# ---- design 1 ----
===== src/rtl/midi_serializer.sv =====
// MIDI 8N1 UART transmitter with a small byte FIFO in front of the line FSM.
// Define MIDI_RUNNING_STATUS_EN to drop repeated channel-voice status bytes at pop.
module midi_serializer #(
  parameter int CLK_HZ     = 50_000_000,
  parameter int BAUD       = 31250,
  parameter int FIFO_DEPTH = 4
) (
  input  logic                        clock,
  input  logic                        reset_n,
  input  logic [7:0]                  byte_in,
  input  logic                        byte_valid,
  output logic                        byte_ready,
  output logic                        tx,
  output logic                        busy,
  output logic [$clog2(FIFO_DEPTH):0] fifo_count
);

  localparam int CPB = CLK_HZ / BAUD;
  localparam int AW  = $clog2(FIFO_DEPTH);
  localparam int BW  = $clog2(CPB);

  localparam logic [BW-1:0] BAUD_LAST = BW'(CPB - 1);
  localparam logic [AW:0]   DEPTH_C   = (AW + 1)'(FIFO_DEPTH);

  localparam logic [1:0] IDLE  = 2'd0;
  localparam logic [1:0] START = 2'd1;
  localparam logic [1:0] DATA  = 2'd2;
  localparam logic [1:0] STOP  = 2'd3;

  logic [7:0]    mem [FIFO_DEPTH];
  logic [AW-1:0] wr_ptr;
  logic [AW-1:0] rd_ptr;
  logic [AW:0]   count;

  logic [1:0]    state;
  logic [BW-1:0] baud_cnt;
  logic [2:0]    bit_cnt;
  logic [7:0]    shift;

  logic          push;
  logic          pop;
  logic          drop;
  logic          send;
  logic          baud_end;
  logic [7:0]    head;

  assign head       = mem[rd_ptr];
  assign byte_ready = count < DEPTH_C;
  assign push       = byte_valid && byte_ready;
  assign baud_end   = baud_cnt == BAUD_LAST;
  assign pop        = (count != '0) &&
                      ((state == IDLE) ||
                       (state == STOP && baud_end));
  assign send       = pop && !drop;
  assign busy       = (state != IDLE) || (count != '0);
  assign fifo_count = count;

`ifdef MIDI_RUNNING_STATUS_EN
  logic [7:0] last_status;
  logic       last_valid;
  logic       is_voice;

  assign is_voice = head[7] && (head[7:4] != 4'hF);
  assign drop     = is_voice && last_valid &&
                    (head == last_status);

  // System common / SysEx cancels running status; real-time and data keep it.
  always_ff @(posedge clock or negedge reset_n) begin
    if (!reset_n) begin
      last_status <= 8'h00;
      last_valid  <= 1'b0;
    end else if (send) begin
      if (is_voice) begin
        last_status <= head;
        last_valid  <= 1'b1;
      end else if (head[7:3] == 5'b11110) begin
        last_valid  <= 1'b0;
      end
    end
  end
`else
  assign drop = 1'b0;
`endif

  always_ff @(posedge clock) begin
    if (push) mem[wr_ptr] <= byte_in;
  end

  always_ff @(posedge clock or negedge reset_n) begin
    if (!reset_n) begin
      wr_ptr <= '0;
      rd_ptr <= '0;
      count  <= '0;
    end else begin
      if (push) wr_ptr <= wr_ptr + AW'(1);
      if (pop)  rd_ptr <= rd_ptr + AW'(1);
      if (push && !pop)      count <= count + (AW + 1)'(1);
      else if (pop && !push) count <= count - (AW + 1)'(1);
    end
  end

  always_ff @(posedge clock or negedge reset_n) begin
    if (!reset_n) begin
      state    <= IDLE;
      baud_cnt <= '0;
      bit_cnt  <= '0;
      shift    <= '0;
      tx       <= 1'b1;
    end else begin
      case (state)
        IDLE: begin
          tx       <= 1'b1;
          baud_cnt <= '0;
          if (send) begin
            shift <= head;
            state <= START;
            tx    <= 1'b0;
          end
        end
        START: begin
          if (baud_end) begin
            baud_cnt <= '0;
            bit_cnt  <= '0;
            state    <= DATA;
            tx       <= shift[0];
          end else begin
            baud_cnt <= baud_cnt + BW'(1);
          end
        end
        DATA: begin
          if (baud_end) begin
            baud_cnt <= '0;
            if (bit_cnt == 3'd7) begin
              state <= STOP;
              tx    <= 1'b1;
            end else begin
              shift   <= shift >> 1;
              tx      <= shift[1];
              bit_cnt <= bit_cnt + 3'd1;
            end
          end else begin
            baud_cnt <= baud_cnt + BW'(1);
          end
        end
        STOP: begin
          if (baud_end) begin
            baud_cnt <= '0;
            // Next queued byte starts immediately, keeping frames contiguous.
            if (send) begin
              shift <= head;
              state <= START;
              tx    <= 1'b0;
            end else begin
              state <= IDLE;
              tx    <= 1'b1;
            end
          end else begin
            baud_cnt <= baud_cnt + BW'(1);
          end
        end
        default: begin
          state <= IDLE;
          tx    <= 1'b1;
        end
      endcase
    end
  end

endmodule


===== config.mk =====
export PLATFORM = sky130hd
export DESIGN_NAME = midi_serializer
export DESIGN_NICKNAME = d
export VERILOG_FILES = /design/src/rtl/midi_serializer.sv
export SDC_FILE = /design/constraint.sdc
export NUM_CORES = 1
export LEC_CHECK = 0
export CORE_MARGIN = 2
export CORE_UTILIZATION = 60
export CTS_BUF_LIST = sky130_fd_sc_hd__clkbuf_4 sky130_fd_sc_hd__clkbuf_8
export CTS_CLUSTER_DIAMETER = 200
export CTS_CLUSTER_SIZE = 25
export DETAILED_ROUTE_END_ITERATION = 6
export HOLD_SLACK_MARGIN = 0.1
export PLACE_DENSITY = 0.8
export SLEW_MARGIN = 20
export SYNTH_ARGS = -nofsm -noshare
export SYNTH_HDL_FRONTEND = slang
export SYNTH_SLANG_ARGS = --single-unit

===== constraint.sdc =====
create_clock -name clock -period 6.4 [get_ports clock]
set_input_delay 0.96 -clock clock [delete_from_list [all_inputs] [get_ports clock]]
set_output_delay 0.96 -clock clock [all_outputs]
set_load 0.01 [all_outputs]

# ---- design 2 ----
**config.mk**
```make
export PLATFORM = sky130hd
export DESIGN_NAME = pong_ball_engine_flat
export DESIGN_NICKNAME = d
export VERILOG_FILES = /design/src/rtl/pong_ball_engine_if.sv /design/src/rtl/pong_ball_engine.sv /design/src/flat_wrapper.sv
export SDC_FILE = /design/constraint.sdc
export NUM_CORES = 1
export LEC_CHECK = 0
export CAP_MARGIN = 10
export CORE_UTILIZATION = 60
export CTS_CLUSTER_SIZE = 16
export DETAILED_ROUTE_END_ITERATION = 10
export PLACE_DENSITY = 0.84
export SLEW_MARGIN = 20
export SYNTH_ARGS = -nofsm -noshare
export SYNTH_HDL_FRONTEND = slang
export SYNTH_SLANG_ARGS = --single-unit
```
**constraint.sdc**
```tcl
create_clock -name clk_in -period 8 [get_ports clk_in]
set_clock_uncertainty 0.15 [all_clocks]
set_input_delay 1.6 -clock clk_in [delete_from_list [all_inputs] [get_ports clk_in]]
set_output_delay 1.6 -clock clk_in [all_outputs]
set_load 0.02 [all_outputs]
```
**src/rtl/pong_ball_engine_if.sv**
```systemverilog
// Signal bundle between the Pong ball engine and its neighbours.
// The neighbours are the VGA timing generator, the paddle controllers, the score display and the colour mux.
interface pong_ball_engine_if #(
   parameter int SCORE_W = 2
);
   logic               enable;
   logic               frame_tick;
   logic               restart;
   logic               o_active;
   logic [9:0]         o_x;
   logic [8:0]         o_y;
   logic [8:0]         pad1_y;
   logic [8:0]         pad2_y;
   logic [1:0]         rnd;
   logic [9:0]         ball_x;
   logic [8:0]         ball_y;
   logic [SCORE_W-1:0] score1;
   logic [SCORE_W-1:0] score2;
   logic [1:0]         point_evt;
   logic               game_over;
   logic               pixel_on;

   modport master (
      output enable, frame_tick, restart, o_active, o_x, o_y, pad1_y, pad2_y, rnd,
      input  ball_x, ball_y, score1, score2, point_evt, game_over, pixel_on
   );

   modport slave (
      input  enable, frame_tick, restart, o_active, o_x, o_y, pad1_y, pad2_y, rnd,
      output ball_x, ball_y, score1, score2, point_evt, game_over, pixel_on
   );
endinterface

```
**src/rtl/pong_ball_engine.sv**
```systemverilog
// Pong ball engine: per-frame ball motion, wall/paddle/goal resolution,
// scoring and serve/play/over sequencing, plus the registered ball pixel layer.
module pong_ball_engine #(
   parameter int H_ACTIVE     = 640,
   parameter int V_ACTIVE     = 480,
   parameter int BALL         = 8,
   parameter int PAD_W        = 10,
   parameter int PAD_H        = 90,
   parameter int PAD1_X       = 10,
   parameter int PAD2_X       = 620,
   parameter int SPEED        = 2,
   parameter int WIN_SCORE    = 3,
   parameter int SERVE_FRAMES = 60,
   parameter int SCORE_W      = 2
) (
   input  logic              clk_in,
   input  logic              i_rst,
   pong_ball_engine_if.slave bus
);
   localparam int FC_W = $clog2(SERVE_FRAMES + 1);

   typedef logic signed [10:0] pos_t;
   typedef logic signed [3:0]  vel_t;

   localparam pos_t X_CTR    = pos_t'((H_ACTIVE - BALL) / 2);
   localparam pos_t Y_CTR    = pos_t'((V_ACTIVE - BALL) / 2);
   localparam pos_t Y_MAX    = pos_t'(V_ACTIVE - BALL);
   localparam pos_t H_S      = pos_t'(H_ACTIVE);
   localparam pos_t BALL_S   = pos_t'(BALL);
   localparam pos_t BALL_M1  = pos_t'(BALL - 1);
   localparam pos_t HALF     = pos_t'(BALL / 2);
   localparam pos_t SPD      = pos_t'(SPEED);
   localparam pos_t PH_M1    = pos_t'(PAD_H - 1);
   localparam pos_t ZONE1    = pos_t'(PAD_H / 3);
   localparam pos_t ZONE2    = pos_t'((2 * PAD_H) / 3);
   localparam pos_t P1_CLAMP = pos_t'(PAD1_X + PAD_W);
   localparam pos_t P2_CLAMP = pos_t'(PAD2_X - BALL);

   localparam vel_t DX_POS = vel_t'(SPEED);
   localparam vel_t DX_NEG = vel_t'(-SPEED);
   localparam vel_t DY_UP2 = vel_t'(-2);
   localparam vel_t DY_UP1 = vel_t'(-1);
   localparam vel_t DY_DN1 = vel_t'(1);
   localparam vel_t DY_DN2 = vel_t'(2);

   typedef enum logic [1:0] {S_SERVE, S_PLAY, S_POINT, S_OVER} state_t;

   state_t             state_reg, state_next;
   logic [FC_W-1:0]    frame_cnt_reg, frame_cnt_next;
   pos_t               ball_x_reg, ball_x_next;
   pos_t               ball_y_reg, ball_y_next;
   vel_t               dx_reg, dx_next;
   vel_t               dy_reg, dy_next;
   logic [SCORE_W-1:0] score1_reg, score1_next;
   logic [SCORE_W-1:0] score2_reg, score2_next;
   logic               p1_scored_reg, p1_scored_next;
   logic               pixel_on_reg, pixel_on_next;

   logic dx_neg, dx_pos;
   assign dx_neg = dx_reg[3];
   assign dx_pos = !dx_reg[3] && (dx_reg != '0);

   // Goals are judged on the current position, before any move this frame.
   logic goal_p1, goal_p2;
   assign goal_p2 = dx_neg && (ball_x_reg <= SPD);
   assign goal_p1 = dx_pos && (ball_x_reg + BALL_S + SPD >= H_S);

   pos_t ball_ctr_y;
   assign ball_ctr_y = ball_y_reg + HALF;

   logic [1:0] pad_hit;
   vel_t       pad_dy [2];

   generate
      for (genvar gi = 0; gi < 2; gi++) begin : g_pad
         localparam pos_t PX_L = pos_t'((gi == 0) ? PAD1_X : PAD2_X);
         localparam pos_t PX_R = pos_t'(((gi == 0) ? PAD1_X : PAD2_X) + PAD_W - 1);
         pos_t pad_top;
         pos_t pad_off;
         logic moving_in;

         assign pad_top   = $signed({2'b00, (gi == 0) ? bus.pad1_y : bus.pad2_y});
         // A paddle only sees the ball when it is travelling towards it.
         assign moving_in = (gi == 0) ? dx_neg : dx_pos;
         assign pad_hit[gi] = moving_in
                              && (ball_x_reg <= PX_R) && (ball_x_reg + BALL_M1 >= PX_L)
                              && (ball_y_reg <= pad_top + PH_M1) && (ball_y_reg + BALL_M1 >= pad_top);
         assign pad_off  = ball_ctr_y - pad_top;
         assign pad_dy[gi] = (pad_off < ZONE1)  ? DY_UP2 :
                             (pad_off >= ZONE2) ? DY_DN2 :
                             (dy_reg[3] ? DY_UP1 : DY_DN1);
      end
   endgenerate

   vel_t dy_hit, wall_dy;
   pos_t y_try, wall_y, x_step;

   always_comb begin
      dy_hit = dy_reg;
      if (pad_hit[0]) begin
         dy_hit = pad_dy[0];
      end else if (pad_hit[1]) begin
         dy_hit = pad_dy[1];
      end
      y_try   = ball_y_reg + $signed({{7{dy_hit[3]}}, dy_hit});
      wall_y  = y_try;
      wall_dy = dy_hit;
      if (y_try[10]) begin
         wall_y  = '0;
         wall_dy = -dy_hit;
      end else if (y_try > Y_MAX) begin
         wall_y  = Y_MAX;
         wall_dy = -dy_hit;
      end
   end

   assign x_step = ball_x_reg + $signed({{7{dx_reg[3]}}, dx_reg});

   logic [SCORE_W-1:0] score_inc;
   assign score_inc = (p1_scored_reg ? score1_reg : score2_reg) + SCORE_W'(1);

   always_comb begin
      state_next     = state_reg;
      frame_cnt_next = frame_cnt_reg;
      ball_x_next    = ball_x_reg;
      ball_y_next    = ball_y_reg;
      dx_next        = dx_reg;
      dy_next        = dy_reg;
      score1_next    = score1_reg;
      score2_next    = score2_reg;
      p1_scored_next = p1_scored_reg;
      // With enable low nothing advances, so ticks in that window are simply lost.
      if (bus.enable) begin
         case (state_reg)
            S_SERVE: begin
               ball_x_next = X_CTR;
               ball_y_next = Y_CTR;
               if (bus.frame_tick) begin
                  if (frame_cnt_reg == FC_W'(SERVE_FRAMES - 1)) begin
                     frame_cnt_next = '0;
                     state_next     = S_PLAY;
                     case (bus.rnd)
                        2'b00:   dy_next = DY_UP1;
                        2'b01:   dy_next = DY_DN1;
                        2'b10:   dy_next = DY_UP2;
                        default: dy_next = DY_DN2;
                     endcase
                  end else begin
                     frame_cnt_next = frame_cnt_reg + FC_W'(1);
                  end
               end
            end
            S_PLAY: begin
               if (bus.frame_tick) begin
                  if (goal_p2) begin
                     p1_scored_next = 1'b0;
                     state_next     = S_POINT;
                  end else if (goal_p1) begin
                     p1_scored_next = 1'b1;
                     state_next     = S_POINT;
                  end else begin
                     ball_y_next = wall_y;
                     dy_next     = wall_dy;
                     if (pad_hit[0]) begin
                        dx_next     = DX_POS;
                        ball_x_next = P1_CLAMP;
                     end else if (pad_hit[1]) begin
                        dx_next     = DX_NEG;
                        ball_x_next = P2_CLAMP;
                     end else begin
                        ball_x_next = x_step;
                     end
                  end
               end
            end
            S_POINT: begin
               if (p1_scored_reg) begin
                  score1_next = score_inc;
                  dx_next     = DX_NEG;
               end else begin
                  score2_next = score_inc;
                  dx_next     = DX_POS;
               end
               ball_x_next    = X_CTR;
               ball_y_next    = Y_CTR;
               frame_cnt_next = '0;
               state_next     = (score_inc == SCORE_W'(WIN_SCORE)) ? S_OVER : S_SERVE;
            end
            S_OVER: begin
               ball_x_next = X_CTR;
               ball_y_next = Y_CTR;
               if (bus.restart) begin
                  score1_next    = '0;
                  score2_next    = '0;
                  dx_next        = DX_POS;
                  dy_next        = '0;
                  frame_cnt_next = '0;
                  state_next     = S_SERVE;
               end
            end
            default: state_next = S_SERVE;
         endcase
      end
   end

   pos_t pix_x, pix_y;
   assign pix_x = $signed({1'b0, bus.o_x});
   assign pix_y = $signed({2'b00, bus.o_y});
   assign pixel_on_next = bus.enable && bus.o_active
                          && (pix_x >= ball_x_reg) && (pix_x <= ball_x_reg + BALL_M1)
                          && (pix_y >= ball_y_reg) && (pix_y <= ball_y_reg + BALL_M1);

   always_ff @(posedge clk_in) begin
      if (i_rst) begin
         state_reg     <= S_SERVE;
         frame_cnt_reg <= '0;
         ball_x_reg    <= X_CTR;
         ball_y_reg    <= Y_CTR;
         dx_reg        <= DX_POS;
         dy_reg        <= '0;
         score1_reg    <= '0;
         score2_reg    <= '0;
         p1_scored_reg <= 1'b0;
         pixel_on_reg  <= 1'b0;
      end else begin
         state_reg     <= state_next;
         frame_cnt_reg <= frame_cnt_next;
         ball_x_reg    <= ball_x_next;
         ball_y_reg    <= ball_y_next;
         dx_reg        <= dx_next;
         dy_reg        <= dy_next;
         score1_reg    <= score1_next;
         score2_reg    <= score2_next;
         p1_scored_reg <= p1_scored_next;
         pixel_on_reg  <= pixel_on_next;
      end
   end

   assign bus.ball_x    = ball_x_reg[9:0];
   assign bus.ball_y    = ball_y_reg[8:0];
   assign bus.score1    = score1_reg;
   assign bus.score2    = score2_reg;
   assign bus.point_evt = (state_reg == S_POINT) ? {p1_scored_reg, !p1_scored_reg} : 2'b00;
   assign bus.game_over = (state_reg == S_OVER);
   assign bus.pixel_on  = pixel_on_reg;
endmodule
```
**src/flat_wrapper.sv**
```systemverilog
// flat-port wrapper written by rule: the top's interface ports become plain ports
module pong_ball_engine_flat 
#(
   parameter int H_ACTIVE     = 640,
   parameter int V_ACTIVE     = 480,
   parameter int BALL         = 8,
   parameter int PAD_W        = 10,
   parameter int PAD_H        = 90,
   parameter int PAD1_X       = 10,
   parameter int PAD2_X       = 620,
   parameter int SPEED        = 2,
   parameter int WIN_SCORE    = 3,
   parameter int SERVE_FRAMES = 60,
   parameter int SCORE_W      = 2
)
  (clk_in, i_rst, bus_enable, bus_frame_tick, bus_restart, bus_o_active, bus_o_x, bus_o_y, bus_pad1_y, bus_pad2_y, bus_rnd, bus_ball_x, bus_ball_y, bus_score1, bus_score2, bus_point_evt, bus_game_over, bus_pixel_on);
  pong_ball_engine_if #(.SCORE_W(SCORE_W)) bus_i ();
  input  logic clk_in;
  input  logic i_rst;
  input wire logic [$bits(bus_i.enable)-1:0] bus_enable;
  input wire logic [$bits(bus_i.frame_tick)-1:0] bus_frame_tick;
  input wire logic [$bits(bus_i.restart)-1:0] bus_restart;
  input wire logic [$bits(bus_i.o_active)-1:0] bus_o_active;
  input wire logic [$bits(bus_i.o_x)-1:0] bus_o_x;
  input wire logic [$bits(bus_i.o_y)-1:0] bus_o_y;
  input wire logic [$bits(bus_i.pad1_y)-1:0] bus_pad1_y;
  input wire logic [$bits(bus_i.pad2_y)-1:0] bus_pad2_y;
  input wire logic [$bits(bus_i.rnd)-1:0] bus_rnd;
  output wire logic [$bits(bus_i.ball_x)-1:0] bus_ball_x;
  output wire logic [$bits(bus_i.ball_y)-1:0] bus_ball_y;
  output wire logic [$bits(bus_i.score1)-1:0] bus_score1;
  output wire logic [$bits(bus_i.score2)-1:0] bus_score2;
  output wire logic [$bits(bus_i.point_evt)-1:0] bus_point_evt;
  output wire logic [$bits(bus_i.game_over)-1:0] bus_game_over;
  output wire logic [$bits(bus_i.pixel_on)-1:0] bus_pixel_on;
  assign bus_i.enable = bus_enable;
  assign bus_i.frame_tick = bus_frame_tick;
  assign bus_i.restart = bus_restart;
  assign bus_i.o_active = bus_o_active;
  assign bus_i.o_x = bus_o_x;
  assign bus_i.o_y = bus_o_y;
  assign bus_i.pad1_y = bus_pad1_y;
  assign bus_i.pad2_y = bus_pad2_y;
  assign bus_i.rnd = bus_rnd;
  assign bus_ball_x = bus_i.ball_x;
  assign bus_ball_y = bus_i.ball_y;
  assign bus_score1 = bus_i.score1;
  assign bus_score2 = bus_i.score2;
  assign bus_point_evt = bus_i.point_evt;
  assign bus_game_over = bus_i.game_over;
  assign bus_pixel_on = bus_i.pixel_on;
  pong_ball_engine #(.H_ACTIVE(H_ACTIVE), .V_ACTIVE(V_ACTIVE), .BALL(BALL), .PAD_W(PAD_W), .PAD_H(PAD_H), .PAD1_X(PAD1_X), .PAD2_X(PAD2_X), .SPEED(SPEED), .WIN_SCORE(WIN_SCORE), .SERVE_FRAMES(SERVE_FRAMES), .SCORE_W(SCORE_W)) u_core (.clk_in(clk_in), .i_rst(i_rst), .bus(bus_i));
endmodule
```

==> layout pictures side by side <==
Gate families picked out.
shot_01.png
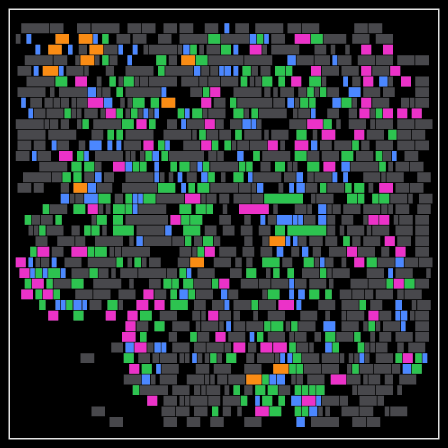
shot_02.png
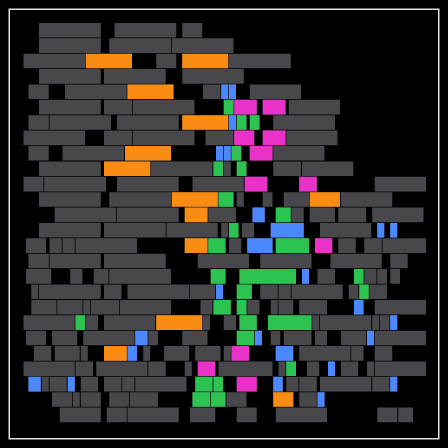
The one with the most cells is shot_01.png.
shot_02.png is design 1.
shot_01.png is design 2.

**Design 2: floorplan with the power grid**

Pins as bars on the die edge.
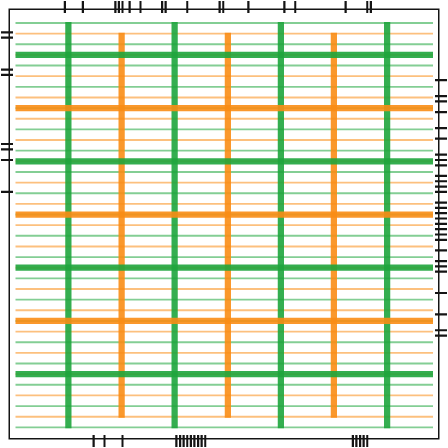
legend:
  orange:
    net: VDD
  green:
    net: VSS
signal pins: 72
met4 straps: 7
met1 rails: 39
rows: 38
met5 straps: 7

==> flow.log, design 2 <==
[report] implementation figures
INFO  metric global_route_wire_length_before_repair = 30.5 mm
INFO  metric ant_nets = 0
INFO  metric grt_busiest_layer = met2
INFO  metric post_synth_instance_area = slightly below 7000 sq um
INFO  metric cell_internal_pwr = between 0.4 and 0.5 mW
INFO  metric clock_power_share = 40.0%
INFO  metric synth_area_leader_cell = sky130_fd_sc_hd__ha_1
INFO  metric initCoreUtil = 62.7%
INFO  metric grt_util_all_layers = approximately a third
INFO  metric cts-buffers-inserted = 5
INFO  metric status = finished, final reports clean
INFO  metric worst_r2r_endpoint = u_core.dy_reg[1]
INFO  metric postSynthSeqShare = 11.3%
INFO  metric final_layout_top_logic_cells = sky130_fd_sc_hd__ha_1 (123), sky130_fd_sc_hd__inv_1 (80), sky130_fd_sc_hd__nor2_1 (77)
INFO  metric required = 8.04 ns
INFO  metric final_layout_size_suffix_gt1_share = just over 5%
INFO  metric ctsLongestPathBuffers = 2
INFO  metric m1WireLength = roughly 8.7 mm
INFO  metric critical_path.endpoint = u_core.ball_y_reg[1]
INFO  metric achievable-frequency = 0.134 GHz
INFO  metric design_power_total = between 0.5 and 0.6 mW
INFO  metric buffer_ports.inserted = 70
INFO  metric min-delay-path-class = register to register
INFO  metric post-route-min-period = 7.47 ns
INFO  metric grt_max_degree = 25
INFO  metric worst_min_path_start = u_core.frame_cnt_reg[5]
[design 2: critical path: cells and delay by family]
family                   cells  cell delay [ns]
AND-OR/OR-AND               10             2.17
XOR/XNOR                     1             0.13
adder cells (fa/ha/maj)      4             1.20
buffers and inverters        3             0.80
AND/OR/NAND/NOR             12             1.60
[design 2: power by group through the flow]
stage | sequential (mW) | combinational [mW] | clock [mW]
2_1_floorplan | 0.200 | 0.108 | 0
3_3_place_gp | 0.200 | 0.158 | 0
3_5_place_dp | 0.200 | 0.162 | 0
4_1_cts | 0.195 | 0.163 | 0.238
5_1_grt | 0.196 | 0.183 | 0.244
6_report | 0.195 | 0.165 | 0.240
[design 2: layout make-up]
class                   count  area [sq um]
repair buffers             80           776
clock buffers               5           125
well taps                 140           175
fillers                   912          3230
inverters                  81           304
clock inverters             3          47.5
flip-flops and latches     39           781
multi-input cells         746          5600
[design 2: cells by family after synthesis]
kind of cell	count (synthesis)	share of synthesized area, %
AND/OR/NAND/NOR	276	20.3
flip-flops	39	11.3
adder cells (fa/ha/maj)	127	23.4
AND-OR/OR-AND	268	27.2
buffers and inverters	125	8.03
multiplexers	13	1.95
XOR/XNOR	61	7.83
other	1	0.0542
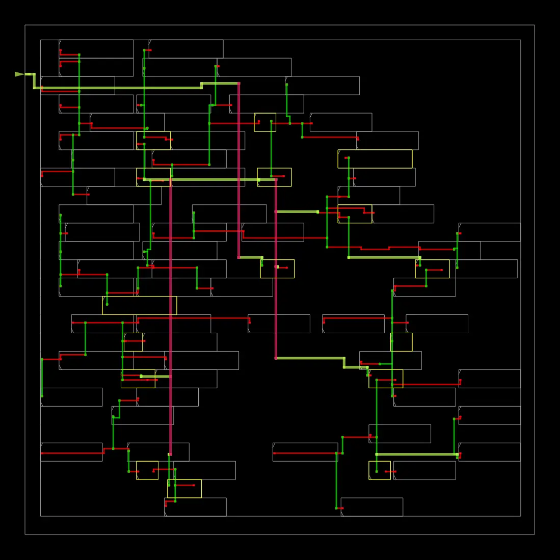
**Above:** design 1 (the clock network).
clk latency of the worst-skew pair: 0.34 ns
worst clock skew: 0.00766 ns
sink count of the clock tree: 64
clock group total power: 0.393 mW
cts bufs inserted: 9

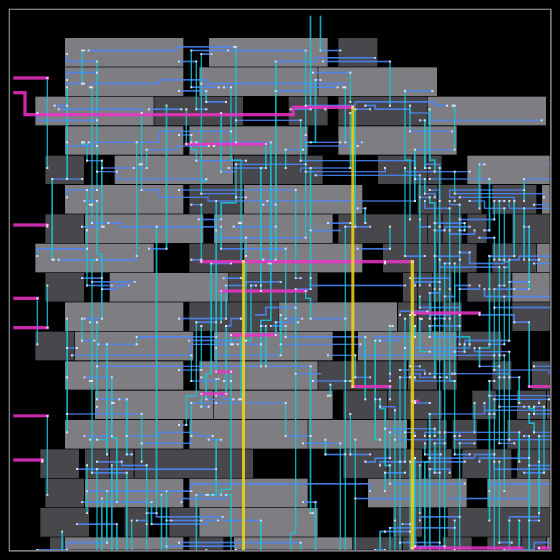
**Above:** design 1 (close-up of the layout).
Region (0, 26) to (50, 76) um. Cells in grey, sequential cells in the stronger grey; small squares are vias.
legend:
  yellow:
    layer: met4
  magenta:
    layer: met3
  cyan:
    layer: met2
  blue:
    layer: met1
most frequent: edfxtp_1 (30), clkdlybuf4s50_1 (8)
cells with their middle in the window: 98
sequential cells in the window: 36
netlist names of flops here include: mem (30), shift (5)

==> flow.log, design 1 <==
[report] implementation figures
INFO  metric post_layout_nonfiller_instances = 316
INFO  metric n_antenna_cell = 0
INFO  metric die_h = 75.7 um
INFO  metric die.size.x = 75.7 um
INFO  metric grt_busiest_layer = met2
INFO  metric final_layout_top_logic_cells = sky130_fd_sc_hd__edfxtp_1 (32), sky130_fd_sc_hd__dfrtp_1 (31), sky130_fd_sc_hd__nor2_1 (16), sky130_fd_sc_hd__clkdlybuf4s50_1 (16), sky130_fd_sc_hd__ha_1 (13)
INFO  metric critical_path_endpoint_category = primary output
INFO  metric postCtsSetupRepairBufs = 0
INFO  metric postSynthSeqShare = 57.2%
INFO  metric required = 5.44 ns
INFO  metric worst_min_path_start = shift[0]
INFO  metric yosysWarningCount = 0
INFO  metric status = finished, final reports clean
INFO  metric post_synth_main_area_contributors = sky130_fd_sc_hd__edfxtp_1 (31%), sky130_fd_sc_hd__dfrtp_1 (25%), sky130_fd_sc_hd__mux4_2 (5.8%)
INFO  metric core_region_area = 5040 sq um
INFO  metric floorplan.io_pins = 17
INFO  metric final_util = 69.6%
INFO  metric synth-async-reset-ratio = 50.0%
INFO  metric root_cell_of_the_clock_tree = sky130_fd_sc_hd__clkbuf_8
INFO  metric synth.top_cells.by_count = sky130_fd_sc_hd__edfxtp_1 (32), sky130_fd_sc_hd__dfrtp_1 (31), sky130_fd_sc_hd__nor2_1 (16), sky130_fd_sc_hd__ha_1 (13)
INFO  metric synth_area_leader_cell = sky130_fd_sc_hd__edfxtp_1
INFO  metric m1WireLength = roughly 2.4 mm
==> design 1: worst max-delay path, cell delays in order, from the launching register on <==
cell,delay [ns]
sky130_fd_sc_hd__dfrtp_1,0.45
sky130_fd_sc_hd__nor3_1,0.56
sky130_fd_sc_hd__nand2_1,0.24
sky130_fd_sc_hd__clkdlybuf4s50_1,0.53
==> design 1: final cells by class <==
class                      instances  area, sq um
inverter                           9         33.8
timing repair buffer              17          168
sequential                        64         1760
clock buffer                       9          124
fill                             347         1530
tap                               70         87.6
multi-input combinational        140         1230
clock inverter                     7          103
==> design 1: where the power goes <==
part	total, mW	switching [mW]	leakage [nW]	internal, mW
clock network	0.393	0.169	0.111	0.224
logic	0.544	0.268	0.571	0.276
registers	0.637	0.0977	0.688	0.539
total	1.57	0.535	1.37	1.04
==> design 1: cells by family (layout without fill, tap and decap cells) <==
family | count (synthesis) | count (layout) | synth area share (%)
mux | 13 | 13 | 7.76
compound gates | 38 | 38 | 10.8
fa+ha+maj | 14 | 14 | 5.93
buf+inv | 19 | 42 | 2.84
simple gates | 62 | 62 | 11.8
xor+xnor | 13 | 13 | 3.70
flops | 64 | 64 | 57.2

# ---- design 3 ----
**Design 3: where the registers sit**

Other sequential cells in the stronger grey, the rest of the logic in the fainter grey.
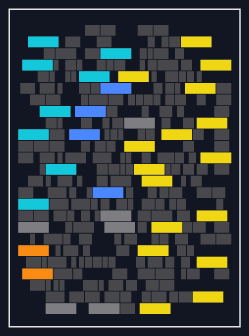

## config.mk

```make
export PLATFORM = sky130hd
export DESIGN_NAME = conv_enc_frame_ctrl_flat
export DESIGN_NICKNAME = d
export VERILOG_FILES = /design/src/rtl/conv_enc_frame_ctrl_if.sv /design/src/rtl/conv_enc_frame_ctrl.sv /design/src/flat_wrapper.sv
export SDC_FILE = /design/constraint.sdc
export NUM_CORES = 1
export LEC_CHECK = 0
export ABC_CLOCK_PERIOD_IN_PS = 2550
export CAP_MARGIN = 20
export CORE_ASPECT_RATIO = 1.4
export CORE_MARGIN = 1.5
export CORE_UTILIZATION = 51
export DETAILED_ROUTE_END_ITERATION = 16
export GPL_ROUTABILITY_DRIVEN = 1
export GPL_TIMING_DRIVEN = 0
export PLACE_DENSITY_LB_ADDON = 0.15
export SLEW_MARGIN = 30
export SYNTH_ARGS = -nofsm -noshare
export SYNTH_HDL_FRONTEND = slang
export SYNTH_SLANG_ARGS = --single-unit
```

## constraint.sdc

```tcl
create_clock -name CLK -period 2.55 [get_ports CLK]
set_input_delay 0.51 -clock CLK [delete_from_list [all_inputs] [get_ports CLK]]
set_output_delay 0.51 -clock CLK [all_outputs]
set_load 0.03 [all_outputs]
```

## src/rtl/conv_enc_frame_ctrl_if.sv

```systemverilog
// Stream bundle for the convolutional encoder: word input side (s_*) and
// parity-pair output side (m_*).
interface conv_enc_frame_ctrl_if #(
  parameter int DATA_W = 8
);
  logic [DATA_W-1:0] s_data;
  logic              s_valid;
  logic              s_last;
  logic              s_ready;
  logic [1:0]        m_parity;
  logic              m_valid;
  logic              m_ready;
  logic              m_last;

  modport master (
    output s_data, s_valid, s_last, m_ready,
    input  s_ready, m_parity, m_valid, m_last
  );

  modport slave (
    input  s_data, s_valid, s_last, m_ready,
    output s_ready, m_parity, m_valid, m_last
  );
endinterface

```

## src/rtl/conv_enc_frame_ctrl.sv

```systemverilog
// Rate-1/2, constraint-length-3 convolutional encoder with word framing:
// serialises words MSB first and appends two zero tail bits after the last word.
module conv_enc_frame_ctrl #(
  parameter int DATA_W = 8
) (
  input  logic                   CLK,
  input  logic                   RST_N,
  conv_enc_frame_ctrl_if.slave   bus,
  output logic                   busy,
  output logic [15:0]            frame_count
);
  localparam int                IDX_W    = $clog2(DATA_W + 1);
  localparam logic [IDX_W-1:0]  LAST_IDX = IDX_W'(DATA_W - 1);
  // Generator taps over {bit, s[1], s[0]}: parity[0] = 110, parity[1] = 111.
  localparam logic [5:0]        GEN_POLY = 6'b111_110;

  typedef enum logic [1:0] {IDLE, SHIFT, TAIL} state_t;

  state_t            state_reg;
  logic [1:0]        trellis_reg;
  logic [DATA_W-1:0] shift_reg;
  logic [IDX_W-1:0]  idx_reg;
  logic              last_flag_reg;
  logic [15:0]       frame_count_reg;
  logic              s_ready_reg;
  logic              m_valid_reg;
  logic              m_last_reg;
  logic              busy_reg;

  logic              cur_bit;
  logic              beat_xfer;
  logic [2:0]        tap_vec;
  logic [1:0]        parity_w;

  assign cur_bit   = (state_reg == SHIFT) ? shift_reg[DATA_W-1] : 1'b0;
  assign beat_xfer = m_valid_reg && bus.m_ready;
  assign tap_vec   = {cur_bit, trellis_reg};

  for (genvar gi = 0; gi < 2; gi++) begin : g_parity
    assign parity_w[gi] = ^(tap_vec & GEN_POLY[gi*3 +: 3]);
  end

  assign bus.s_ready  = s_ready_reg;
  assign bus.m_valid  = m_valid_reg;
  assign bus.m_last   = m_last_reg;
  assign bus.m_parity = m_valid_reg ? parity_w : 2'b00;
  assign busy         = busy_reg;
  assign frame_count  = frame_count_reg;

  always_ff @(posedge CLK) begin
    if (!RST_N) begin
      state_reg       <= IDLE;
      trellis_reg     <= 2'b00;
      shift_reg       <= '0;
      idx_reg         <= '0;
      last_flag_reg   <= 1'b0;
      frame_count_reg <= 16'h0000;
      s_ready_reg     <= 1'b0;
      m_valid_reg     <= 1'b0;
      m_last_reg      <= 1'b0;
      busy_reg        <= 1'b0;
    end else begin
      // Trellis moves only when a beat is actually taken downstream.
      if (beat_xfer) begin
        trellis_reg <= {trellis_reg[0], cur_bit};
      end
      case (state_reg)
        IDLE: begin
          s_ready_reg <= 1'b1;
          if (bus.s_valid && s_ready_reg) begin
            shift_reg     <= bus.s_data;
            last_flag_reg <= bus.s_last;
            idx_reg       <= '0;
            state_reg     <= SHIFT;
            s_ready_reg   <= 1'b0;
            m_valid_reg   <= 1'b1;
            busy_reg      <= 1'b1;
          end
        end
        SHIFT: begin
          if (beat_xfer) begin
            shift_reg <= shift_reg << 1;
            if (idx_reg == LAST_IDX) begin
              idx_reg <= '0;
              if (last_flag_reg) begin
                state_reg <= TAIL;
              end else begin
                // Trellis is kept so the next word continues the same code stream.
                state_reg   <= IDLE;
                s_ready_reg <= 1'b1;
                m_valid_reg <= 1'b0;
                busy_reg    <= 1'b0;
              end
            end else begin
              idx_reg <= idx_reg + 1'b1;
            end
          end
        end
        TAIL: begin
          if (beat_xfer) begin
            if (m_last_reg) begin
              state_reg       <= IDLE;
              s_ready_reg     <= 1'b1;
              m_valid_reg     <= 1'b0;
              m_last_reg      <= 1'b0;
              busy_reg        <= 1'b0;
              frame_count_reg <= frame_count_reg + 16'd1;
            end else begin
              m_last_reg <= 1'b1;
            end
          end
        end
        default: begin
          state_reg <= IDLE;
        end
      endcase
    end
  end
endmodule

```

## src/flat_wrapper.sv

```systemverilog
// flat-port wrapper written by rule: the top's interface ports become plain ports
module conv_enc_frame_ctrl_flat 
#(
  parameter int DATA_W = 8
)
  (CLK, RST_N, busy, frame_count, bus_s_data, bus_s_valid, bus_s_last, bus_m_ready, bus_s_ready, bus_m_parity, bus_m_valid, bus_m_last);
  conv_enc_frame_ctrl_if #(.DATA_W(DATA_W)) bus_i ();
  input  logic CLK;
  input  logic RST_N;
  output logic busy;
  output logic [15:0] frame_count;
  input wire logic [$bits(bus_i.s_data)-1:0] bus_s_data;
  input wire logic [$bits(bus_i.s_valid)-1:0] bus_s_valid;
  input wire logic [$bits(bus_i.s_last)-1:0] bus_s_last;
  input wire logic [$bits(bus_i.m_ready)-1:0] bus_m_ready;
  output wire logic [$bits(bus_i.s_ready)-1:0] bus_s_ready;
  output wire logic [$bits(bus_i.m_parity)-1:0] bus_m_parity;
  output wire logic [$bits(bus_i.m_valid)-1:0] bus_m_valid;
  output wire logic [$bits(bus_i.m_last)-1:0] bus_m_last;
  assign bus_i.s_data = bus_s_data;
  assign bus_i.s_valid = bus_s_valid;
  assign bus_i.s_last = bus_s_last;
  assign bus_i.m_ready = bus_m_ready;
  assign bus_s_ready = bus_i.s_ready;
  assign bus_m_parity = bus_i.m_parity;
  assign bus_m_valid = bus_i.m_valid;
  assign bus_m_last = bus_i.m_last;
  conv_enc_frame_ctrl #(.DATA_W(DATA_W)) u_core (.CLK(CLK), .RST_N(RST_N), .bus(bus_i), .busy(busy), .frame_count(frame_count));
endmodule
```

# ---- design 4 ----
**config.mk**
```make
export PLATFORM = sky130hd
export DESIGN_NAME = uart_rx
export DESIGN_NICKNAME = d
export VERILOG_FILES = /design/src/rtl/uart_pkg.sv /design/src/rtl/uart_sync.sv /design/src/rtl/uart_rx.sv
export SDC_FILE = /design/constraint.sdc
export NUM_CORES = 1
export LEC_CHECK = 0
export CAP_MARGIN = 20
export CORE_MARGIN = 4
export CORE_UTILIZATION = 35
export DETAILED_ROUTE_END_ITERATION = 7
export REMOVE_ABC_BUFFERS = 1
export SLEW_MARGIN = 15
export SYNTH_ARGS = -nofsm -noshare
export SYNTH_HDL_FRONTEND = slang
export SYNTH_SLANG_ARGS = --single-unit
```
**constraint.sdc**
```tcl
create_clock -name clk -period 2 [get_ports clk]
set_input_delay 0.3 -clock clk [delete_from_list [all_inputs] [get_ports clk]]
set_output_delay 0.3 -clock clk [all_outputs]
set_load 0.05 [all_outputs]
```
**src/rtl/uart_pkg.sv**
```systemverilog
// Shared UART types and constants.
//   uart_rx_state_e : receive FSM state encoding
//   UART_DATA_BITS  : data bits per frame
package uart_pkg;

  typedef enum logic [2:0] {
    RX_IDLE,
    RX_START,
    RX_DATA,
    RX_PARITY,
    RX_STOP
  } uart_rx_state_e;

  localparam int unsigned UART_DATA_BITS = 8;

endpackage

```
**src/rtl/uart_sync.sv**
```systemverilog
// N-flop metastability synchroniser. All flops reset to 1 so an idle-high
// line never looks like a falling edge coming out of reset.
//   clk, rst_n : clock, synchronous active-low reset
//   d          : asynchronous input
//   q          : synchronised output (STAGES cycles of latency)
module uart_sync #(
  parameter int unsigned STAGES = 2
) (
  input  logic clk,
  input  logic rst_n,
  input  logic d,
  output logic q
);

  logic [STAGES-1:0] ff;

  always_ff @(posedge clk) begin
    if (!rst_n) ff <= '1;
    else        ff <= {ff[STAGES-2:0], d};
  end

  assign q = ff[STAGES-1];

endmodule

```
**src/rtl/uart_rx.sv**
```systemverilog
// UART receive engine: 1 start, 8 data (LSB first), optional parity, 1 stop.
//   clk, rst_n          : clock, synchronous active-low reset
//   i_rx                : asynchronous serial line, idle high
//   i_baud_strb         : mid-bit sample strobe from the baud generator
//   o_baud_strb_en      : holds the baud RX counter at 0 while idle
//   i_parity_en/odd     : parity enable / type (1 = odd), sampled per frame
//   o_data, o_valid     : received byte, valid/ready handshake with i_ready
//   o_frame_err         : stop bit sampled low (qualified by o_valid)
//   o_parity_err        : parity mismatch (qualified by o_valid)
//   o_overrun           : one-cycle pulse when a completed byte is dropped
module uart_rx
  import uart_pkg::*;
#(
  parameter int unsigned SYNC_STAGES = 2
) (
  input  logic       clk,
  input  logic       rst_n,
  input  logic       i_rx,
  input  logic       i_baud_strb,
  output logic       o_baud_strb_en,
  input  logic       i_parity_en,
  input  logic       i_parity_odd,
  output logic [7:0] o_data,
  output logic       o_valid,
  input  logic       i_ready,
  output logic       o_frame_err,
  output logic       o_parity_err,
  output logic       o_overrun
);

  localparam logic [2:0] LAST_BIT = 3'(UART_DATA_BITS - 1);

  uart_rx_state_e            state, state_nx;
  logic                      rx_s, rx_q;
  logic                      start_edge;
  logic [2:0]                bit_cnt;
  logic [UART_DATA_BITS-1:0] shreg;
  logic                      par_en_q, par_odd_q, par_err_q;
  logic                      deliver;

  uart_sync #(.STAGES(SYNC_STAGES)) u_sync (
    .clk   (clk),
    .rst_n (rst_n),
    .d     (i_rx),
    .q     (rx_s)
  );

  // rx_q resets high too, so a line that stays low after a bad stop bit
  // never re-triggers: a fresh high-to-low transition is required.
  always_ff @(posedge clk) begin
    if (!rst_n) rx_q <= 1'b1;
    else        rx_q <= rx_s;
  end

  assign start_edge = rx_q & ~rx_s;
  assign deliver    = (state == RX_STOP) && i_baud_strb;

  // State register
  always_ff @(posedge clk) begin
    if (!rst_n) state <= RX_IDLE;
    else        state <= state_nx;
  end

  // Next-state logic
  always_comb begin
    state_nx = state;
    case (state)
      RX_IDLE:   if (start_edge)  state_nx = RX_START;
      RX_START:  if (i_baud_strb) state_nx = rx_s ? RX_IDLE : RX_DATA;
      RX_DATA:   if (i_baud_strb && bit_cnt == LAST_BIT)
                   state_nx = par_en_q ? RX_PARITY : RX_STOP;
      RX_PARITY: if (i_baud_strb) state_nx = RX_STOP;
      RX_STOP:   if (i_baud_strb) state_nx = RX_IDLE;
      default:   state_nx = RX_IDLE;
    endcase
  end

  // Outputs decoded from state
  always_comb begin
    o_baud_strb_en = (state == RX_IDLE);
  end

  // Frame datapath
  always_ff @(posedge clk) begin
    if (!rst_n) begin
      bit_cnt   <= '0;
      shreg     <= '0;
      par_en_q  <= 1'b0;
      par_odd_q <= 1'b0;
      par_err_q <= 1'b0;
    end else begin
      case (state)
        RX_IDLE: if (start_edge) begin
          par_en_q  <= i_parity_en;
          par_odd_q <= i_parity_odd;
          par_err_q <= 1'b0;
        end
        RX_START: if (i_baud_strb && !rx_s) bit_cnt <= '0;
        RX_DATA: if (i_baud_strb) begin
          shreg <= {rx_s, shreg[UART_DATA_BITS-1:1]};
          if (bit_cnt != LAST_BIT) bit_cnt <= bit_cnt + 3'd1;
        end
        RX_PARITY: if (i_baud_strb) par_err_q <= rx_s ^ (^shreg) ^ par_odd_q;
        default: ;
      endcase
    end
  end

  // Output holding register; a load in the same cycle as an accept wins.
  always_ff @(posedge clk) begin
    if (!rst_n) begin
      o_data       <= '0;
      o_valid      <= 1'b0;
      o_frame_err  <= 1'b0;
      o_parity_err <= 1'b0;
      o_overrun    <= 1'b0;
    end else begin
      o_overrun <= 1'b0;
      if (deliver) begin
        if (!o_valid || i_ready) begin
          o_data       <= shreg;
          o_frame_err  <= ~rx_s;
          o_parity_err <= par_err_q & par_en_q;
          o_valid      <= 1'b1;
        end else begin
          o_overrun <= 1'b1;
        end
      end else if (o_valid && i_ready) begin
        o_valid <= 1'b0;
      end
    end
  end

endmodule

```

==> layout pictures side by side <==
The clock network.
panel A
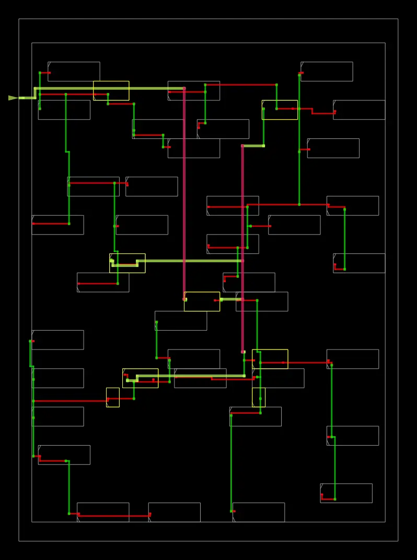
panel B
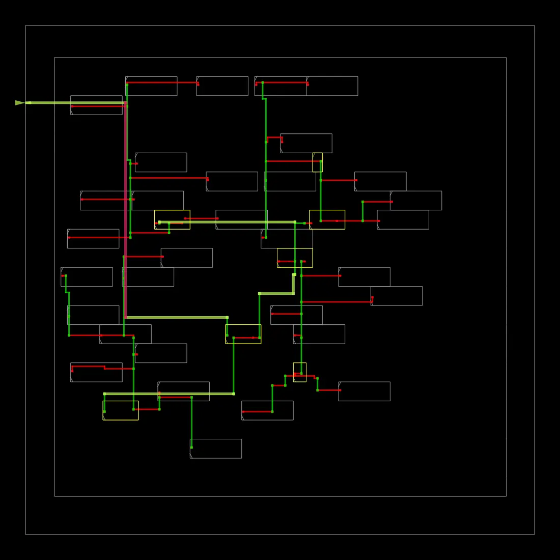
- panel B = design 4
- panel A = design 3

**Design 4: where the registers sit**

Other sequential cells in the stronger grey, the rest of the logic in the fainter grey.
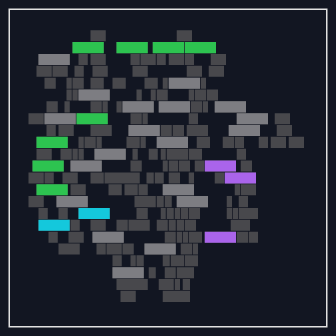
legend:
  purple:
    name_in_the_netlist: bit_cnt
    sequential_cells: 3
  green:
    name_in_the_netlist: o_data
    sequential_cells: 8
  cyan:
    name_in_the_netlist: u_sync.ff
    sequential_cells: 2
not coloured: 19

==> flow.log, design 4 <==
[report] implementation figures
INFO  metric status = finished, final reports clean
INFO  metric ctsHoldBuffers = 0
INFO  metric ant_nets = 0
INFO  metric worst-setup-path-type = register to primary output
INFO  metric remaining_drc_errors = 0
INFO  metric placement.cell_area = 1750 sq um
INFO  metric maxCapViolCount = 0
INFO  metric layout.clock.cell_area_share = 4.26%
INFO  metric final_hold_viol_count = 0
INFO  metric worst_setup_slack_before_clock_tree_synthesis = between 0.2 and 0.3 ns
INFO  metric clock-skew-final = ~0.0043 ns
INFO  metric crit_path_top_delay_cell = sky130_fd_sc_hd__nor3_1
INFO  metric post-route-min-period = 1.76 ns
INFO  metric cp_max_fo = 8
INFO  metric final-nonclk-buf-share = about 14%
INFO  metric initialDrtViolationCount = 28
INFO  metric root_cell_of_the_clock_tree = sky130_fd_sc_hd__clkbuf_8
INFO  metric min-delay-path-class = register to register
INFO  metric max_slew.worst_pin.slew = about 0.50 ns
INFO  metric period_used_share = 88.2%
INFO  metric numPlacedInstances = approximately 230
INFO  metric drt_wl_total = 2.91 mm
INFO  metric synth-edff-count = 0
INFO  metric critical_path.endpoint = o_baud_strb_en
INFO  metric yosysWarningCount = 0
INFO  metric hold-worst-slack = 0.407 ns
INFO  metric area.share.sequential = 35.1%
INFO  metric synthFlopType = sky130_fd_sc_hd__dfxtp_1
INFO  metric floorplan.io_pins = 20
INFO  metric ys_types = 34
INFO  metric achievable-frequency = 0.567 GHz
INFO  metric register_area = 641 sq um
INFO  metric area.share.combinational = approximately 42%
INFO  metric cts_resized = 0
INFO  metric final_util = 45.2%
INFO  metric grt_util_all_layers = between 10% and 20%
INFO  metric synth_cells = 157
INFO  metric detail_route.vias_per_cell = 5.03
[design 4: power by group]
| group | switching [mW] | internal [mW] | leakage (nW) | total, mW |
|---|---|---|---|---|
| registers | 0.0497 | 0.661 | 0.259 | 0.711 |
| logic | 0.172 | 0.165 | 0.429 | 0.337 |
| clock network | 0.224 | 0.236 | 0.0410 | 0.460 |
| total | 0.446 | 1.06 | 0.729 | 1.51 |
[design 4: routing by layer]
layer,global-route usage [%],vias to the layer above,part of all wire [%]
met5,0,-,0
met4,6.56,0,2.8
met3,5.26,8,5.2
met2,20.0,37,47
met1,14.8,539,45
li1,-,583,-
[design 4: worst max-delay path: cells and delay by family, from the launching register on]
kind	cells	cell delay, ns
flip-flops	1	0.36
AND/OR/NAND/NOR	1	0.44
buffers and inverters	2	0.38
[design 4: kinds of logic (layout without fill, tap and decap cells)]
logic type	after synthesis	in the layout	synth area share, %
AND/OR/NAND/NOR	67	67	25.0
multiplexers	11	11	7.55
adder cells (fa/ha/maj)	2	2	1.71
flip-flops	32	32	43.9
AND-OR/OR-AND	26	26	13.1
buffers and inverters	11	36	3.00
XOR/XNOR	8	8	5.75
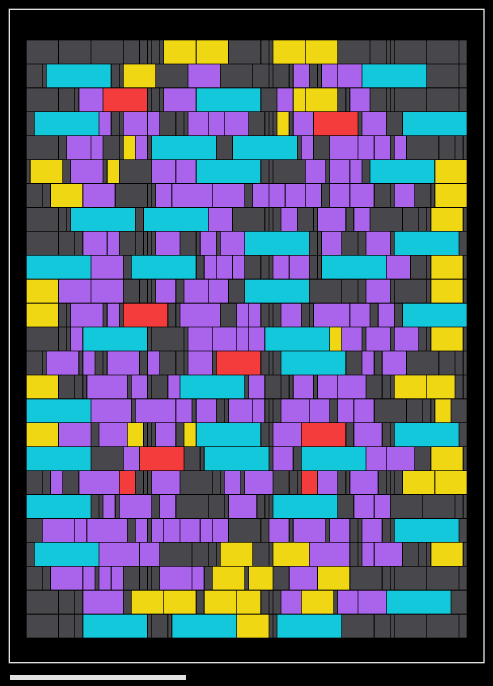
**Above:** design 3 (cell classes on the final placement).
The bar under the picture is 20 um long. Fill, decap, tap and diode cells in grey.
legend:
  cyan:
    class: flip-flops
    cells: 36
    share_of_their_area: 32%
  purple:
    class: all other logic
    cells: 157
    share_of_their_area: 47%
  yellow:
    class: other buffers and delay cells
    cells: 43
    share_of_their_area: 17%
  red:
    class: clock drivers and dummy loads
    cells: 8
    share_of_their_area: 4.1%

## Picture notes: 'where the registers sit' of design 3
legend:
  blue:
    name_in_the_netlist: u_core.idx_reg
    sequential_cells: 4
  cyan:
    name_in_the_netlist: u_core.shift_reg
    sequential_cells: 8
  orange:
    name_in_the_netlist: u_core.state_reg
    sequential_cells: 2
  yellow:
    name_in_the_netlist: u_core.frame_count
    sequential_cells: 16
sequential cell area share: 31.2%
Final Util: 67.7%

==> flow.log, design 3 <==
[report] implementation figures
INFO  metric status = finished, final reports clean
INFO  metric critical-path-max-stage-delay = 0.37 ns
INFO  metric synth_area_per_cell = between 9 and 10 sq um
INFO  metric synth-seq-cells = 36
INFO  metric n_antenna_cell = 0
INFO  metric detail_route.vias_per_cell = 5.58
INFO  metric pwr.group.combinational = 0.503 mW
INFO  metric synth_top_area_share = 39.1%
INFO  metric signal_buffers = 43
INFO  metric yosys_cells = 203
INFO  metric required = 2.04 ns
INFO  metric synth-edff-count = 0
INFO  metric combinationalPowerShare = 31.6%
INFO  metric cell_internal_pwr = 1.06 mW
INFO  metric crit_start = u_core.state_reg[1]
INFO  metric fillerInstances = 299
INFO  metric design.final.nets = 264
INFO  metric worst_min_path_start = u_core.shift_reg[0]
INFO  metric warnings = 31
INFO  metric synth-async-reset-ratio = 0%
INFO  metric global_route_wire_length_before_repair = ~6.2 mm
INFO  metric min-delay-path-class = register to register
INFO  metric number_of_antenna_violations_at_the_first_check_in_global_routing = 0
INFO  metric achievable-frequency = 0.431 GHz
design 3: logic make-up after synthesis:
logic type / count (synthesis)
xor gates and xnor gates: 10
buffers and inverters: 14
and+or+nand+nor: 84
muxes: 12
AOI/OAI and AO/OA: 39
DFF: 36
adders and majority gates: 8
design 3: final timing paths:
kind | to | slack, ns | cells after the start
hold / removal | u_core.shift_reg[0] | 0.47 | 2
hold reg to reg | u_core.shift_reg[0] | 0.47 | 2
setup reg to reg | u_core.shift_reg[5] | 0.47 | 7
setup / recovery | bus_m_parity[1] | 0.23 | 7
design 3: metrics by stage:
| stage | worst slack (ns) | hold slack, ns | instances | area [sq um] |
|---|---|---|---|---|
| after global placement | 0.107 | 0.463 | 276 | 2220 |
| after global routing | 0.0860 | 0.498 | 284 | 2310 |
| final | 0.231 | 0.473 | 284 | 2310 |
| after floorplan | 0.679 | 0.446 | 203 | 1840 |
| after CTS | 0.0248 | 0.476 | 284 | 2310 |
| after detailed placement | 0.0655 | 0.463 | 276 | 2220 |
design 3: per-layer routing:
layer  track usage, %  vias up  wire length, um
met5                0        -                0
met1             21.9      725             1630
met3             5.62        8              143
li1                 -      809                -
met2             38.2       42             1960
met4             10.8        0               88

# ---- design 5 ----
**Design 5: floorplan with the power grid**

Pins as bars on the die edge.
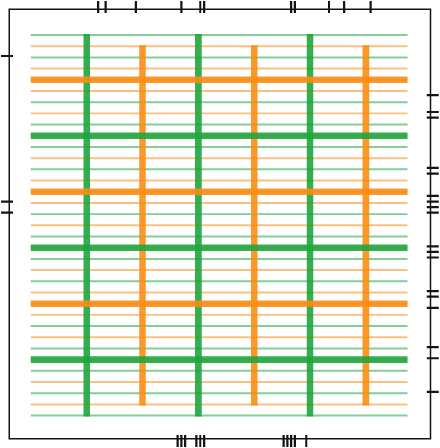

<file path="config.mk">
export PLATFORM = sky130hd
export DESIGN_NAME = hit_readout_master
export DESIGN_NICKNAME = d
export VERILOG_FILES = /design/src/rtl/hit_readout_master.sv
export SDC_FILE = /design/constraint.sdc
export NUM_CORES = 1
export LEC_CHECK = 0
export ABC_AREA = 1
export ABC_CLOCK_PERIOD_IN_PS = 1950
export CAP_MARGIN = 20
export CORE_AREA = 5 5 97 99
export CTS_CLUSTER_SIZE = 28
export DETAILED_ROUTE_END_ITERATION = 8
export DIE_AREA = 0 0 102 104
export GPL_ROUTABILITY_DRIVEN = 0
export PLACE_DENSITY = 0.64
export SLEW_MARGIN = 5
export SYNTH_ARGS = -nofsm -noshare
export SYNTH_HDL_FRONTEND = slang
export SYNTH_SLANG_ARGS = --single-unit
</file>
<file path="constraint.sdc">
create_clock -name sys_clk_pll -period 1.95 [get_ports sys_clk_pll]
set_input_delay 0.195 -clock sys_clk_pll [delete_from_list [all_inputs] [get_ports sys_clk_pll]]
set_output_delay 0.195 -clock sys_clk_pll [all_outputs]
set_load 0.1 [all_outputs]
</file>
<file path="src/rtl/hit_readout_master.sv">
// SPI master that reads the 24-bit latched hit pattern from the trigger
// latching register. It publishes the word in parallel with a pair-coverage
// qualifier, then re-arms the register with an active-low clear pulse.
module hit_readout_master #(
  parameter int unsigned CLK_DIV      = 8,
  parameter int unsigned CS_SETUP     = 8,
  parameter int unsigned CS_HOLD      = 8,
  parameter int unsigned CLEAR_CYCLES = 4,
  parameter int unsigned AUTO_TRIGGER = 1
) (
  input  logic        sys_clk_pll,
  input  logic        rst_n,
  input  logic        start,
  input  logic        trigger_in,
  output logic        spi_cs,
  output logic        spi_clk,
  input  logic        spi_miso,
  output logic        latch_clr_n,
  output logic [23:0] data,
  output logic        data_valid,
  output logic        pattern_ok,
  output logic        busy,
  output logic [7:0]  overrun_cnt
);

  typedef enum logic [2:0] {
    IDLE, SETUP, SCK_HI, SCK_LO, HOLD, DONE, CLEAR
  } state_t;

  localparam logic [15:0] SETUP_LAST = 16'(CS_SETUP - 1);
  localparam logic [15:0] DIV_LAST   = 16'(CLK_DIV - 1);
  localparam logic [15:0] HOLD_LAST  = 16'(CS_HOLD - 1);
  localparam logic [15:0] CLR_LAST   = 16'(CLEAR_CYCLES - 1);
  localparam logic        AUTO_EN    = (AUTO_TRIGGER != 0);

  state_t      state, state_nx;
  logic [15:0] cnt, cnt_nx;
  logic [4:0]  bit_cnt, bit_cnt_nx;
  logic [23:0] shreg, shreg_nx;
  logic [7:0]  overrun_nx;
  logic        trig_s1, trig_s2, trig_d, trig_edge;
  logic        miso_s1, miso_s2;
  logic        request;
  logic        pairs_ok;

  // Two-flop synchronizers for trigger and MISO, plus a registered trigger edge
  always_ff @(posedge sys_clk_pll or negedge rst_n) begin
    if (!rst_n) begin
      trig_s1   <= 1'b0;
      trig_s2   <= 1'b0;
      trig_d    <= 1'b0;
      trig_edge <= 1'b0;
      miso_s1   <= 1'b0;
      miso_s2   <= 1'b0;
    end else begin
      trig_s1   <= trigger_in;
      trig_s2   <= trig_s1;
      trig_d    <= trig_s2;
      trig_edge <= trig_s2 & ~trig_d;
      miso_s1   <= spi_miso;
      miso_s2   <= miso_s1;
    end
  end

  assign request = start | (AUTO_EN & trig_edge);

  // Pattern qualifier: every 2-bit pair of the captured word must be nonzero
  always_comb begin
    pairs_ok = 1'b1;
    for (int unsigned k = 0; k < 12; k++) begin
      if (shreg[2*k +: 2] == 2'b00) pairs_ok = 1'b0;
    end
  end

  // Next-state, timing counter, bit capture and overrun accounting
  always_comb begin
    state_nx   = state;
    cnt_nx     = cnt + 16'd1;
    bit_cnt_nx = bit_cnt;
    shreg_nx   = shreg;
    overrun_nx = overrun_cnt;
    if (request && state != IDLE && overrun_cnt != 8'hFF) begin
      overrun_nx = overrun_cnt + 8'd1;
    end
    unique case (state)
      IDLE: begin
        cnt_nx = '0;
        if (request) begin
          state_nx   = SETUP;
          shreg_nx   = '0;
          bit_cnt_nx = '0;
        end
      end
      SETUP: begin
        if (cnt == SETUP_LAST) begin
          state_nx = SCK_HI;
          cnt_nx   = '0;
        end
      end
      SCK_HI: begin
        if (cnt == DIV_LAST) begin
          shreg_nx   = {shreg[22:0], miso_s2};
          bit_cnt_nx = bit_cnt + 5'd1;
          state_nx   = SCK_LO;
          cnt_nx     = '0;
        end
      end
      SCK_LO: begin
        if (cnt == DIV_LAST) begin
          state_nx = (bit_cnt == 5'd24) ? HOLD : SCK_HI;
          cnt_nx   = '0;
        end
      end
      HOLD: begin
        if (cnt == HOLD_LAST) begin
          state_nx = DONE;
          cnt_nx   = '0;
        end
      end
      DONE: begin
        state_nx = CLEAR;
        cnt_nx   = '0;
      end
      CLEAR: begin
        if (cnt == CLR_LAST) begin
          state_nx = IDLE;
          cnt_nx   = '0;
        end
      end
      default: begin
        state_nx = IDLE;
        cnt_nx   = '0;
      end
    endcase
  end

  // State and datapath registers
  always_ff @(posedge sys_clk_pll or negedge rst_n) begin
    if (!rst_n) begin
      state       <= IDLE;
      cnt         <= '0;
      bit_cnt     <= '0;
      shreg       <= '0;
      overrun_cnt <= '0;
    end else begin
      state       <= state_nx;
      cnt         <= cnt_nx;
      bit_cnt     <= bit_cnt_nx;
      shreg       <= shreg_nx;
      overrun_cnt <= overrun_nx;
    end
  end

  // Outputs are registered from the next state so the pins change cleanly
  // on the same edge the FSM enters each state
  always_ff @(posedge sys_clk_pll or negedge rst_n) begin
    if (!rst_n) begin
      spi_cs      <= 1'b1;
      spi_clk     <= 1'b0;
      latch_clr_n <= 1'b1;
      busy        <= 1'b0;
      data_valid  <= 1'b0;
      data        <= '0;
      pattern_ok  <= 1'b0;
    end else begin
      spi_cs      <= !(state_nx == SETUP || state_nx == SCK_HI || state_nx == SCK_LO);
      spi_clk     <= (state_nx == SCK_HI);
      latch_clr_n <= (state_nx != CLEAR);
      busy        <= (state_nx != IDLE);
      data_valid  <= (state_nx == DONE);
      if (state_nx == DONE) begin
        data       <= shreg;
        pattern_ok <= pairs_ok;
      end
    end
  end

endmodule

</file>
# ---- design 6 ----
## src/rtl/seg_scan_ctrl_pkg.sv

```systemverilog
// Shared constants for the 4-digit seven-segment scanner: state encodings,
// blank pattern and the hex decode table (active-low, g..a).
package seg_scan_ctrl_pkg;

  localparam int CNT_W = 20;

  localparam logic [0:0] ST_GAP  = 1'b0;
  localparam logic [0:0] ST_SHOW = 1'b1;

  localparam logic [6:0] SEG_BLANK = 7'b1111111;

  // Entry n is the segment pattern for hex digit n; bit 6 = g, bit 0 = a.
  localparam logic [15:0][6:0] SEG_LUT = {
    7'b0001110,  // F
    7'b0000110,  // E
    7'b0100001,  // d
    7'b1000110,  // C
    7'b0000011,  // b
    7'b0001000,  // A
    7'b0010000,  // 9
    7'b0000000,  // 8
    7'b1111000,  // 7
    7'b0000010,  // 6
    7'b0010010,  // 5
    7'b0011001,  // 4
    7'b0110000,  // 3
    7'b0100100,  // 2
    7'b1111001,  // 1
    7'b1000000   // 0
  };

  function automatic logic [6:0] seg_decode(input logic [3:0] nib);
    return SEG_LUT[nib];
  endfunction

endpackage

```

## src/rtl/seg_scan_timer.sv

```systemverilog
// Phase counter for the scanner: counts cycles of the current SHOW or GAP
// phase and flags the last cycle of that phase.
module seg_scan_timer
  import seg_scan_ctrl_pkg::*;
#(
  parameter int CLK_DIV = 50000,
  parameter int GAP_CYC = 2
) (
  input  logic clk,
  input  logic reset,
  input  logic show_i,
  output logic phase_end_o
);

  localparam logic [CNT_W-1:0] SHOW_LAST = CNT_W'(CLK_DIV - 1);
  localparam logic [CNT_W-1:0] GAP_LAST  = CNT_W'(GAP_CYC - 1);

  logic [CNT_W-1:0] cnt_q;
  logic [CNT_W-1:0] cnt_d;
  logic [CNT_W-1:0] last_cnt;

  assign last_cnt    = show_i ? SHOW_LAST : GAP_LAST;
  assign phase_end_o = (cnt_q == last_cnt);

  always_comb begin
    cnt_d = cnt_q + CNT_W'(1);
    if (phase_end_o) cnt_d = '0;
  end

  always_ff @(posedge clk) begin
    if (reset) cnt_q <= '0;
    else       cnt_q <= cnt_d;
  end

endmodule

```

## src/rtl/seg_scan_ctrl.sv

```systemverilog
// Multiplexed 4-digit seven-segment scan controller with frame-synchronous
// display update. Define SEG_LZ_BLANK_EN to blank leading zero digits.
//
// state | meaning
// GAP   | all digits off, guard between digits; last GAP before digit 0 is the frame boundary
// SHOW  | digit dig enabled, segments show decoded nibble of disp
module seg_scan_ctrl
  import seg_scan_ctrl_pkg::*;
#(
  parameter int CLK_DIV = 50000,
  parameter int GAP_CYC = 2
) (
  input  logic        clk,
  input  logic        reset,
  input  logic [15:0] value,
  input  logic        load,
  output logic [3:0]  an_n,
  output logic [7:1]  seven,
  output logic        frame_done
);

  logic [0:0]  state_q, state_d;
  logic [1:0]  dig_q, dig_d;
  logic [15:0] disp_q, disp_d;
  logic [15:0] pend_q, pend_d;
  logic        pend_v_q, pend_v_d;
  logic [3:0]  an_n_q, an_n_d;
  logic [6:0]  seven_q, seven_d;
  logic        phase_end;
  logic        boundary;
  logic        lz_blank;

  seg_scan_timer #(
    .CLK_DIV(CLK_DIV),
    .GAP_CYC(GAP_CYC)
  ) u_timer (
    .clk        (clk),
    .reset      (reset),
    .show_i     (state_q == ST_SHOW),
    .phase_end_o(phase_end)
  );

  assign boundary = (state_q == ST_GAP) && phase_end && (dig_q == 2'd0);
  // Gated by reset so a one-cycle GAP cannot pulse while reset is held.
  assign frame_done = boundary && !reset;

  always_comb begin
    state_d  = state_q;
    dig_d    = dig_q;
    disp_d   = disp_q;
    pend_d   = pend_q;
    pend_v_d = pend_v_q;

    if (phase_end) begin
      if (state_q == ST_GAP) begin
        state_d = ST_SHOW;
      end else begin
        state_d = ST_GAP;
        dig_d   = dig_q + 2'd1;
      end
    end

    if (load) begin
      pend_d   = value;
      pend_v_d = 1'b1;
    end

    // A load on the boundary bypasses pend and lands directly in disp.
    if (boundary) begin
      if (load)          disp_d = value;
      else if (pend_v_q) disp_d = pend_q;
      pend_v_d = 1'b0;
    end
  end

  always_comb begin
    lz_blank = 1'b0;
`ifdef SEG_LZ_BLANK_EN
    case (dig_d)
      2'd3:    lz_blank = (disp_d[15:12] == 4'h0);
      2'd2:    lz_blank = (disp_d[15:8]  == 8'h00);
      2'd1:    lz_blank = (disp_d[15:4]  == 12'h000);
      default: lz_blank = 1'b0;
    endcase
`endif
  end

  // Outputs are computed from next-state so enables and segments move together.
  always_comb begin
    an_n_d  = 4'b1111;
    seven_d = SEG_BLANK;
    if (state_d == ST_SHOW) begin
      an_n_d  = ~(4'b0001 << dig_d);
      seven_d = lz_blank ? SEG_BLANK : seg_decode(disp_d[{dig_d, 2'b00} +: 4]);
    end
  end

  always_ff @(posedge clk) begin
    if (reset) begin
      state_q  <= ST_GAP;
      dig_q    <= 2'd0;
      disp_q   <= '0;
      pend_q   <= '0;
      pend_v_q <= 1'b0;
      an_n_q   <= 4'b1111;
      seven_q  <= SEG_BLANK;
    end else begin
      state_q  <= state_d;
      dig_q    <= dig_d;
      disp_q   <= disp_d;
      pend_q   <= pend_d;
      pend_v_q <= pend_v_d;
      an_n_q   <= an_n_d;
      seven_q  <= seven_d;
    end
  end

  assign an_n  = an_n_q;
  assign seven = seven_q;

endmodule

```

## config.mk

```make
export PLATFORM = sky130hd
export DESIGN_NAME = seg_scan_ctrl
export DESIGN_NICKNAME = d
export VERILOG_FILES = /design/src/rtl/seg_scan_ctrl_pkg.sv /design/src/rtl/seg_scan_timer.sv /design/src/rtl/seg_scan_ctrl.sv
export SDC_FILE = /design/constraint.sdc
export NUM_CORES = 1
export LEC_CHECK = 0
export ABC_AREA = 1
export CAP_MARGIN = 25
export CORE_UTILIZATION = 61
export CTS_BUF_LIST = sky130_fd_sc_hd__clkbuf_2
export CTS_CLUSTER_SIZE = 12
export DETAILED_ROUTE_END_ITERATION = 12
export GPL_TIMING_DRIVEN = 1
export HOLD_SLACK_MARGIN = 0.03
export PLACE_DENSITY_LB_ADDON = 0.12
export REMOVE_ABC_BUFFERS = 1
export SLEW_MARGIN = 20
export SYNTH_ARGS = -nofsm -noshare
export SYNTH_HDL_FRONTEND = slang
export SYNTH_SLANG_ARGS = --single-unit
export TNS_END_PERCENT = 20
```

## constraint.sdc

```tcl
create_clock -name clk -period 8.1 [get_ports clk]
set_input_delay 1.62 -clock clk [delete_from_list [all_inputs] [get_ports clk]]
set_output_delay 1.62 -clock clk [all_outputs]
set_load 0.02 [all_outputs]
```

**Design 6: the clock network**

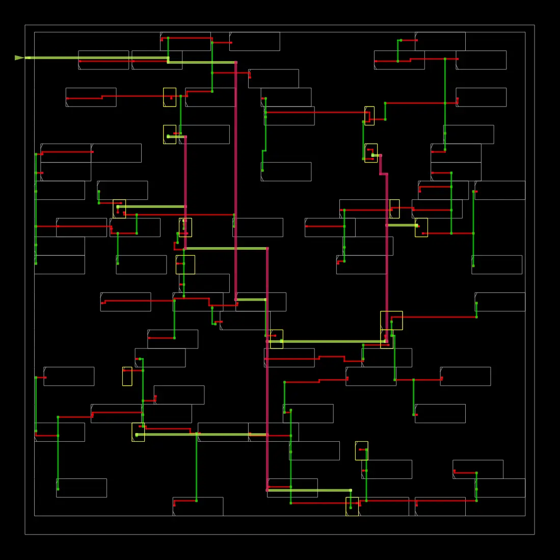
clock group total power: 0.156 mW
clk latency of the worst-skew pair: 0.50 ns
worst clock skew: 0.0206 ns
cts bufs inserted: 9

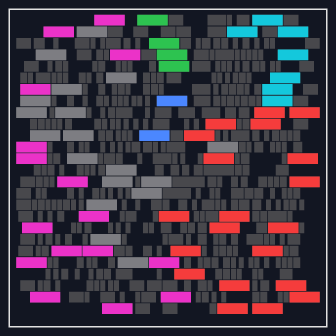
**Above:** design 6 (where the registers sit).
Other sequential cells in the stronger grey, the rest of the logic in the fainter grey.
legend:
  cyan:
    name_in_the_netlist: seven
    sequential_cells: 7
    where: top right
  magenta:
    name_in_the_netlist: pend_q
    sequential_cells: 16
  green:
    name_in_the_netlist: an_n
    sequential_cells: 4
    where: top middle
  red:
    name_in_the_netlist: u_timer.cnt_q
    sequential_cells: 20
  blue:
    name_in_the_netlist: dig_q
    sequential_cells: 2
not coloured: 18
Final Util: 71.4%
power of the sequential group: 0.383 mW
sequential cell area share: 37.0%

==> flow.log, design 6 <==
[report] implementation figures
INFO  metric synth_xor_xnor_area_share = 1.37%
INFO  metric n_antenna_cell = 0
INFO  metric die_h = approximately 74 um
INFO  metric worstPathBufferInverterCount = 3
INFO  metric ant_nets = 0
INFO  metric largest_register_ffs = 20
INFO  metric grt_max_degree = 39
INFO  metric status = finished, final reports clean
INFO  metric ys_chip_area = ~3200 sq um
INFO  metric period_used_share = 57.7%
INFO  metric clock_power_share = 20.0%
INFO  metric worst-r2r-cell-count = 20
INFO  metric reg2reg_slack = 4.78 ns
INFO  metric root_cell_of_the_clock_tree = sky130_fd_sc_hd__clkbuf_2
INFO  metric m1WireLength = 2.78 mm
INFO  metric routedWlPerCell = 11.2 um
INFO  metric worst-setup-path-type = input pin to primary output
INFO  metric drt_wl_total = between 6 and 7 mm
INFO  metric drv_slew = 0
INFO  metric met1_usage_grt = ~26%
INFO  metric flow.area_growth_from_synthesis = 13.1%
INFO  metric power_per_cell_area = 216 nW/um^2
INFO  metric worstSetupStartpointType = input pin
INFO  metric cp_max_fo = 38
INFO  metric post-route-min-period = 4.68 ns
INFO  metric post_layout_nonfiller_instances = ~540
INFO  metric slew_headroom = 53.2%
INFO  metric number_of_antenna_violations_at_the_first_check_in_global_routing = 0
INFO  metric combinationalPowerShare = 31.0%
INFO  metric top_power_group = registers
[design 6: cell usage after synthesis, drive strengths merged]
cell / instances
buf: 6
clkbuf: 6
nor3: 6
nand4: 4
clkinv: 2
or2: 4
o21a: 4
o211ai: 1
o21ai: 9
and3: 1
nor3b: 1
nor4: 3
nand3b: 2
nand2: 130
xor2: 5
inv: 44
dfxtp: 67
nand3: 42
a22oi: 1
mux2i: 7
a21oi: 31
nor2: 50
ha: 9
o21bai: 1
[design 6: layout make-up]
class                   instances  area, sq um
inverters                      46          173
clock inverters                 6         32.5
clock buffers                  10         50.0
multi-input cells             311         1630
well taps                      70         87.6
repair buffers                 32          315
flip-flops and latches         67         1340
fillers                       454         1450
[design 6: how the worst max path moves through the flow]
stage          startpoint          to  slack (ns)
2_1_floorplan       reset  frame_done        4.57
3_3_place_gp        reset  frame_done        3.41
3_5_place_dp        reset  frame_done        3.42
4_1_cts             reset  frame_done        3.42
5_1_grt             reset  frame_done        3.34
6_report            reset  frame_done        3.42
[design 6: per-stage QoR]
stage,cell area [sq um],hold WS (ns)
global placement,3540,0.447
CTS,3620,0.482
finish,3620,0.481
floorplan,3140,0.439
global route,3620,0.501
detailed placement,3540,0.461
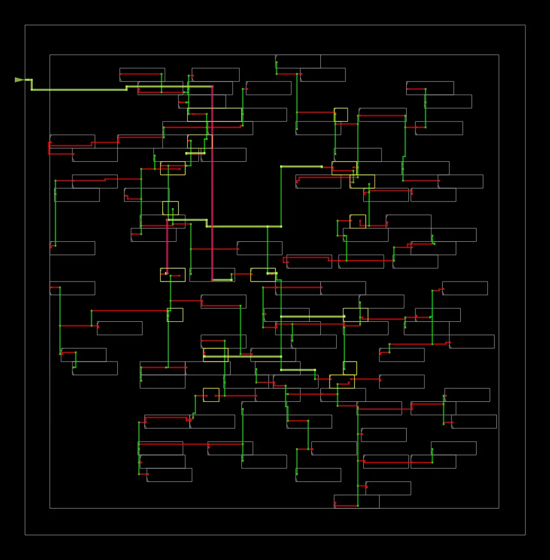
**Above:** design 5 (the clock network).
clk latency of the worst-skew pair: 0.35 ns
worst clock skew: 0.0101 ns
cts bufs inserted: 9
number of clock buffers in the layout: 9
Seq cells: 92

## Picture notes: 'floorplan with the power grid' of design 5
legend:
  orange:
    net: VDD
  green:
    net: VSS
met1 rails: 35
met4 straps: 6
signal pins: 43
met5 straps: 6
rows: 34
vertical die dimension: 104 um
horizontal extent of the die: 102 um
placeable core region: 8470 sq um
worst ir drop on vdd: 0.000464 V

==> flow.log, design 5 <==
[report] implementation figures
INFO  metric m1WireLength = roughly 3.7 mm
INFO  metric yosysMostFrequentCell = sky130_fd_sc_hd__dfrtp_1
INFO  metric flow.area_growth_from_synthesis = 17.6%
INFO  metric global_route_wire_length_before_repair = 13.5 mm
INFO  metric slew_headroom = between 60% and 70%
INFO  metric placementRows = 34
INFO  metric static_leakage = 2.27 nW
INFO  metric yosysWarningCount = 0
INFO  metric combinationalPowerShare = 19.6%
INFO  metric fin_area = 4630 sq um
INFO  metric comb.multi_input.count = 263
INFO  metric postSynthSeqShare = around 60%
INFO  metric status = finished, final reports clean
INFO  metric synth_compound_gate_area_share = about 8.7%
INFO  metric fp.dieArea = 10600 sq um
INFO  metric maxCapViolCount = 0
INFO  metric design_power_total = ~4.2 mW
INFO  metric signal_buffers = 52
INFO  metric post-route-min-period = 1.76 ns
INFO  metric worst_setup_slack_before_clock_tree_synthesis = 0.187 ns
INFO  metric yosys_cells = 416
INFO  metric multiInputGateArea = between 1000 and 1500 sq um
INFO  metric pwr.group.combinational = 0.828 mW
INFO  metric area.share.combinational = approximately 30%
INFO  metric synth.top_cells.by_count = sky130_fd_sc_hd__dfrtp_1 (90), sky130_fd_sc_hd__nand2_1 (73), sky130_fd_sc_hd__nor2_1 (57), sky130_fd_sc_hd__inv_1 (45), sky130_fd_sc_hd__o21ai_0 (30)
INFO  metric drv_slew = 0
INFO  metric root_cell_of_the_clock_tree = sky130_fd_sc_hd__clkbuf_8
INFO  metric grt_util_all_layers = 15.5%
design 5: state kept, by name (all words and copies together) (netlist names), 3 cells and up:
signal	count
cnt	16
state	3
overrun_cnt	8
data	24
shreg	24
bit_cnt	5
design 5: layer usage:
| layer | vias to the layer above | track usage, % |
|---|---|---|
| met2 | 63 | 23.5 |
| met3 | 4 | 2.68 |
| met4 | 0 | 5.34 |
| li1 | 1452 | - |
| met5 | - | 0 |
| met1 | 1361 | 22.5 |
design 5: metrics by stage:
step	hold slack, ns	util [%]	instances
CTS	0.262	54.7	580
global placement	0.237	52.1	563
detailed placement	0.232	52.1	563
global route	0.269	54.7	581
floorplan	-0.101	-	416
finish	0.271	54.7	581
design 5: path summary, 6_finish.rpt:
path,from,endpoint,slack [ns],cells past startpoint
max,cnt[0],bit_cnt[4],0.19,8
min,spi_miso,miso_s1,0.27,1
max reg2reg,cnt[0],bit_cnt[4],0.19,8
min reg2reg,miso_s1,miso_s2,0.36,0
max in group asynchronous,rst_n,spi_cs,0.89,3
min in group asynchronous,rst_n,data[15],0.36,2
design 5: repair_timing:
item,4_1_cts,5_1_grt
hold buffers,1,0
buffers inserted,0,1
endpoints found under the setup margin,0,2
endpoints found under the hold margin,43,0

==> layout pictures side by side <==
Gate families picked out.
(a)
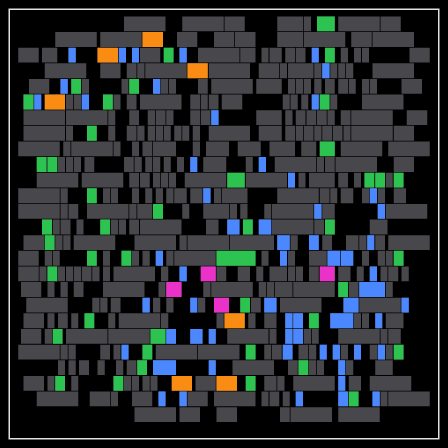
(b)
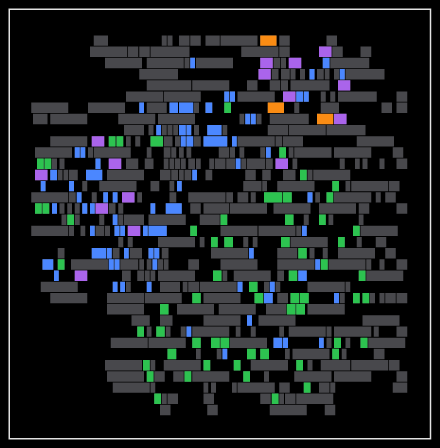
| from | picture |
|---|---|
| design 6 | (a) |
| design 5 | (b) |


# ---- design 7 ----
File: src/rtl/stage_transition_ctrl_if.sv
// Door-hit bundle from the two per-stage door detectors into the stage transition controller.
interface stage_transition_ctrl_if #(
  parameter int STAGE_W = 5
);
  logic               doorHit0;
  logic               doorHit1;
  logic [STAGE_W-1:0] newStage0;
  logic [STAGE_W-1:0] newStage1;
  logic [31:0]        newPosX0;
  logic [31:0]        newPosX1;

  modport master (
    output doorHit0, doorHit1, newStage0, newStage1, newPosX0, newPosX1
  );

  modport slave (
    input  doorHit0, doorHit1, newStage0, newStage1, newPosX0, newPosX1
  );
endinterface

File: src/rtl/stage_transition_ctrl.sv
// Sequenced stage change: fade out, load new stage and spawn X, fade in, then a door lockout.
// Owns the current stage code and the RGB brightness level.
module stage_transition_ctrl #(
  parameter int STAGE_W         = 5,
  parameter int NUM_STAGES      = 16,
  parameter int INIT_STAGE      = 0,
  parameter int INIT_POSX       = 32,
  parameter int STEP_FRAMES     = 4,
  parameter int COOLDOWN_FRAMES = 30
) (
  input  logic                    clk,
  input  logic                    reset,
  input  logic                    frameTick,
  stage_transition_ctrl_if.slave  door,
  output logic [STAGE_W-1:0]      stageCode,
  output logic [31:0]             charPosX,
  output logic                    charLoad,
  output logic [2:0]              brightness,
  output logic                    busy,
  output logic                    badDoor
);

  localparam int CNT_MAX = (STEP_FRAMES > COOLDOWN_FRAMES) ? STEP_FRAMES : COOLDOWN_FRAMES;
  localparam int CNT_W   = (CNT_MAX > 1) ? $clog2(CNT_MAX) : 1;
  localparam logic [CNT_W-1:0]   STEP_LAST     = CNT_W'(STEP_FRAMES - 1);
  localparam logic [CNT_W-1:0]   CD_LAST       = CNT_W'(COOLDOWN_FRAMES - 1);
  localparam logic [STAGE_W:0]   NUM_STAGES_L  = (STAGE_W + 1)'(NUM_STAGES);
  localparam logic [STAGE_W-1:0] INIT_STAGE_L  = STAGE_W'(INIT_STAGE);
  localparam logic [31:0]        INIT_POSX_L   = 32'(INIT_POSX);

  typedef enum logic [2:0] {
    S_IDLE     = 3'd0,
    S_FADE_OUT = 3'd1,
    S_LOAD     = 3'd2,
    S_FADE_IN  = 3'd3,
    S_COOLDOWN = 3'd4
  } state_t;

  state_t             state_q, state_d;
  logic [CNT_W-1:0]   cnt_q, cnt_d;
  logic [2:0]         bright_q, bright_d;
  logic [STAGE_W-1:0] stage_q, stage_d;
  logic [31:0]        posx_q, posx_d;
  logic [STAGE_W-1:0] tgt_stage_q, tgt_stage_d;
  logic [31:0]        tgt_posx_q, tgt_posx_d;
  logic               char_load_q, char_load_d;
  logic               busy_q, busy_d;
  logic               bad_door_q, bad_door_d;

  logic               hit_s;
  logic               bad_s;
  logic [STAGE_W-1:0] sel_stage_s;
  logic [31:0]        sel_posx_s;
  logic               step_s;
  logic               cd_done_s;

  // Door 0 has priority when both doors report a hit in the same cycle.
  assign hit_s       = door.doorHit0 | door.doorHit1;
  assign sel_stage_s = door.doorHit0 ? door.newStage0 : door.newStage1;
  assign sel_posx_s  = door.doorHit0 ? door.newPosX0  : door.newPosX1;
  assign bad_s       = ({1'b0, sel_stage_s} >= NUM_STAGES_L);
  assign step_s      = frameTick && (cnt_q == STEP_LAST);
  assign cd_done_s   = frameTick && (cnt_q == CD_LAST);

  // Next-state, frame counter, brightness ramp and stage load decisions.
  always_comb begin
    state_d     = state_q;
    cnt_d       = cnt_q;
    bright_d    = bright_q;
    stage_d     = stage_q;
    posx_d      = posx_q;
    tgt_stage_d = tgt_stage_q;
    tgt_posx_d  = tgt_posx_q;
    char_load_d = 1'b0;
    bad_door_d  = 1'b0;
    case (state_q)
      S_IDLE: begin
        // A tick arriving with the hit is deliberately not counted.
        cnt_d = {CNT_W{1'b0}};
        if (hit_s && bad_s) begin
          bad_door_d = 1'b1;
        end else if (hit_s) begin
          tgt_stage_d = sel_stage_s;
          tgt_posx_d  = sel_posx_s;
          state_d     = S_FADE_OUT;
        end else begin
          state_d = S_IDLE;
        end
      end
      S_FADE_OUT: begin
        if (step_s) begin
          cnt_d    = {CNT_W{1'b0}};
          bright_d = (bright_q != 3'd0) ? (bright_q - 3'd1) : 3'd0;
          if (bright_q <= 3'd1) begin
            // Stage and X become visible together with the load strobe.
            state_d     = S_LOAD;
            stage_d     = tgt_stage_q;
            posx_d      = tgt_posx_q;
            char_load_d = 1'b1;
          end else begin
            state_d = S_FADE_OUT;
          end
        end else if (frameTick) begin
          cnt_d = cnt_q + CNT_W'(1);
        end else begin
          cnt_d = cnt_q;
        end
      end
      S_LOAD: begin
        cnt_d    = {CNT_W{1'b0}};
        bright_d = 3'd0;
        state_d  = S_FADE_IN;
      end
      S_FADE_IN: begin
        if (step_s) begin
          cnt_d    = {CNT_W{1'b0}};
          bright_d = (bright_q != 3'd7) ? (bright_q + 3'd1) : 3'd7;
          if (bright_q >= 3'd6) begin
            state_d = S_COOLDOWN;
          end else begin
            state_d = S_FADE_IN;
          end
        end else if (frameTick) begin
          cnt_d = cnt_q + CNT_W'(1);
        end else begin
          cnt_d = cnt_q;
        end
      end
      S_COOLDOWN: begin
        if (cd_done_s) begin
          cnt_d   = {CNT_W{1'b0}};
          state_d = S_IDLE;
        end else if (frameTick) begin
          cnt_d = cnt_q + CNT_W'(1);
        end else begin
          cnt_d = cnt_q;
        end
      end
      default: begin
        cnt_d   = {CNT_W{1'b0}};
        state_d = S_IDLE;
      end
    endcase
    busy_d = (state_d != S_IDLE);
  end

  // State and output registers with synchronous reset.
  always_ff @(posedge clk) begin
    if (reset) begin
      state_q     <= S_IDLE;
      cnt_q       <= {CNT_W{1'b0}};
      bright_q    <= 3'd7;
      stage_q     <= INIT_STAGE_L;
      posx_q      <= INIT_POSX_L;
      tgt_stage_q <= {STAGE_W{1'b0}};
      tgt_posx_q  <= 32'd0;
      char_load_q <= 1'b0;
      busy_q      <= 1'b0;
      bad_door_q  <= 1'b0;
    end else begin
      state_q     <= state_d;
      cnt_q       <= cnt_d;
      bright_q    <= bright_d;
      stage_q     <= stage_d;
      posx_q      <= posx_d;
      tgt_stage_q <= tgt_stage_d;
      tgt_posx_q  <= tgt_posx_d;
      char_load_q <= char_load_d;
      busy_q      <= busy_d;
      bad_door_q  <= bad_door_d;
    end
  end

  assign stageCode  = stage_q;
  assign charPosX   = posx_q;
  assign charLoad   = char_load_q;
  assign brightness = bright_q;
  assign busy       = busy_q;
  assign badDoor    = bad_door_q;

endmodule

File: src/flat_wrapper.sv
// flat-port wrapper written by rule: the top's interface ports become plain ports
module stage_transition_ctrl_flat 
#(
  parameter int STAGE_W         = 5,
  parameter int NUM_STAGES      = 16,
  parameter int INIT_STAGE      = 0,
  parameter int INIT_POSX       = 32,
  parameter int STEP_FRAMES     = 4,
  parameter int COOLDOWN_FRAMES = 30
)
  (clk, reset, frameTick, stageCode, charPosX, charLoad, brightness, busy, badDoor, door_doorHit0, door_doorHit1, door_newStage0, door_newStage1, door_newPosX0, door_newPosX1);
  stage_transition_ctrl_if #(.STAGE_W(STAGE_W)) door_i ();
  input  logic clk;
  input  logic reset;
  input  logic frameTick;
  output logic [STAGE_W-1:0] stageCode;
  output logic [31:0] charPosX;
  output logic charLoad;
  output logic [2:0] brightness;
  output logic busy;
  output logic badDoor;
  input wire logic [$bits(door_i.doorHit0)-1:0] door_doorHit0;
  input wire logic [$bits(door_i.doorHit1)-1:0] door_doorHit1;
  input wire logic [$bits(door_i.newStage0)-1:0] door_newStage0;
  input wire logic [$bits(door_i.newStage1)-1:0] door_newStage1;
  input wire logic [$bits(door_i.newPosX0)-1:0] door_newPosX0;
  input wire logic [$bits(door_i.newPosX1)-1:0] door_newPosX1;
  assign door_i.doorHit0 = door_doorHit0;
  assign door_i.doorHit1 = door_doorHit1;
  assign door_i.newStage0 = door_newStage0;
  assign door_i.newStage1 = door_newStage1;
  assign door_i.newPosX0 = door_newPosX0;
  assign door_i.newPosX1 = door_newPosX1;
  stage_transition_ctrl #(.STAGE_W(STAGE_W), .NUM_STAGES(NUM_STAGES), .INIT_STAGE(INIT_STAGE), .INIT_POSX(INIT_POSX), .STEP_FRAMES(STEP_FRAMES), .COOLDOWN_FRAMES(COOLDOWN_FRAMES)) u_core (.clk(clk), .reset(reset), .frameTick(frameTick), .door(door_i), .stageCode(stageCode), .charPosX(charPosX), .charLoad(charLoad), .brightness(brightness), .busy(busy), .badDoor(badDoor));
endmodule
File: config.mk
export PLATFORM = sky130hd
export DESIGN_NAME = stage_transition_ctrl_flat
export DESIGN_NICKNAME = d
export VERILOG_FILES = /design/src/rtl/stage_transition_ctrl_if.sv /design/src/rtl/stage_transition_ctrl.sv /design/src/flat_wrapper.sv
export SDC_FILE = /design/constraint.sdc
export NUM_CORES = 1
export LEC_CHECK = 0
export CAP_MARGIN = 40
export CORE_UTILIZATION = 46
export CTS_CLUSTER_DIAMETER = 100
export DETAILED_ROUTE_END_ITERATION = 7
export GPL_ROUTABILITY_DRIVEN = 0
export PLACE_DENSITY = 0.77
export SLEW_MARGIN = 10
export SYNTH_ARGS = -nofsm -noshare
export SYNTH_HDL_FRONTEND = slang
export SYNTH_SLANG_ARGS = --single-unit
File: constraint.sdc
create_clock -name clk -period 2.8 [get_ports clk]
set_clock_uncertainty 0.15 [all_clocks]
set_input_delay 0.84 -clock clk [delete_from_list [all_inputs] [get_ports clk]]
set_output_delay 0.84 -clock clk [all_outputs]
set_load 0.1 [all_outputs]
# ---- design 8 ----
File: src/rtl/pos_eval_seq.sv
// Run-time programmable product-of-sums evaluator. A serial config port loads a
// shadow word that commits atomically, and a two-stage pipeline evaluates vectors.
module pos_eval_seq #(
    parameter int N_IN    = 8,
    parameter int N_TERMS = 4,
    parameter int CNT_W   = 8
) (
    input  logic             clk,
    input  logic             rst,
    input  logic             cfg_start,
    input  logic             cfg_valid,
    input  logic             cfg_bit,
    output logic             cfg_busy,
    output logic             cfg_done,
    input  logic             in_valid,
    input  logic [N_IN-1:0]  in_data,
    output logic             out_valid,
    output logic             out_result,
    output logic             out_rise,
    output logic [CNT_W-1:0] hit_count,
    input  logic             cnt_clr
);
    localparam int CFG_BITS = N_TERMS * 2 * N_IN;
    localparam int BCNT_W   = $clog2(CFG_BITS);
    localparam logic [BCNT_W-1:0] LAST_BIT = BCNT_W'(CFG_BITS - 1);

    typedef enum logic {IDLE, LOAD} state_t;

    state_t              r_state;
    state_t              w_nextState;
    logic [CFG_BITS-1:0] r_shadow;
    logic [CFG_BITS-1:0] r_active;
    logic [CFG_BITS-1:0] w_shifted;
    logic [BCNT_W-1:0]   r_bitCnt;
    logic                w_accept;
    logic                w_lastBit;
    logic [N_TERMS-1:0]  w_terms;
    logic [N_TERMS-1:0]  r_terms;
    logic [N_IN-1:0]     w_mask;
    logic [N_IN-1:0]     w_inv;
    logic                r_v1;
    logic                r_prev;
    logic                w_and;
    logic                w_hit;

    // A restart pulse wins over a bit offered in the same cycle.
    assign w_accept  = (r_state == LOAD) && cfg_valid && !cfg_start;
    assign w_lastBit = w_accept && (r_bitCnt == LAST_BIT);
    assign w_shifted = {r_shadow[CFG_BITS-2:0], cfg_bit};
    assign cfg_busy  = (r_state == LOAD);

    always_ff @(posedge clk or posedge rst) begin
        if (rst) r_state <= IDLE;
        else     r_state <= w_nextState;
    end

    always_comb begin
        w_nextState = r_state;
        case (r_state)
            IDLE:    if (cfg_start) w_nextState = LOAD;
            LOAD:    if (w_lastBit) w_nextState = IDLE;
            default: w_nextState = IDLE;
        endcase
    end

    always_ff @(posedge clk or posedge rst) begin
        if (rst) begin
            r_shadow <= '0;
            r_active <= '0;
            r_bitCnt <= '0;
            cfg_done <= 1'b0;
        end else begin
            cfg_done <= 1'b0;
            if (cfg_start) begin
                r_shadow <= '0;
                r_bitCnt <= '0;
            end else if (w_accept) begin
                r_shadow <= w_shifted;
                if (w_lastBit) begin
                    r_active <= w_shifted;
                    r_bitCnt <= '0;
                    cfg_done <= 1'b1;
                end else begin
                    r_bitCnt <= r_bitCnt + BCNT_W'(1);
                end
            end
        end
    end

    // An empty mask is a don't-care clause and must not veto the AND.
    always_comb begin
        w_terms = '0;
        w_mask  = '0;
        w_inv   = '0;
        for (int t = 0; t < N_TERMS; t++) begin
            w_mask     = r_active[t*2*N_IN +: N_IN];
            w_inv      = r_active[t*2*N_IN + N_IN +: N_IN];
            w_terms[t] = (w_mask == '0) || (|(w_mask & (in_data ^ w_inv)));
        end
    end

    assign w_and = &r_terms;
    assign w_hit = r_v1 && w_and;

    always_ff @(posedge clk or posedge rst) begin
        if (rst) begin
            r_v1       <= 1'b0;
            r_terms    <= '0;
            out_valid  <= 1'b0;
            out_result <= 1'b0;
            out_rise   <= 1'b0;
            r_prev     <= 1'b0;
        end else begin
            r_v1 <= in_valid;
            if (in_valid) r_terms <= w_terms;
            out_valid  <= r_v1;
            out_result <= w_hit;
            out_rise   <= w_hit && !r_prev;
            if (r_v1) r_prev <= w_and;
        end
    end

    // The counter moves on the same edge that presents the result.
    always_ff @(posedge clk or posedge rst) begin
        if (rst) begin
            hit_count <= '0;
        end else if (cnt_clr) begin
            hit_count <= '0;
        end else if (w_hit && (hit_count != '1)) begin
            hit_count <= hit_count + CNT_W'(1);
        end
    end

endmodule

File: config.mk
export PLATFORM = sky130hd
export DESIGN_NAME = pos_eval_seq
export DESIGN_NICKNAME = d
export VERILOG_FILES = /design/src/rtl/pos_eval_seq.sv
export SDC_FILE = /design/constraint.sdc
export NUM_CORES = 1
export LEC_CHECK = 0
export ABC_AREA = 1
export CORE_MARGIN = 2
export CORE_UTILIZATION = 65
export CTS_CLUSTER_DIAMETER = 40
export DETAILED_ROUTE_END_ITERATION = 10
export PLACE_DENSITY = 0.9
export SLEW_MARGIN = 20
export SYNTH_ARGS = -nofsm -noshare
export SYNTH_HDL_FRONTEND = slang
export SYNTH_SLANG_ARGS = --single-unit
File: constraint.sdc
create_clock -name clk -period 8.4 [get_ports clk]
set_clock_uncertainty 0.05 [all_clocks]
set_input_delay 1.26 -clock clk [delete_from_list [all_inputs] [get_ports clk]]
set_output_delay 1.26 -clock clk [all_outputs]
set_load 0.05 [all_outputs]
# ---- design 9 ----
## src/rtl/pipeline_pkg.sv

```systemverilog
// Shared pipeline definitions: datapath width, the flush NOP encoding and the
// IF/ID control FSM state type.
package pipeline_pkg;

  localparam int unsigned XLEN = 32;

  // addi x0, x0, 0
  localparam logic [XLEN-1:0] NOP = 32'h0000_0013;

  typedef enum logic [0:0] {
    StRun,
    StMcWait
  } ctrl_state_e;

endpackage

```

## src/rtl/sat_counter.sv

```systemverilog
// Saturating up-counter: increments on inc and sticks at all-ones.
module sat_counter #(
  parameter int unsigned CNT_W = 16
) (
  input  logic             clk,
  input  logic             rst,
  input  logic             inc,
  output logic [CNT_W-1:0] count
);

  logic [CNT_W-1:0] count_q, count_d;

  always_comb begin
    count_d = count_q;
    if (inc && (count_q != '1)) begin
      count_d = count_q + 1'b1;
    end
  end

  always_ff @(posedge clk or posedge rst) begin
    if (rst) begin
      count_q <= '0;
    end else begin
      count_q <= count_d;
    end
  end

  assign count = count_q;

endmodule

```

## src/rtl/if_id_stall_ctrl.sv

```systemverilog
// IF/ID pipeline register plus the control that turns load-use stall, EX flush
// and multi-cycle execution requests into PC / IF/ID / ID/EX enables.
module if_id_stall_ctrl
  import pipeline_pkg::*;
#(
  parameter int unsigned CNT_W      = 16,
  parameter int unsigned MC_TIMEOUT = 64
) (
  input  logic             clk,
  input  logic             rst,
  input  logic             stall_req,
  input  logic             flush_req,
  input  logic             mc_start,
  input  logic             mc_done,
  input  logic [XLEN-1:0]  if_instruction,
  input  logic [XLEN-1:0]  if_pc,
  output logic             pc_en,
  output logic [XLEN-1:0]  id_instruction,
  output logic [XLEN-1:0]  id_pc,
  output logic             id_valid,
  output logic             idex_bubble,
  output logic             idex_hold,
  output logic [CNT_W-1:0] stall_count,
  output logic [CNT_W-1:0] flush_count,
  output logic             mc_timeout
);

  localparam int unsigned TIMER_W = $clog2(MC_TIMEOUT);

  ctrl_state_e       state_q, state_d;
  logic [XLEN-1:0]   id_instr_q, id_instr_d;
  logic [XLEN-1:0]   id_pc_q, id_pc_d;
  logic              id_valid_q, id_valid_d;
  logic [TIMER_W-1:0] timer_q, timer_d;
  logic              mc_timeout_q, mc_timeout_d;
  logic              stall_inc, flush_inc;

  always_comb begin
    state_d      = state_q;
    id_instr_d   = id_instr_q;
    id_pc_d      = id_pc_q;
    id_valid_d   = id_valid_q;
    timer_d      = timer_q;
    mc_timeout_d = mc_timeout_q;
    pc_en        = 1'b0;
    idex_bubble  = 1'b0;
    idex_hold    = 1'b0;
    stall_inc    = 1'b0;
    flush_inc    = 1'b0;

    // Enables stay low while reset is held, independent of the inputs.
    if (!rst) begin
      unique case (state_q)
        StRun: begin
          if (flush_req) begin
            pc_en       = 1'b1;
            id_instr_d  = NOP;
            id_pc_d     = '0;
            id_valid_d  = 1'b0;
            idex_bubble = 1'b1;
            flush_inc   = 1'b1;
          end else if (mc_start && !mc_done) begin
            idex_hold = 1'b1;
            timer_d   = '0;
            state_d   = StMcWait;
          end else if (stall_req && !mc_start) begin
            idex_bubble = 1'b1;
            stall_inc   = 1'b1;
          end else begin
            // Normal advance, including a zero-wait multi-cycle op.
            pc_en      = 1'b1;
            id_instr_d = if_instruction;
            id_pc_d    = if_pc;
            id_valid_d = 1'b1;
          end
        end
        StMcWait: begin
          idex_hold = 1'b1;
          timer_d   = timer_q + 1'b1;
          if (mc_done) begin
            state_d = StRun;
          end else if (timer_d == TIMER_W'(MC_TIMEOUT - 1)) begin
            mc_timeout_d = 1'b1;
            state_d      = StRun;
          end
        end
      endcase
    end
  end

  always_ff @(posedge clk or posedge rst) begin
    if (rst) begin
      state_q      <= StRun;
      id_instr_q   <= NOP;
      id_pc_q      <= '0;
      id_valid_q   <= 1'b0;
      timer_q      <= '0;
      mc_timeout_q <= 1'b0;
    end else begin
      state_q      <= state_d;
      id_instr_q   <= id_instr_d;
      id_pc_q      <= id_pc_d;
      id_valid_q   <= id_valid_d;
      timer_q      <= timer_d;
      mc_timeout_q <= mc_timeout_d;
    end
  end

  sat_counter #(
    .CNT_W (CNT_W)
  ) u_stall_cnt (
    .clk   (clk),
    .rst   (rst),
    .inc   (stall_inc),
    .count (stall_count)
  );

  sat_counter #(
    .CNT_W (CNT_W)
  ) u_flush_cnt (
    .clk   (clk),
    .rst   (rst),
    .inc   (flush_inc),
    .count (flush_count)
  );

  assign id_instruction = id_instr_q;
  assign id_pc          = id_pc_q;
  assign id_valid       = id_valid_q;
  assign mc_timeout     = mc_timeout_q;

endmodule

```

## config.mk

```make
export PLATFORM = sky130hd
export DESIGN_NAME = if_id_stall_ctrl
export DESIGN_NICKNAME = d
export VERILOG_FILES = /design/src/rtl/pipeline_pkg.sv /design/src/rtl/sat_counter.sv /design/src/rtl/if_id_stall_ctrl.sv
export SDC_FILE = /design/constraint.sdc
export NUM_CORES = 1
export LEC_CHECK = 0
export CAP_MARGIN = 30
export CORE_MARGIN = 8
export CORE_UTILIZATION = 48
export DETAILED_ROUTE_END_ITERATION = 10
export PLACE_DENSITY = 0.86
export SYNTH_ARGS = -nofsm -noshare
export SYNTH_HDL_FRONTEND = slang
export SYNTH_SLANG_ARGS = --single-unit
```

## constraint.sdc

```tcl
create_clock -name clk -period 11.5 [get_ports clk]
set_clock_uncertainty 0.15 [all_clocks]
set_input_delay 1.725 -clock clk [delete_from_list [all_inputs] [get_ports clk]]
set_output_delay 1.725 -clock clk [all_outputs]
set_load 0.03 [all_outputs]
```

# ---- design 10 ----
[src/rtl/pipelined_add_sub.sv]
// Pipelined adder/subtracter with wrap and signed-saturating modes plus carry/overflow flags.
// All arithmetic is done ahead of stage 0. The remaining stages only move results forward.
module pipelined_add_sub #(
    parameter int WIDTH  = 32,
    parameter int STAGES = 2
) (
    input  logic             clk,
    input  logic             rstN,
    input  logic             in_valid,
    output logic             in_ready,
    input  logic [WIDTH-1:0] a,
    input  logic [WIDTH-1:0] b,
    input  logic [1:0]       mode,
    output logic             out_valid,
    input  logic             out_ready,
    output logic [WIDTH-1:0] sum,
    output logic             carry,
    output logic             overflow
);

    // Handshake: a word moves across a port on a rising edge where valid && ready.
    // A producer holds valid and its payload until that edge, and ready never depends on valid.

    // Packed per-stage payload: {sum, carry, overflow}
    localparam int PW = WIDTH + 2;

    logic             sub;
    logic [WIDTH-1:0] b_x;
    logic [WIDTH-1:0] raw;
    logic             raw_carry;
    logic             raw_ovf;
    logic [WIDTH-1:0] sat_val;
    logic [WIDTH-1:0] res_sum;
    logic [PW-1:0]    stage_in;

    always_comb begin
        sub                = mode[0];
        b_x                = b ^ {WIDTH{sub}};
        {raw_carry, raw}   = {1'b0, a} + {1'b0, b_x} + {{WIDTH{1'b0}}, sub};
        raw_ovf            = (a[WIDTH-1] == b_x[WIDTH-1]) && (raw[WIDTH-1] != a[WIDTH-1]);
        // Overflow can only occur with like-signed effective operands, so A's sign picks the rail
        sat_val            = a[WIDTH-1] ? {1'b1, {(WIDTH-1){1'b0}}} : {1'b0, {(WIDTH-1){1'b1}}};
        res_sum            = (mode[1] && raw_ovf) ? sat_val : raw;
        stage_in           = {res_sum, raw_carry, raw_ovf};
    end

    logic [STAGES-1:0] valid_q;
    logic [STAGES-1:0] valid_d;
    logic [PW-1:0]     data_q [STAGES];
    logic [PW-1:0]     data_d [STAGES];
    logic [STAGES-1:0] stage_load;
    logic              all_full;

    // A stage may load when the output drains or any stage from it to the output holds a gap
    always_comb begin
        all_full   = 1'b1;
        stage_load = '0;
        for (int k = STAGES - 1; k >= 0; k--) begin
            all_full      = all_full & valid_q[k];
            stage_load[k] = out_ready | ~all_full;
        end
    end

    always_comb begin
        valid_d = valid_q;
        data_d  = data_q;
        if (stage_load[0]) begin
            valid_d[0] = in_valid;
            if (in_valid) begin
                data_d[0] = stage_in;
            end
        end
        for (int k = 1; k < STAGES; k++) begin
            if (stage_load[k]) begin
                valid_d[k] = valid_q[k-1];
                if (valid_q[k-1]) begin
                    data_d[k] = data_q[k-1];
                end
            end
        end
    end

    always_ff @(posedge clk or negedge rstN) begin
        if (!rstN) begin
            valid_q <= '0;
            for (int k = 0; k < STAGES; k++) begin
                data_q[k] <= '0;
            end
        end else begin
            valid_q <= valid_d;
            for (int k = 0; k < STAGES; k++) begin
                data_q[k] <= data_d[k];
            end
        end
    end

    assign in_ready                = stage_load[0];
    assign out_valid               = valid_q[STAGES-1];
    assign {sum, carry, overflow}  = data_q[STAGES-1];

endmodule

[config.mk]
export PLATFORM = sky130hd
export DESIGN_NAME = pipelined_add_sub
export DESIGN_NICKNAME = d
export VERILOG_FILES = /design/src/rtl/pipelined_add_sub.sv
export SDC_FILE = /design/constraint.sdc
export NUM_CORES = 1
export LEC_CHECK = 0
export ABC_AREA = 1
export CAP_MARGIN = 0
export CORE_UTILIZATION = 49
export CTS_BUF_LIST = sky130_fd_sc_hd__clkbuf_2
export DETAILED_ROUTE_END_ITERATION = 16
export PLACE_DENSITY_LB_ADDON = 0.25
export SKIP_CTS_REPAIR_TIMING = 1
export SLEW_MARGIN = 10
export SYNTH_ARGS = -nofsm -noshare
export SYNTH_HDL_FRONTEND = slang
export SYNTH_SLANG_ARGS = --single-unit
[constraint.sdc]
create_clock -name clk -period 1.7 [get_ports clk]
set_clock_uncertainty 0.2 [all_clocks]
set_input_delay 0.17 -clock clk [delete_from_list [all_inputs] [get_ports clk]]
set_output_delay 0.17 -clock clk [all_outputs]
set_load 0.01 [all_outputs]

==> layout pictures side by side <==
Gate families picked out.
Plate I
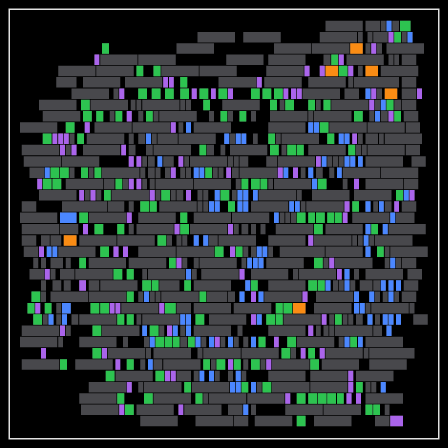
Plate II
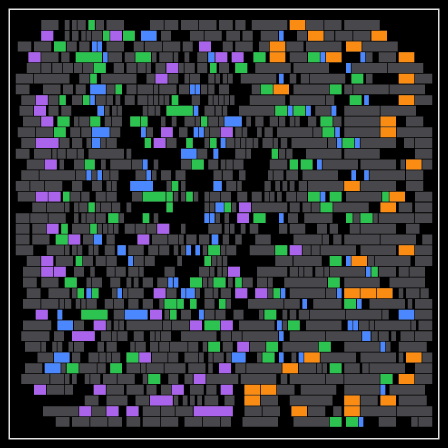
Plate III
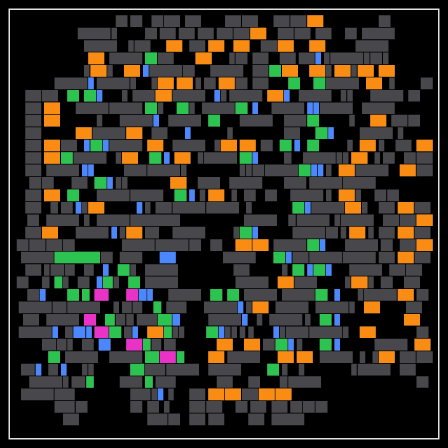
Plate IV
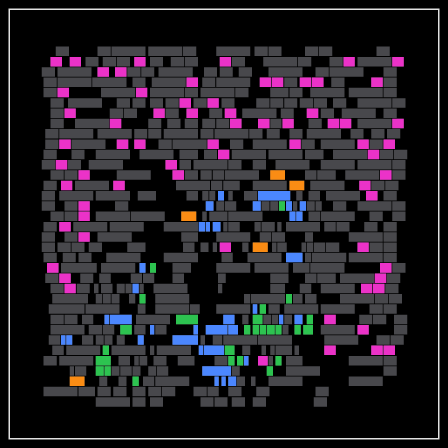
Plate IV comes from design 9.
Plate I comes from design 8.
Plate II comes from design 10.
Plate III comes from design 7.
Of these, most cells: Plate II

**Design 10: close-up of the layout**

Region (2, 56) to (52, 106) um. Cells in grey, sequential cells in the stronger grey; small squares are vias.
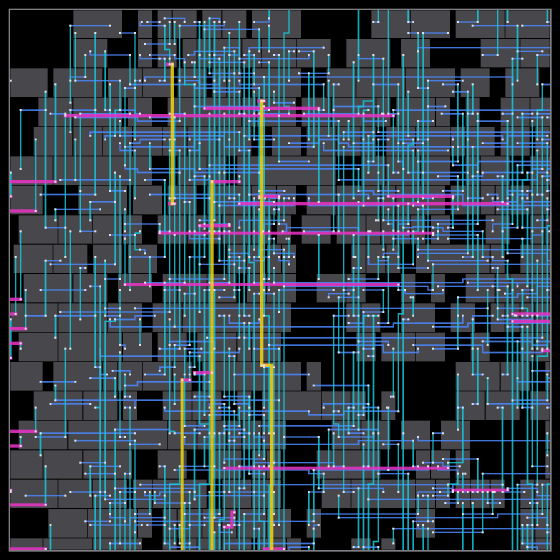
legend:
  magenta:
    layer: met3
  yellow:
    layer: met4
  cyan:
    layer: met2
  blue:
    layer: met1
cells with their middle in the window: 250
most frequent: buf_4 (61), nand2_1 (29), inv_1 (18)
sequential cells in the window: 0

==> flow.log, design 10 <==
[report] implementation figures
INFO  metric final-setup-viol-count = 34
INFO  metric cts_max_level = 3
INFO  metric worst-r2r-cell-count = 6
INFO  metric clk_transition_reported_paths = 0.19 ns
INFO  metric floorplan.io_pins = 106
INFO  metric placementRows = 38
INFO  metric critical_path_endpoint_category = register
INFO  metric synth-async-reset-ratio = 100%
INFO  metric grt_busiest_layer = met2
INFO  metric post_synth_fa_ha_maj_area_fraction = 7.56%
INFO  metric violations_in_the_final_reports = negative setup slack
INFO  metric synthFlopType = sky130_fd_sc_hd__dfrtp_1
INFO  metric cts_tree = yes
INFO  metric status = finished with violations
INFO  metric slew_headroom = 74.5%
INFO  metric achievable-frequency = 0.456 GHz
INFO  metric grt_util_all_layers = 25.7%
INFO  metric yosysMostFrequentCell = sky130_fd_sc_hd__nand2_1
INFO  metric postLayoutSetupSlackWorst = -0.494 ns
INFO  metric maxCapViolCount = 0
INFO  metric root_cell_of_the_clock_tree = sky130_fd_sc_hd__clkbuf_2
INFO  metric post-route-min-period = 2.19 ns
INFO  metric placement.cell_area = roughly 7500 sq um
INFO  metric final_layout_size_suffix_gt1_share = 41.1%
INFO  metric final_hold_viol_count = 0
INFO  metric yosysWarningCount = 0
INFO  metric initCoreUtil = 50.8%
design 10: per-stage QoR:
stage / hold slack (ns) / total power, mW / std cells
final: 0.0915 / 7.98 / 1074
after floorplan: -0.326 / 4.96 / 685
after global routing: 0.0915 / 8.50 / 1074
after global placement: 0.0108 / 6.33 / 1012
after detailed placement: 0.0211 / 6.47 / 1012
after CTS: -0.563 / 7.53 / 1028
design 10: final cells by class:
| type | count | share of cell area [%] |
|---|---|---|
| Clock buffer | 9 | 0.521 |
| Tap cell | 140 | 2.03 |
| Clock inverter | 7 | 1.03 |
| Inverter | 67 | 2.94 |
| Multi-Input combinational cell | 500 | 41.4 |
| Sequential cell | 70 | 20.3 |
| Timing Repair Buffer | 281 | 31.8 |
design 10: power groups by stage:
stage,sequential [mW],clock (mW),combinational [mW]
finish,2.49,1.07,4.42
global route,2.56,1.15,4.78
CTS,2.51,1.08,3.94
detailed placement,2.55,0,3.92
global placement,2.50,0,3.83
floorplan,2.44,0,2.52
design 10: critical path, delay by kind of cell:
kind                       cells  cell delay, ns
AOI/OAI and AO/OA              4            0.54
buffers and inverters          4            0.69
adders and majority gates      1            0.22
xor gates and xnor gates       1            0.16
and+or+nand+nor                6            0.62
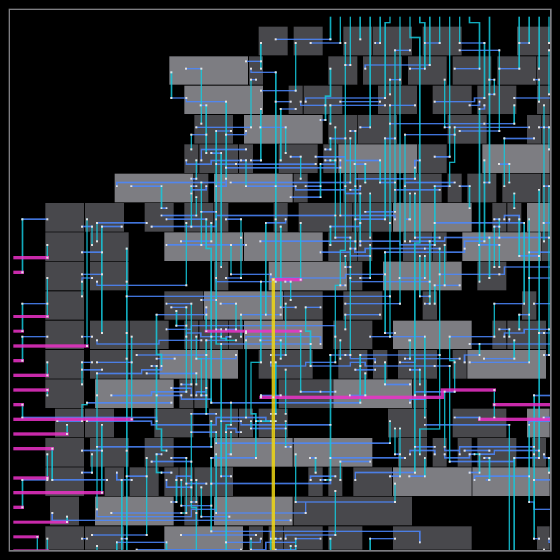
**Above:** design 7 (close-up of the layout).
Region (0, 44) to (50, 94) um. Cells in grey, sequential cells in the stronger grey; small squares are vias.
legend:
  yellow:
    layer: met4
  cyan:
    layer: met2
  magenta:
    layer: met3
  blue:
    layer: met1
most frequent: nand2_1 (27), dfxtp_1 (27), mux2i_1 (26)
cells with their middle in the window: 150
sequential cells in the window: 27
netlist names of flops here include: u_core.charPosX (11), u_core.tgt_posx_q (10), u_core.tgt_stage_q (3)

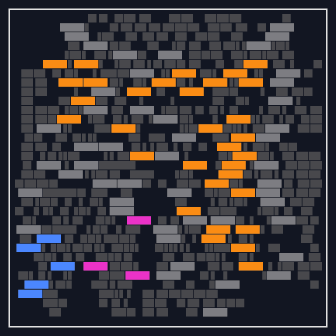
**Above:** design 7 (where the registers sit).
Other sequential cells in the stronger grey, the rest of the logic in the fainter grey.
legend:
  orange:
    name_in_the_netlist: u_core.tgt_posx_q
    sequential_cells: 32
  blue:
    name_in_the_netlist: u_core.cnt_q
    sequential_cells: 5
    where: bottom left
  magenta:
    name_in_the_netlist: u_core.brightness
    sequential_cells: 3
not coloured: 48
Sequential cell area: 1760 sq um
power of the sequential group: 1.33 mW

==> flow.log, design 7 <==
[report] implementation figures
INFO  metric worst_r2r_startpoint = u_core.state_q[0]
INFO  metric warnings = 32
INFO  metric remaining_drc_errors = 0
INFO  metric m1WireLength = 3.81 mm
INFO  metric critical_path.endpoint = u_core.tgt_posx_q[14]
INFO  metric synth_cells = 419
INFO  metric global_route_wire_length_before_repair = 13.8 mm
INFO  metric cts_tree = yes
INFO  metric clock_power_share = 33.2%
INFO  metric postSynthSeqShare = 45.7%
INFO  metric multiInputGateArea = just under 2000 sq um
INFO  metric ant_nets = 0
INFO  metric vias_in_the_first_global_route = between 3000 and 4000
INFO  metric status = finished, final reports clean
INFO  metric fp.dieArea = 8750 sq um
==> design 7: logic make-up after synthesis <==
| kind of cell | count (synthesis) |
|---|---|
| fa+ha+maj | 8 |
| simple gates | 146 |
| buf+inv | 39 |
| mux | 74 |
| compound gates | 61 |
| xor+xnor | 3 |
| flops | 88 |
==> design 7: metrics by stage <==
step	instances	util (%)	TNS [ns]	cell area, sq um	setup WS [ns]
2_1_floorplan	419	-	0	3850	0.281
3_3_place_gp	624	61.8	-5.98	5050	-0.163
5_1_grt	639	64.0	0	5230	0.00903
4_1_cts	639	64.0	0	5230	0.115
6_report	639	64.0	0	5230	0.113
3_5_place_dp	624	61.8	-8.70	5050	-0.253
==> design 7: area by class of cell <==
class / instances / share of cell area [%]
inverter: 8 / 0.574
timing repair buffer: 131 / 22.8
sequential: 88 / 33.7
tap: 105 / 2.51
clock inverter: 6 / 1.12
multi-input combinational: 292 / 37.0
clock buffer: 9 / 2.37
==> design 7: registers in the layout, summed over array words and instances (netlist names), 3 cells and up <==
register and count:
u_core.charPosX 32, u_core.tgt_posx_q 32, u_core.cnt_q 5, u_core.stageCode 5, u_core.tgt_stage_q 5, u_core.brightness 3
u_core.state_q 3
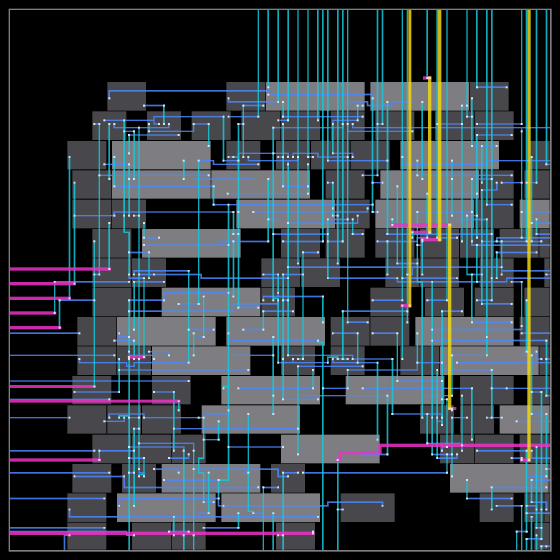
**Above:** design 9 (close-up of the layout).
Region (3, 60) to (53, 110) um. Cells in grey, sequential cells in the stronger grey; small squares are vias.
legend:
  cyan:
    layer: met2
  blue:
    layer: met1
  magenta:
    layer: met3
  yellow:
    layer: met4
cells with their middle in the window: 107
netlist names of flops here include: id_pc (12), id_instruction (11), u_stall_cnt.count (2)
sequential cells in the window: 25
most frequent: clkdlybuf4s50_1 (52), dfrtp_1 (25), a22o_1 (22)

==> flow.log, design 9 <==
[report] implementation figures
INFO  metric reg2reg_slack = 9.38 ns
INFO  metric worst_min_path_start = mc_timeout
INFO  metric worstPathBufferInverterCount = 4
INFO  metric power_per_cell_area = ~170 nW/um^2
INFO  metric ant_nets = 0
INFO  metric final_util = 70.1%
INFO  metric biggestCellCategory = flip-flops and latches
INFO  metric period_used_share = 49.8%
INFO  metric placement.cell_area = 6250 sq um
INFO  metric core_region_area = 9200 sq um
INFO  metric net_switching_component_of_the_power = 0.390 mW
INFO  metric status = finished, final reports clean
INFO  metric worstHoldEndpoint = mc_timeout
INFO  metric postCtsSetupRepairBufs = 0
INFO  metric clk_transition_reported_paths = around 0.090 ns
INFO  metric met3RoutedLength = approximately 950 um
INFO  metric critical_path.endpoint = idex_hold
==> design 9: flip-flops by register name (all words and copies together), names as in the netlist <==
register,flops
id_instruction,32
u_stall_cnt.count,16
u_flush_cnt.count,16
timer_q,6
id_pc,32
mc_timeout,1
state_q,1
id_valid,1
==> design 9: synth_stat cells, types with 4 or more instances <==
master	instances	share of area, %
sky130_fd_sc_hd__dfrtp_1	102	57
sky130_fd_sc_hd__a22o_1	61	12
sky130_fd_sc_hd__nand2_1	17	1.4
sky130_fd_sc_hd__xor2_1	17	3.3
sky130_fd_sc_hd__nand3_1	14	1.6
sky130_fd_sc_hd__o21ai_0	13	1.4
sky130_fd_sc_hd__nor2_1	11	0.92
sky130_fd_sc_hd__nand4_1	10	1.4
sky130_fd_sc_hd__nor3_1	10	1.1
sky130_fd_sc_hd__clkbuf_1	8	0.67
sky130_fd_sc_hd__xnor2_1	8	1.6
sky130_fd_sc_hd__buf_6	7	1.7
sky130_fd_sc_hd__and3_1	6	0.83
sky130_fd_sc_hd__and4_1	6	1.2
sky130_fd_sc_hd__a21oi_1	4	0.44
sky130_fd_sc_hd__ha_1	4	1.1
sky130_fd_sc_hd__inv_1	4	0.33
sky130_fd_sc_hd__o22a_1	4	0.78
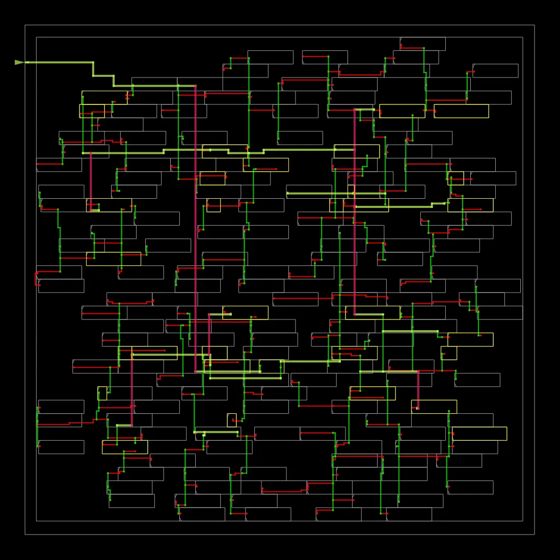
**Above:** design 8 (the clock network).
clk latency of the worst-skew pair: 0.53 ns
sink count of the clock tree: 152
cts bufs inserted: 17
number of clock buffers in the layout: 21
Seq cells: 152

==> flow.log, design 8 <==
[report] implementation figures
INFO  metric status = finished, final reports clean
INFO  metric clock_power_share = 49.8%
INFO  metric biggestCellCategory = flip-flops and latches
INFO  metric p_clk = 0.797 mW
INFO  metric root_cell_of_the_clock_tree = sky130_fd_sc_hd__clkbuf_8
INFO  metric grt_busiest_layer = met2
INFO  metric final_util = 76.0%
INFO  metric ant_nets = 0
INFO  metric worst_r2r_endpoint = r_active[63]
INFO  metric detail_route.vias_per_cell = 5.74
INFO  metric power.switching_fraction = 21.3%
INFO  metric most_numerous_logic_cell_after_layout = sky130_fd_sc_hd__nand2_1
INFO  metric die_h = 103 um
INFO  metric fillerInstances = 645
INFO  metric core_region_area = about 9600 sq um
INFO  metric clk_transition_reported_paths = 0.06 ns
INFO  metric max_slew.worst_pin.slew = about 1.1 ns
INFO  metric global_route.overflow_total = 0
INFO  metric final-nonclk-buf-share = roughly 4.0%
INFO  metric postLayoutSetupSlackWorst = 4.82 ns
INFO  metric cell_internal_pwr = 1.26 mW
INFO  metric final.setup.tns = 0 ns
INFO  metric critical-path-max-stage-delay = 0.77 ns
INFO  metric comb.multi_input.count = 446
INFO  metric worstSetupStartpointType = input pin
INFO  metric final.signal_inverter_count = 97
INFO  metric power_per_cell_area = about 220 nW/um^2
INFO  metric grt_util_all_layers = between 20% and 30%
INFO  metric vias_in_the_first_global_route = 4939
INFO  metric signal_arrival_time_at_the_worst_endpoint = 3.86 ns
INFO  metric worst_min_path_start = r_v1
INFO  metric numPlacedInstances = 858
## design 8: logic make-up (layout without fill, tap and decap cells)
kind of cell             Yosys count  in the layout  share of synthesized area, %
adder cells (fa/ha/maj)            2              2                         0.392
AND-OR/OR-AND                    146            146                          12.9
AND/OR/NAND/NOR                  291            291                          17.9
flip-flops                       152            152                          59.6
XOR/XNOR                           6              6                         0.823
multiplexers                       1              1                         0.157
buffers and inverters            128            159                          8.23
## design 8: synthesized netlist by cell type, types with 2 or more instances
cell type,n
sky130_fd_sc_hd__inv_1,96
sky130_fd_sc_hd__dfrtp_1,152
sky130_fd_sc_hd__buf_2,6
sky130_fd_sc_hd__ha_1,2
sky130_fd_sc_hd__o22ai_1,67
sky130_fd_sc_hd__or2_2,3
sky130_fd_sc_hd__a21oi_1,2
sky130_fd_sc_hd__o21ai_1,40
sky130_fd_sc_hd__xor2_1,5
sky130_fd_sc_hd__nand2_1,164
sky130_fd_sc_hd__nand3_1,19
sky130_fd_sc_hd__nor2_1,100
sky130_fd_sc_hd__clkbuf_1,19
sky130_fd_sc_hd__o21ai_0,34
sky130_fd_sc_hd__nand4_1,2
sky130_fd_sc_hd__buf_6,5


==> notes/layouts.md <==
Pictures saved along the way, in no particular order.

The clock network.
image #1
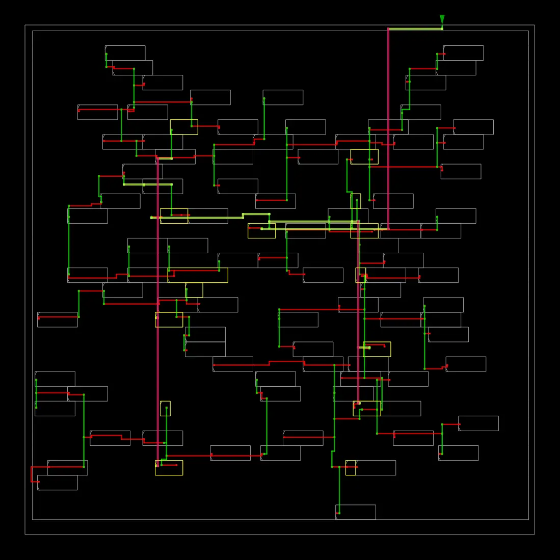
image #2
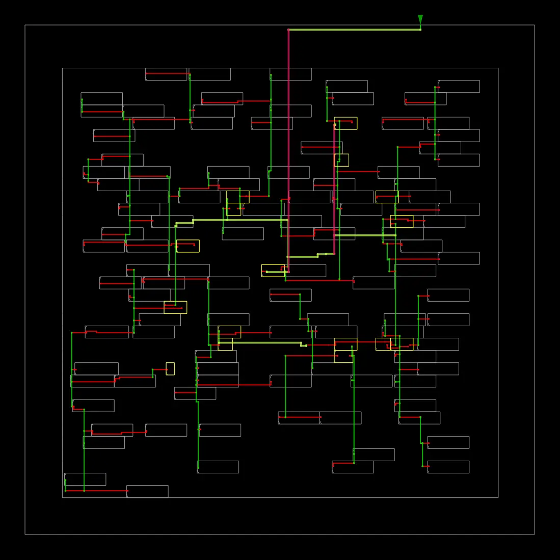
image #3
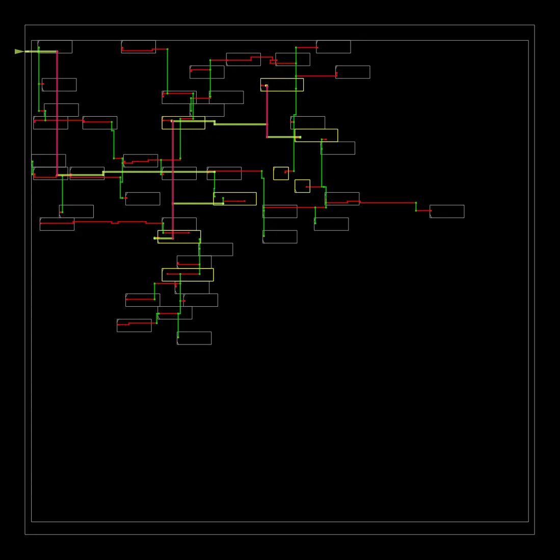
image #4
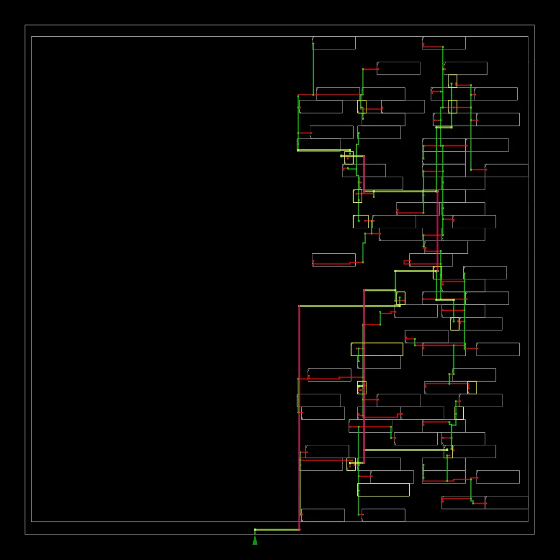
image #2 -> design 9
image #4 -> design 10
image #1 -> design 7
image #3 -> design 2
Of these, most sequential cells: image #2
Of these, fewest clock buffers: image #3


## Gallery

Floorplan with the power grid.
Pins as bars on the die edge.
picture 1
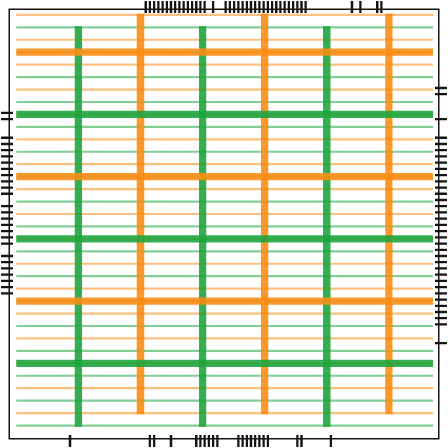
picture 2
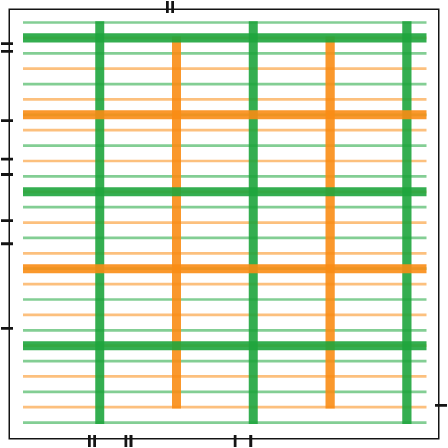
picture 3
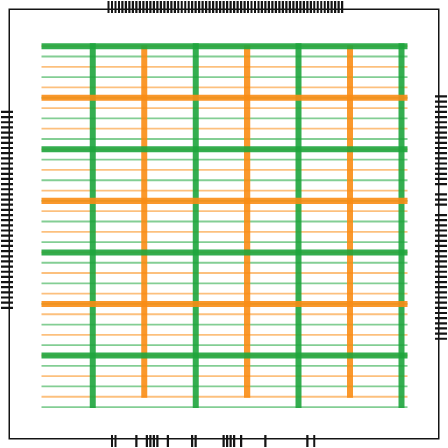
picture 4
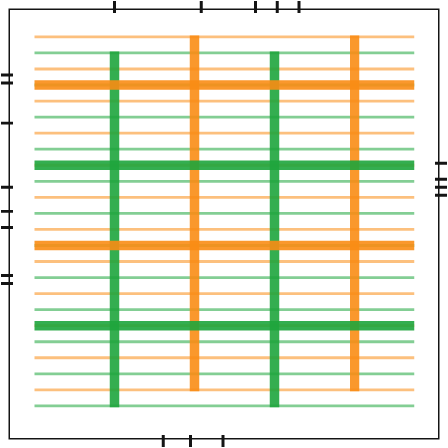
picture 5
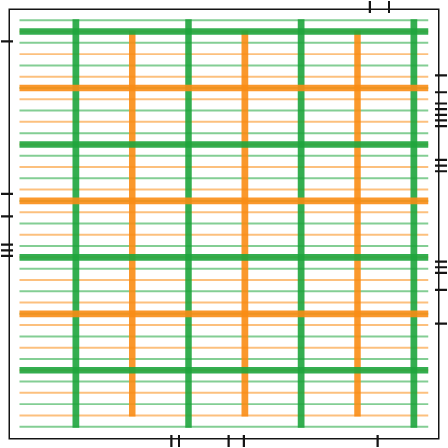
picture 6
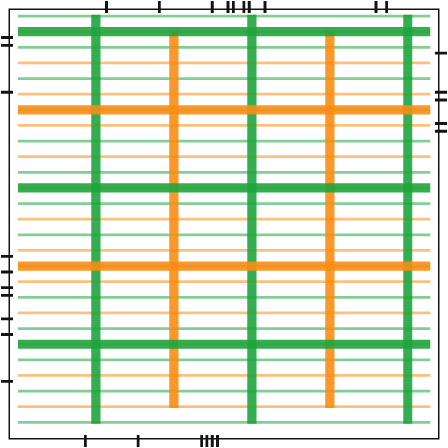
Design 6 is picture 6.
Design 8 is picture 5.
Design 9 is picture 3.
Design 1 is picture 2.
Design 7 is picture 1.
Design 4 is picture 4.
The one with the most pins is picture 3.

No activity file was given, so power comes from the tool's default toggle rates.
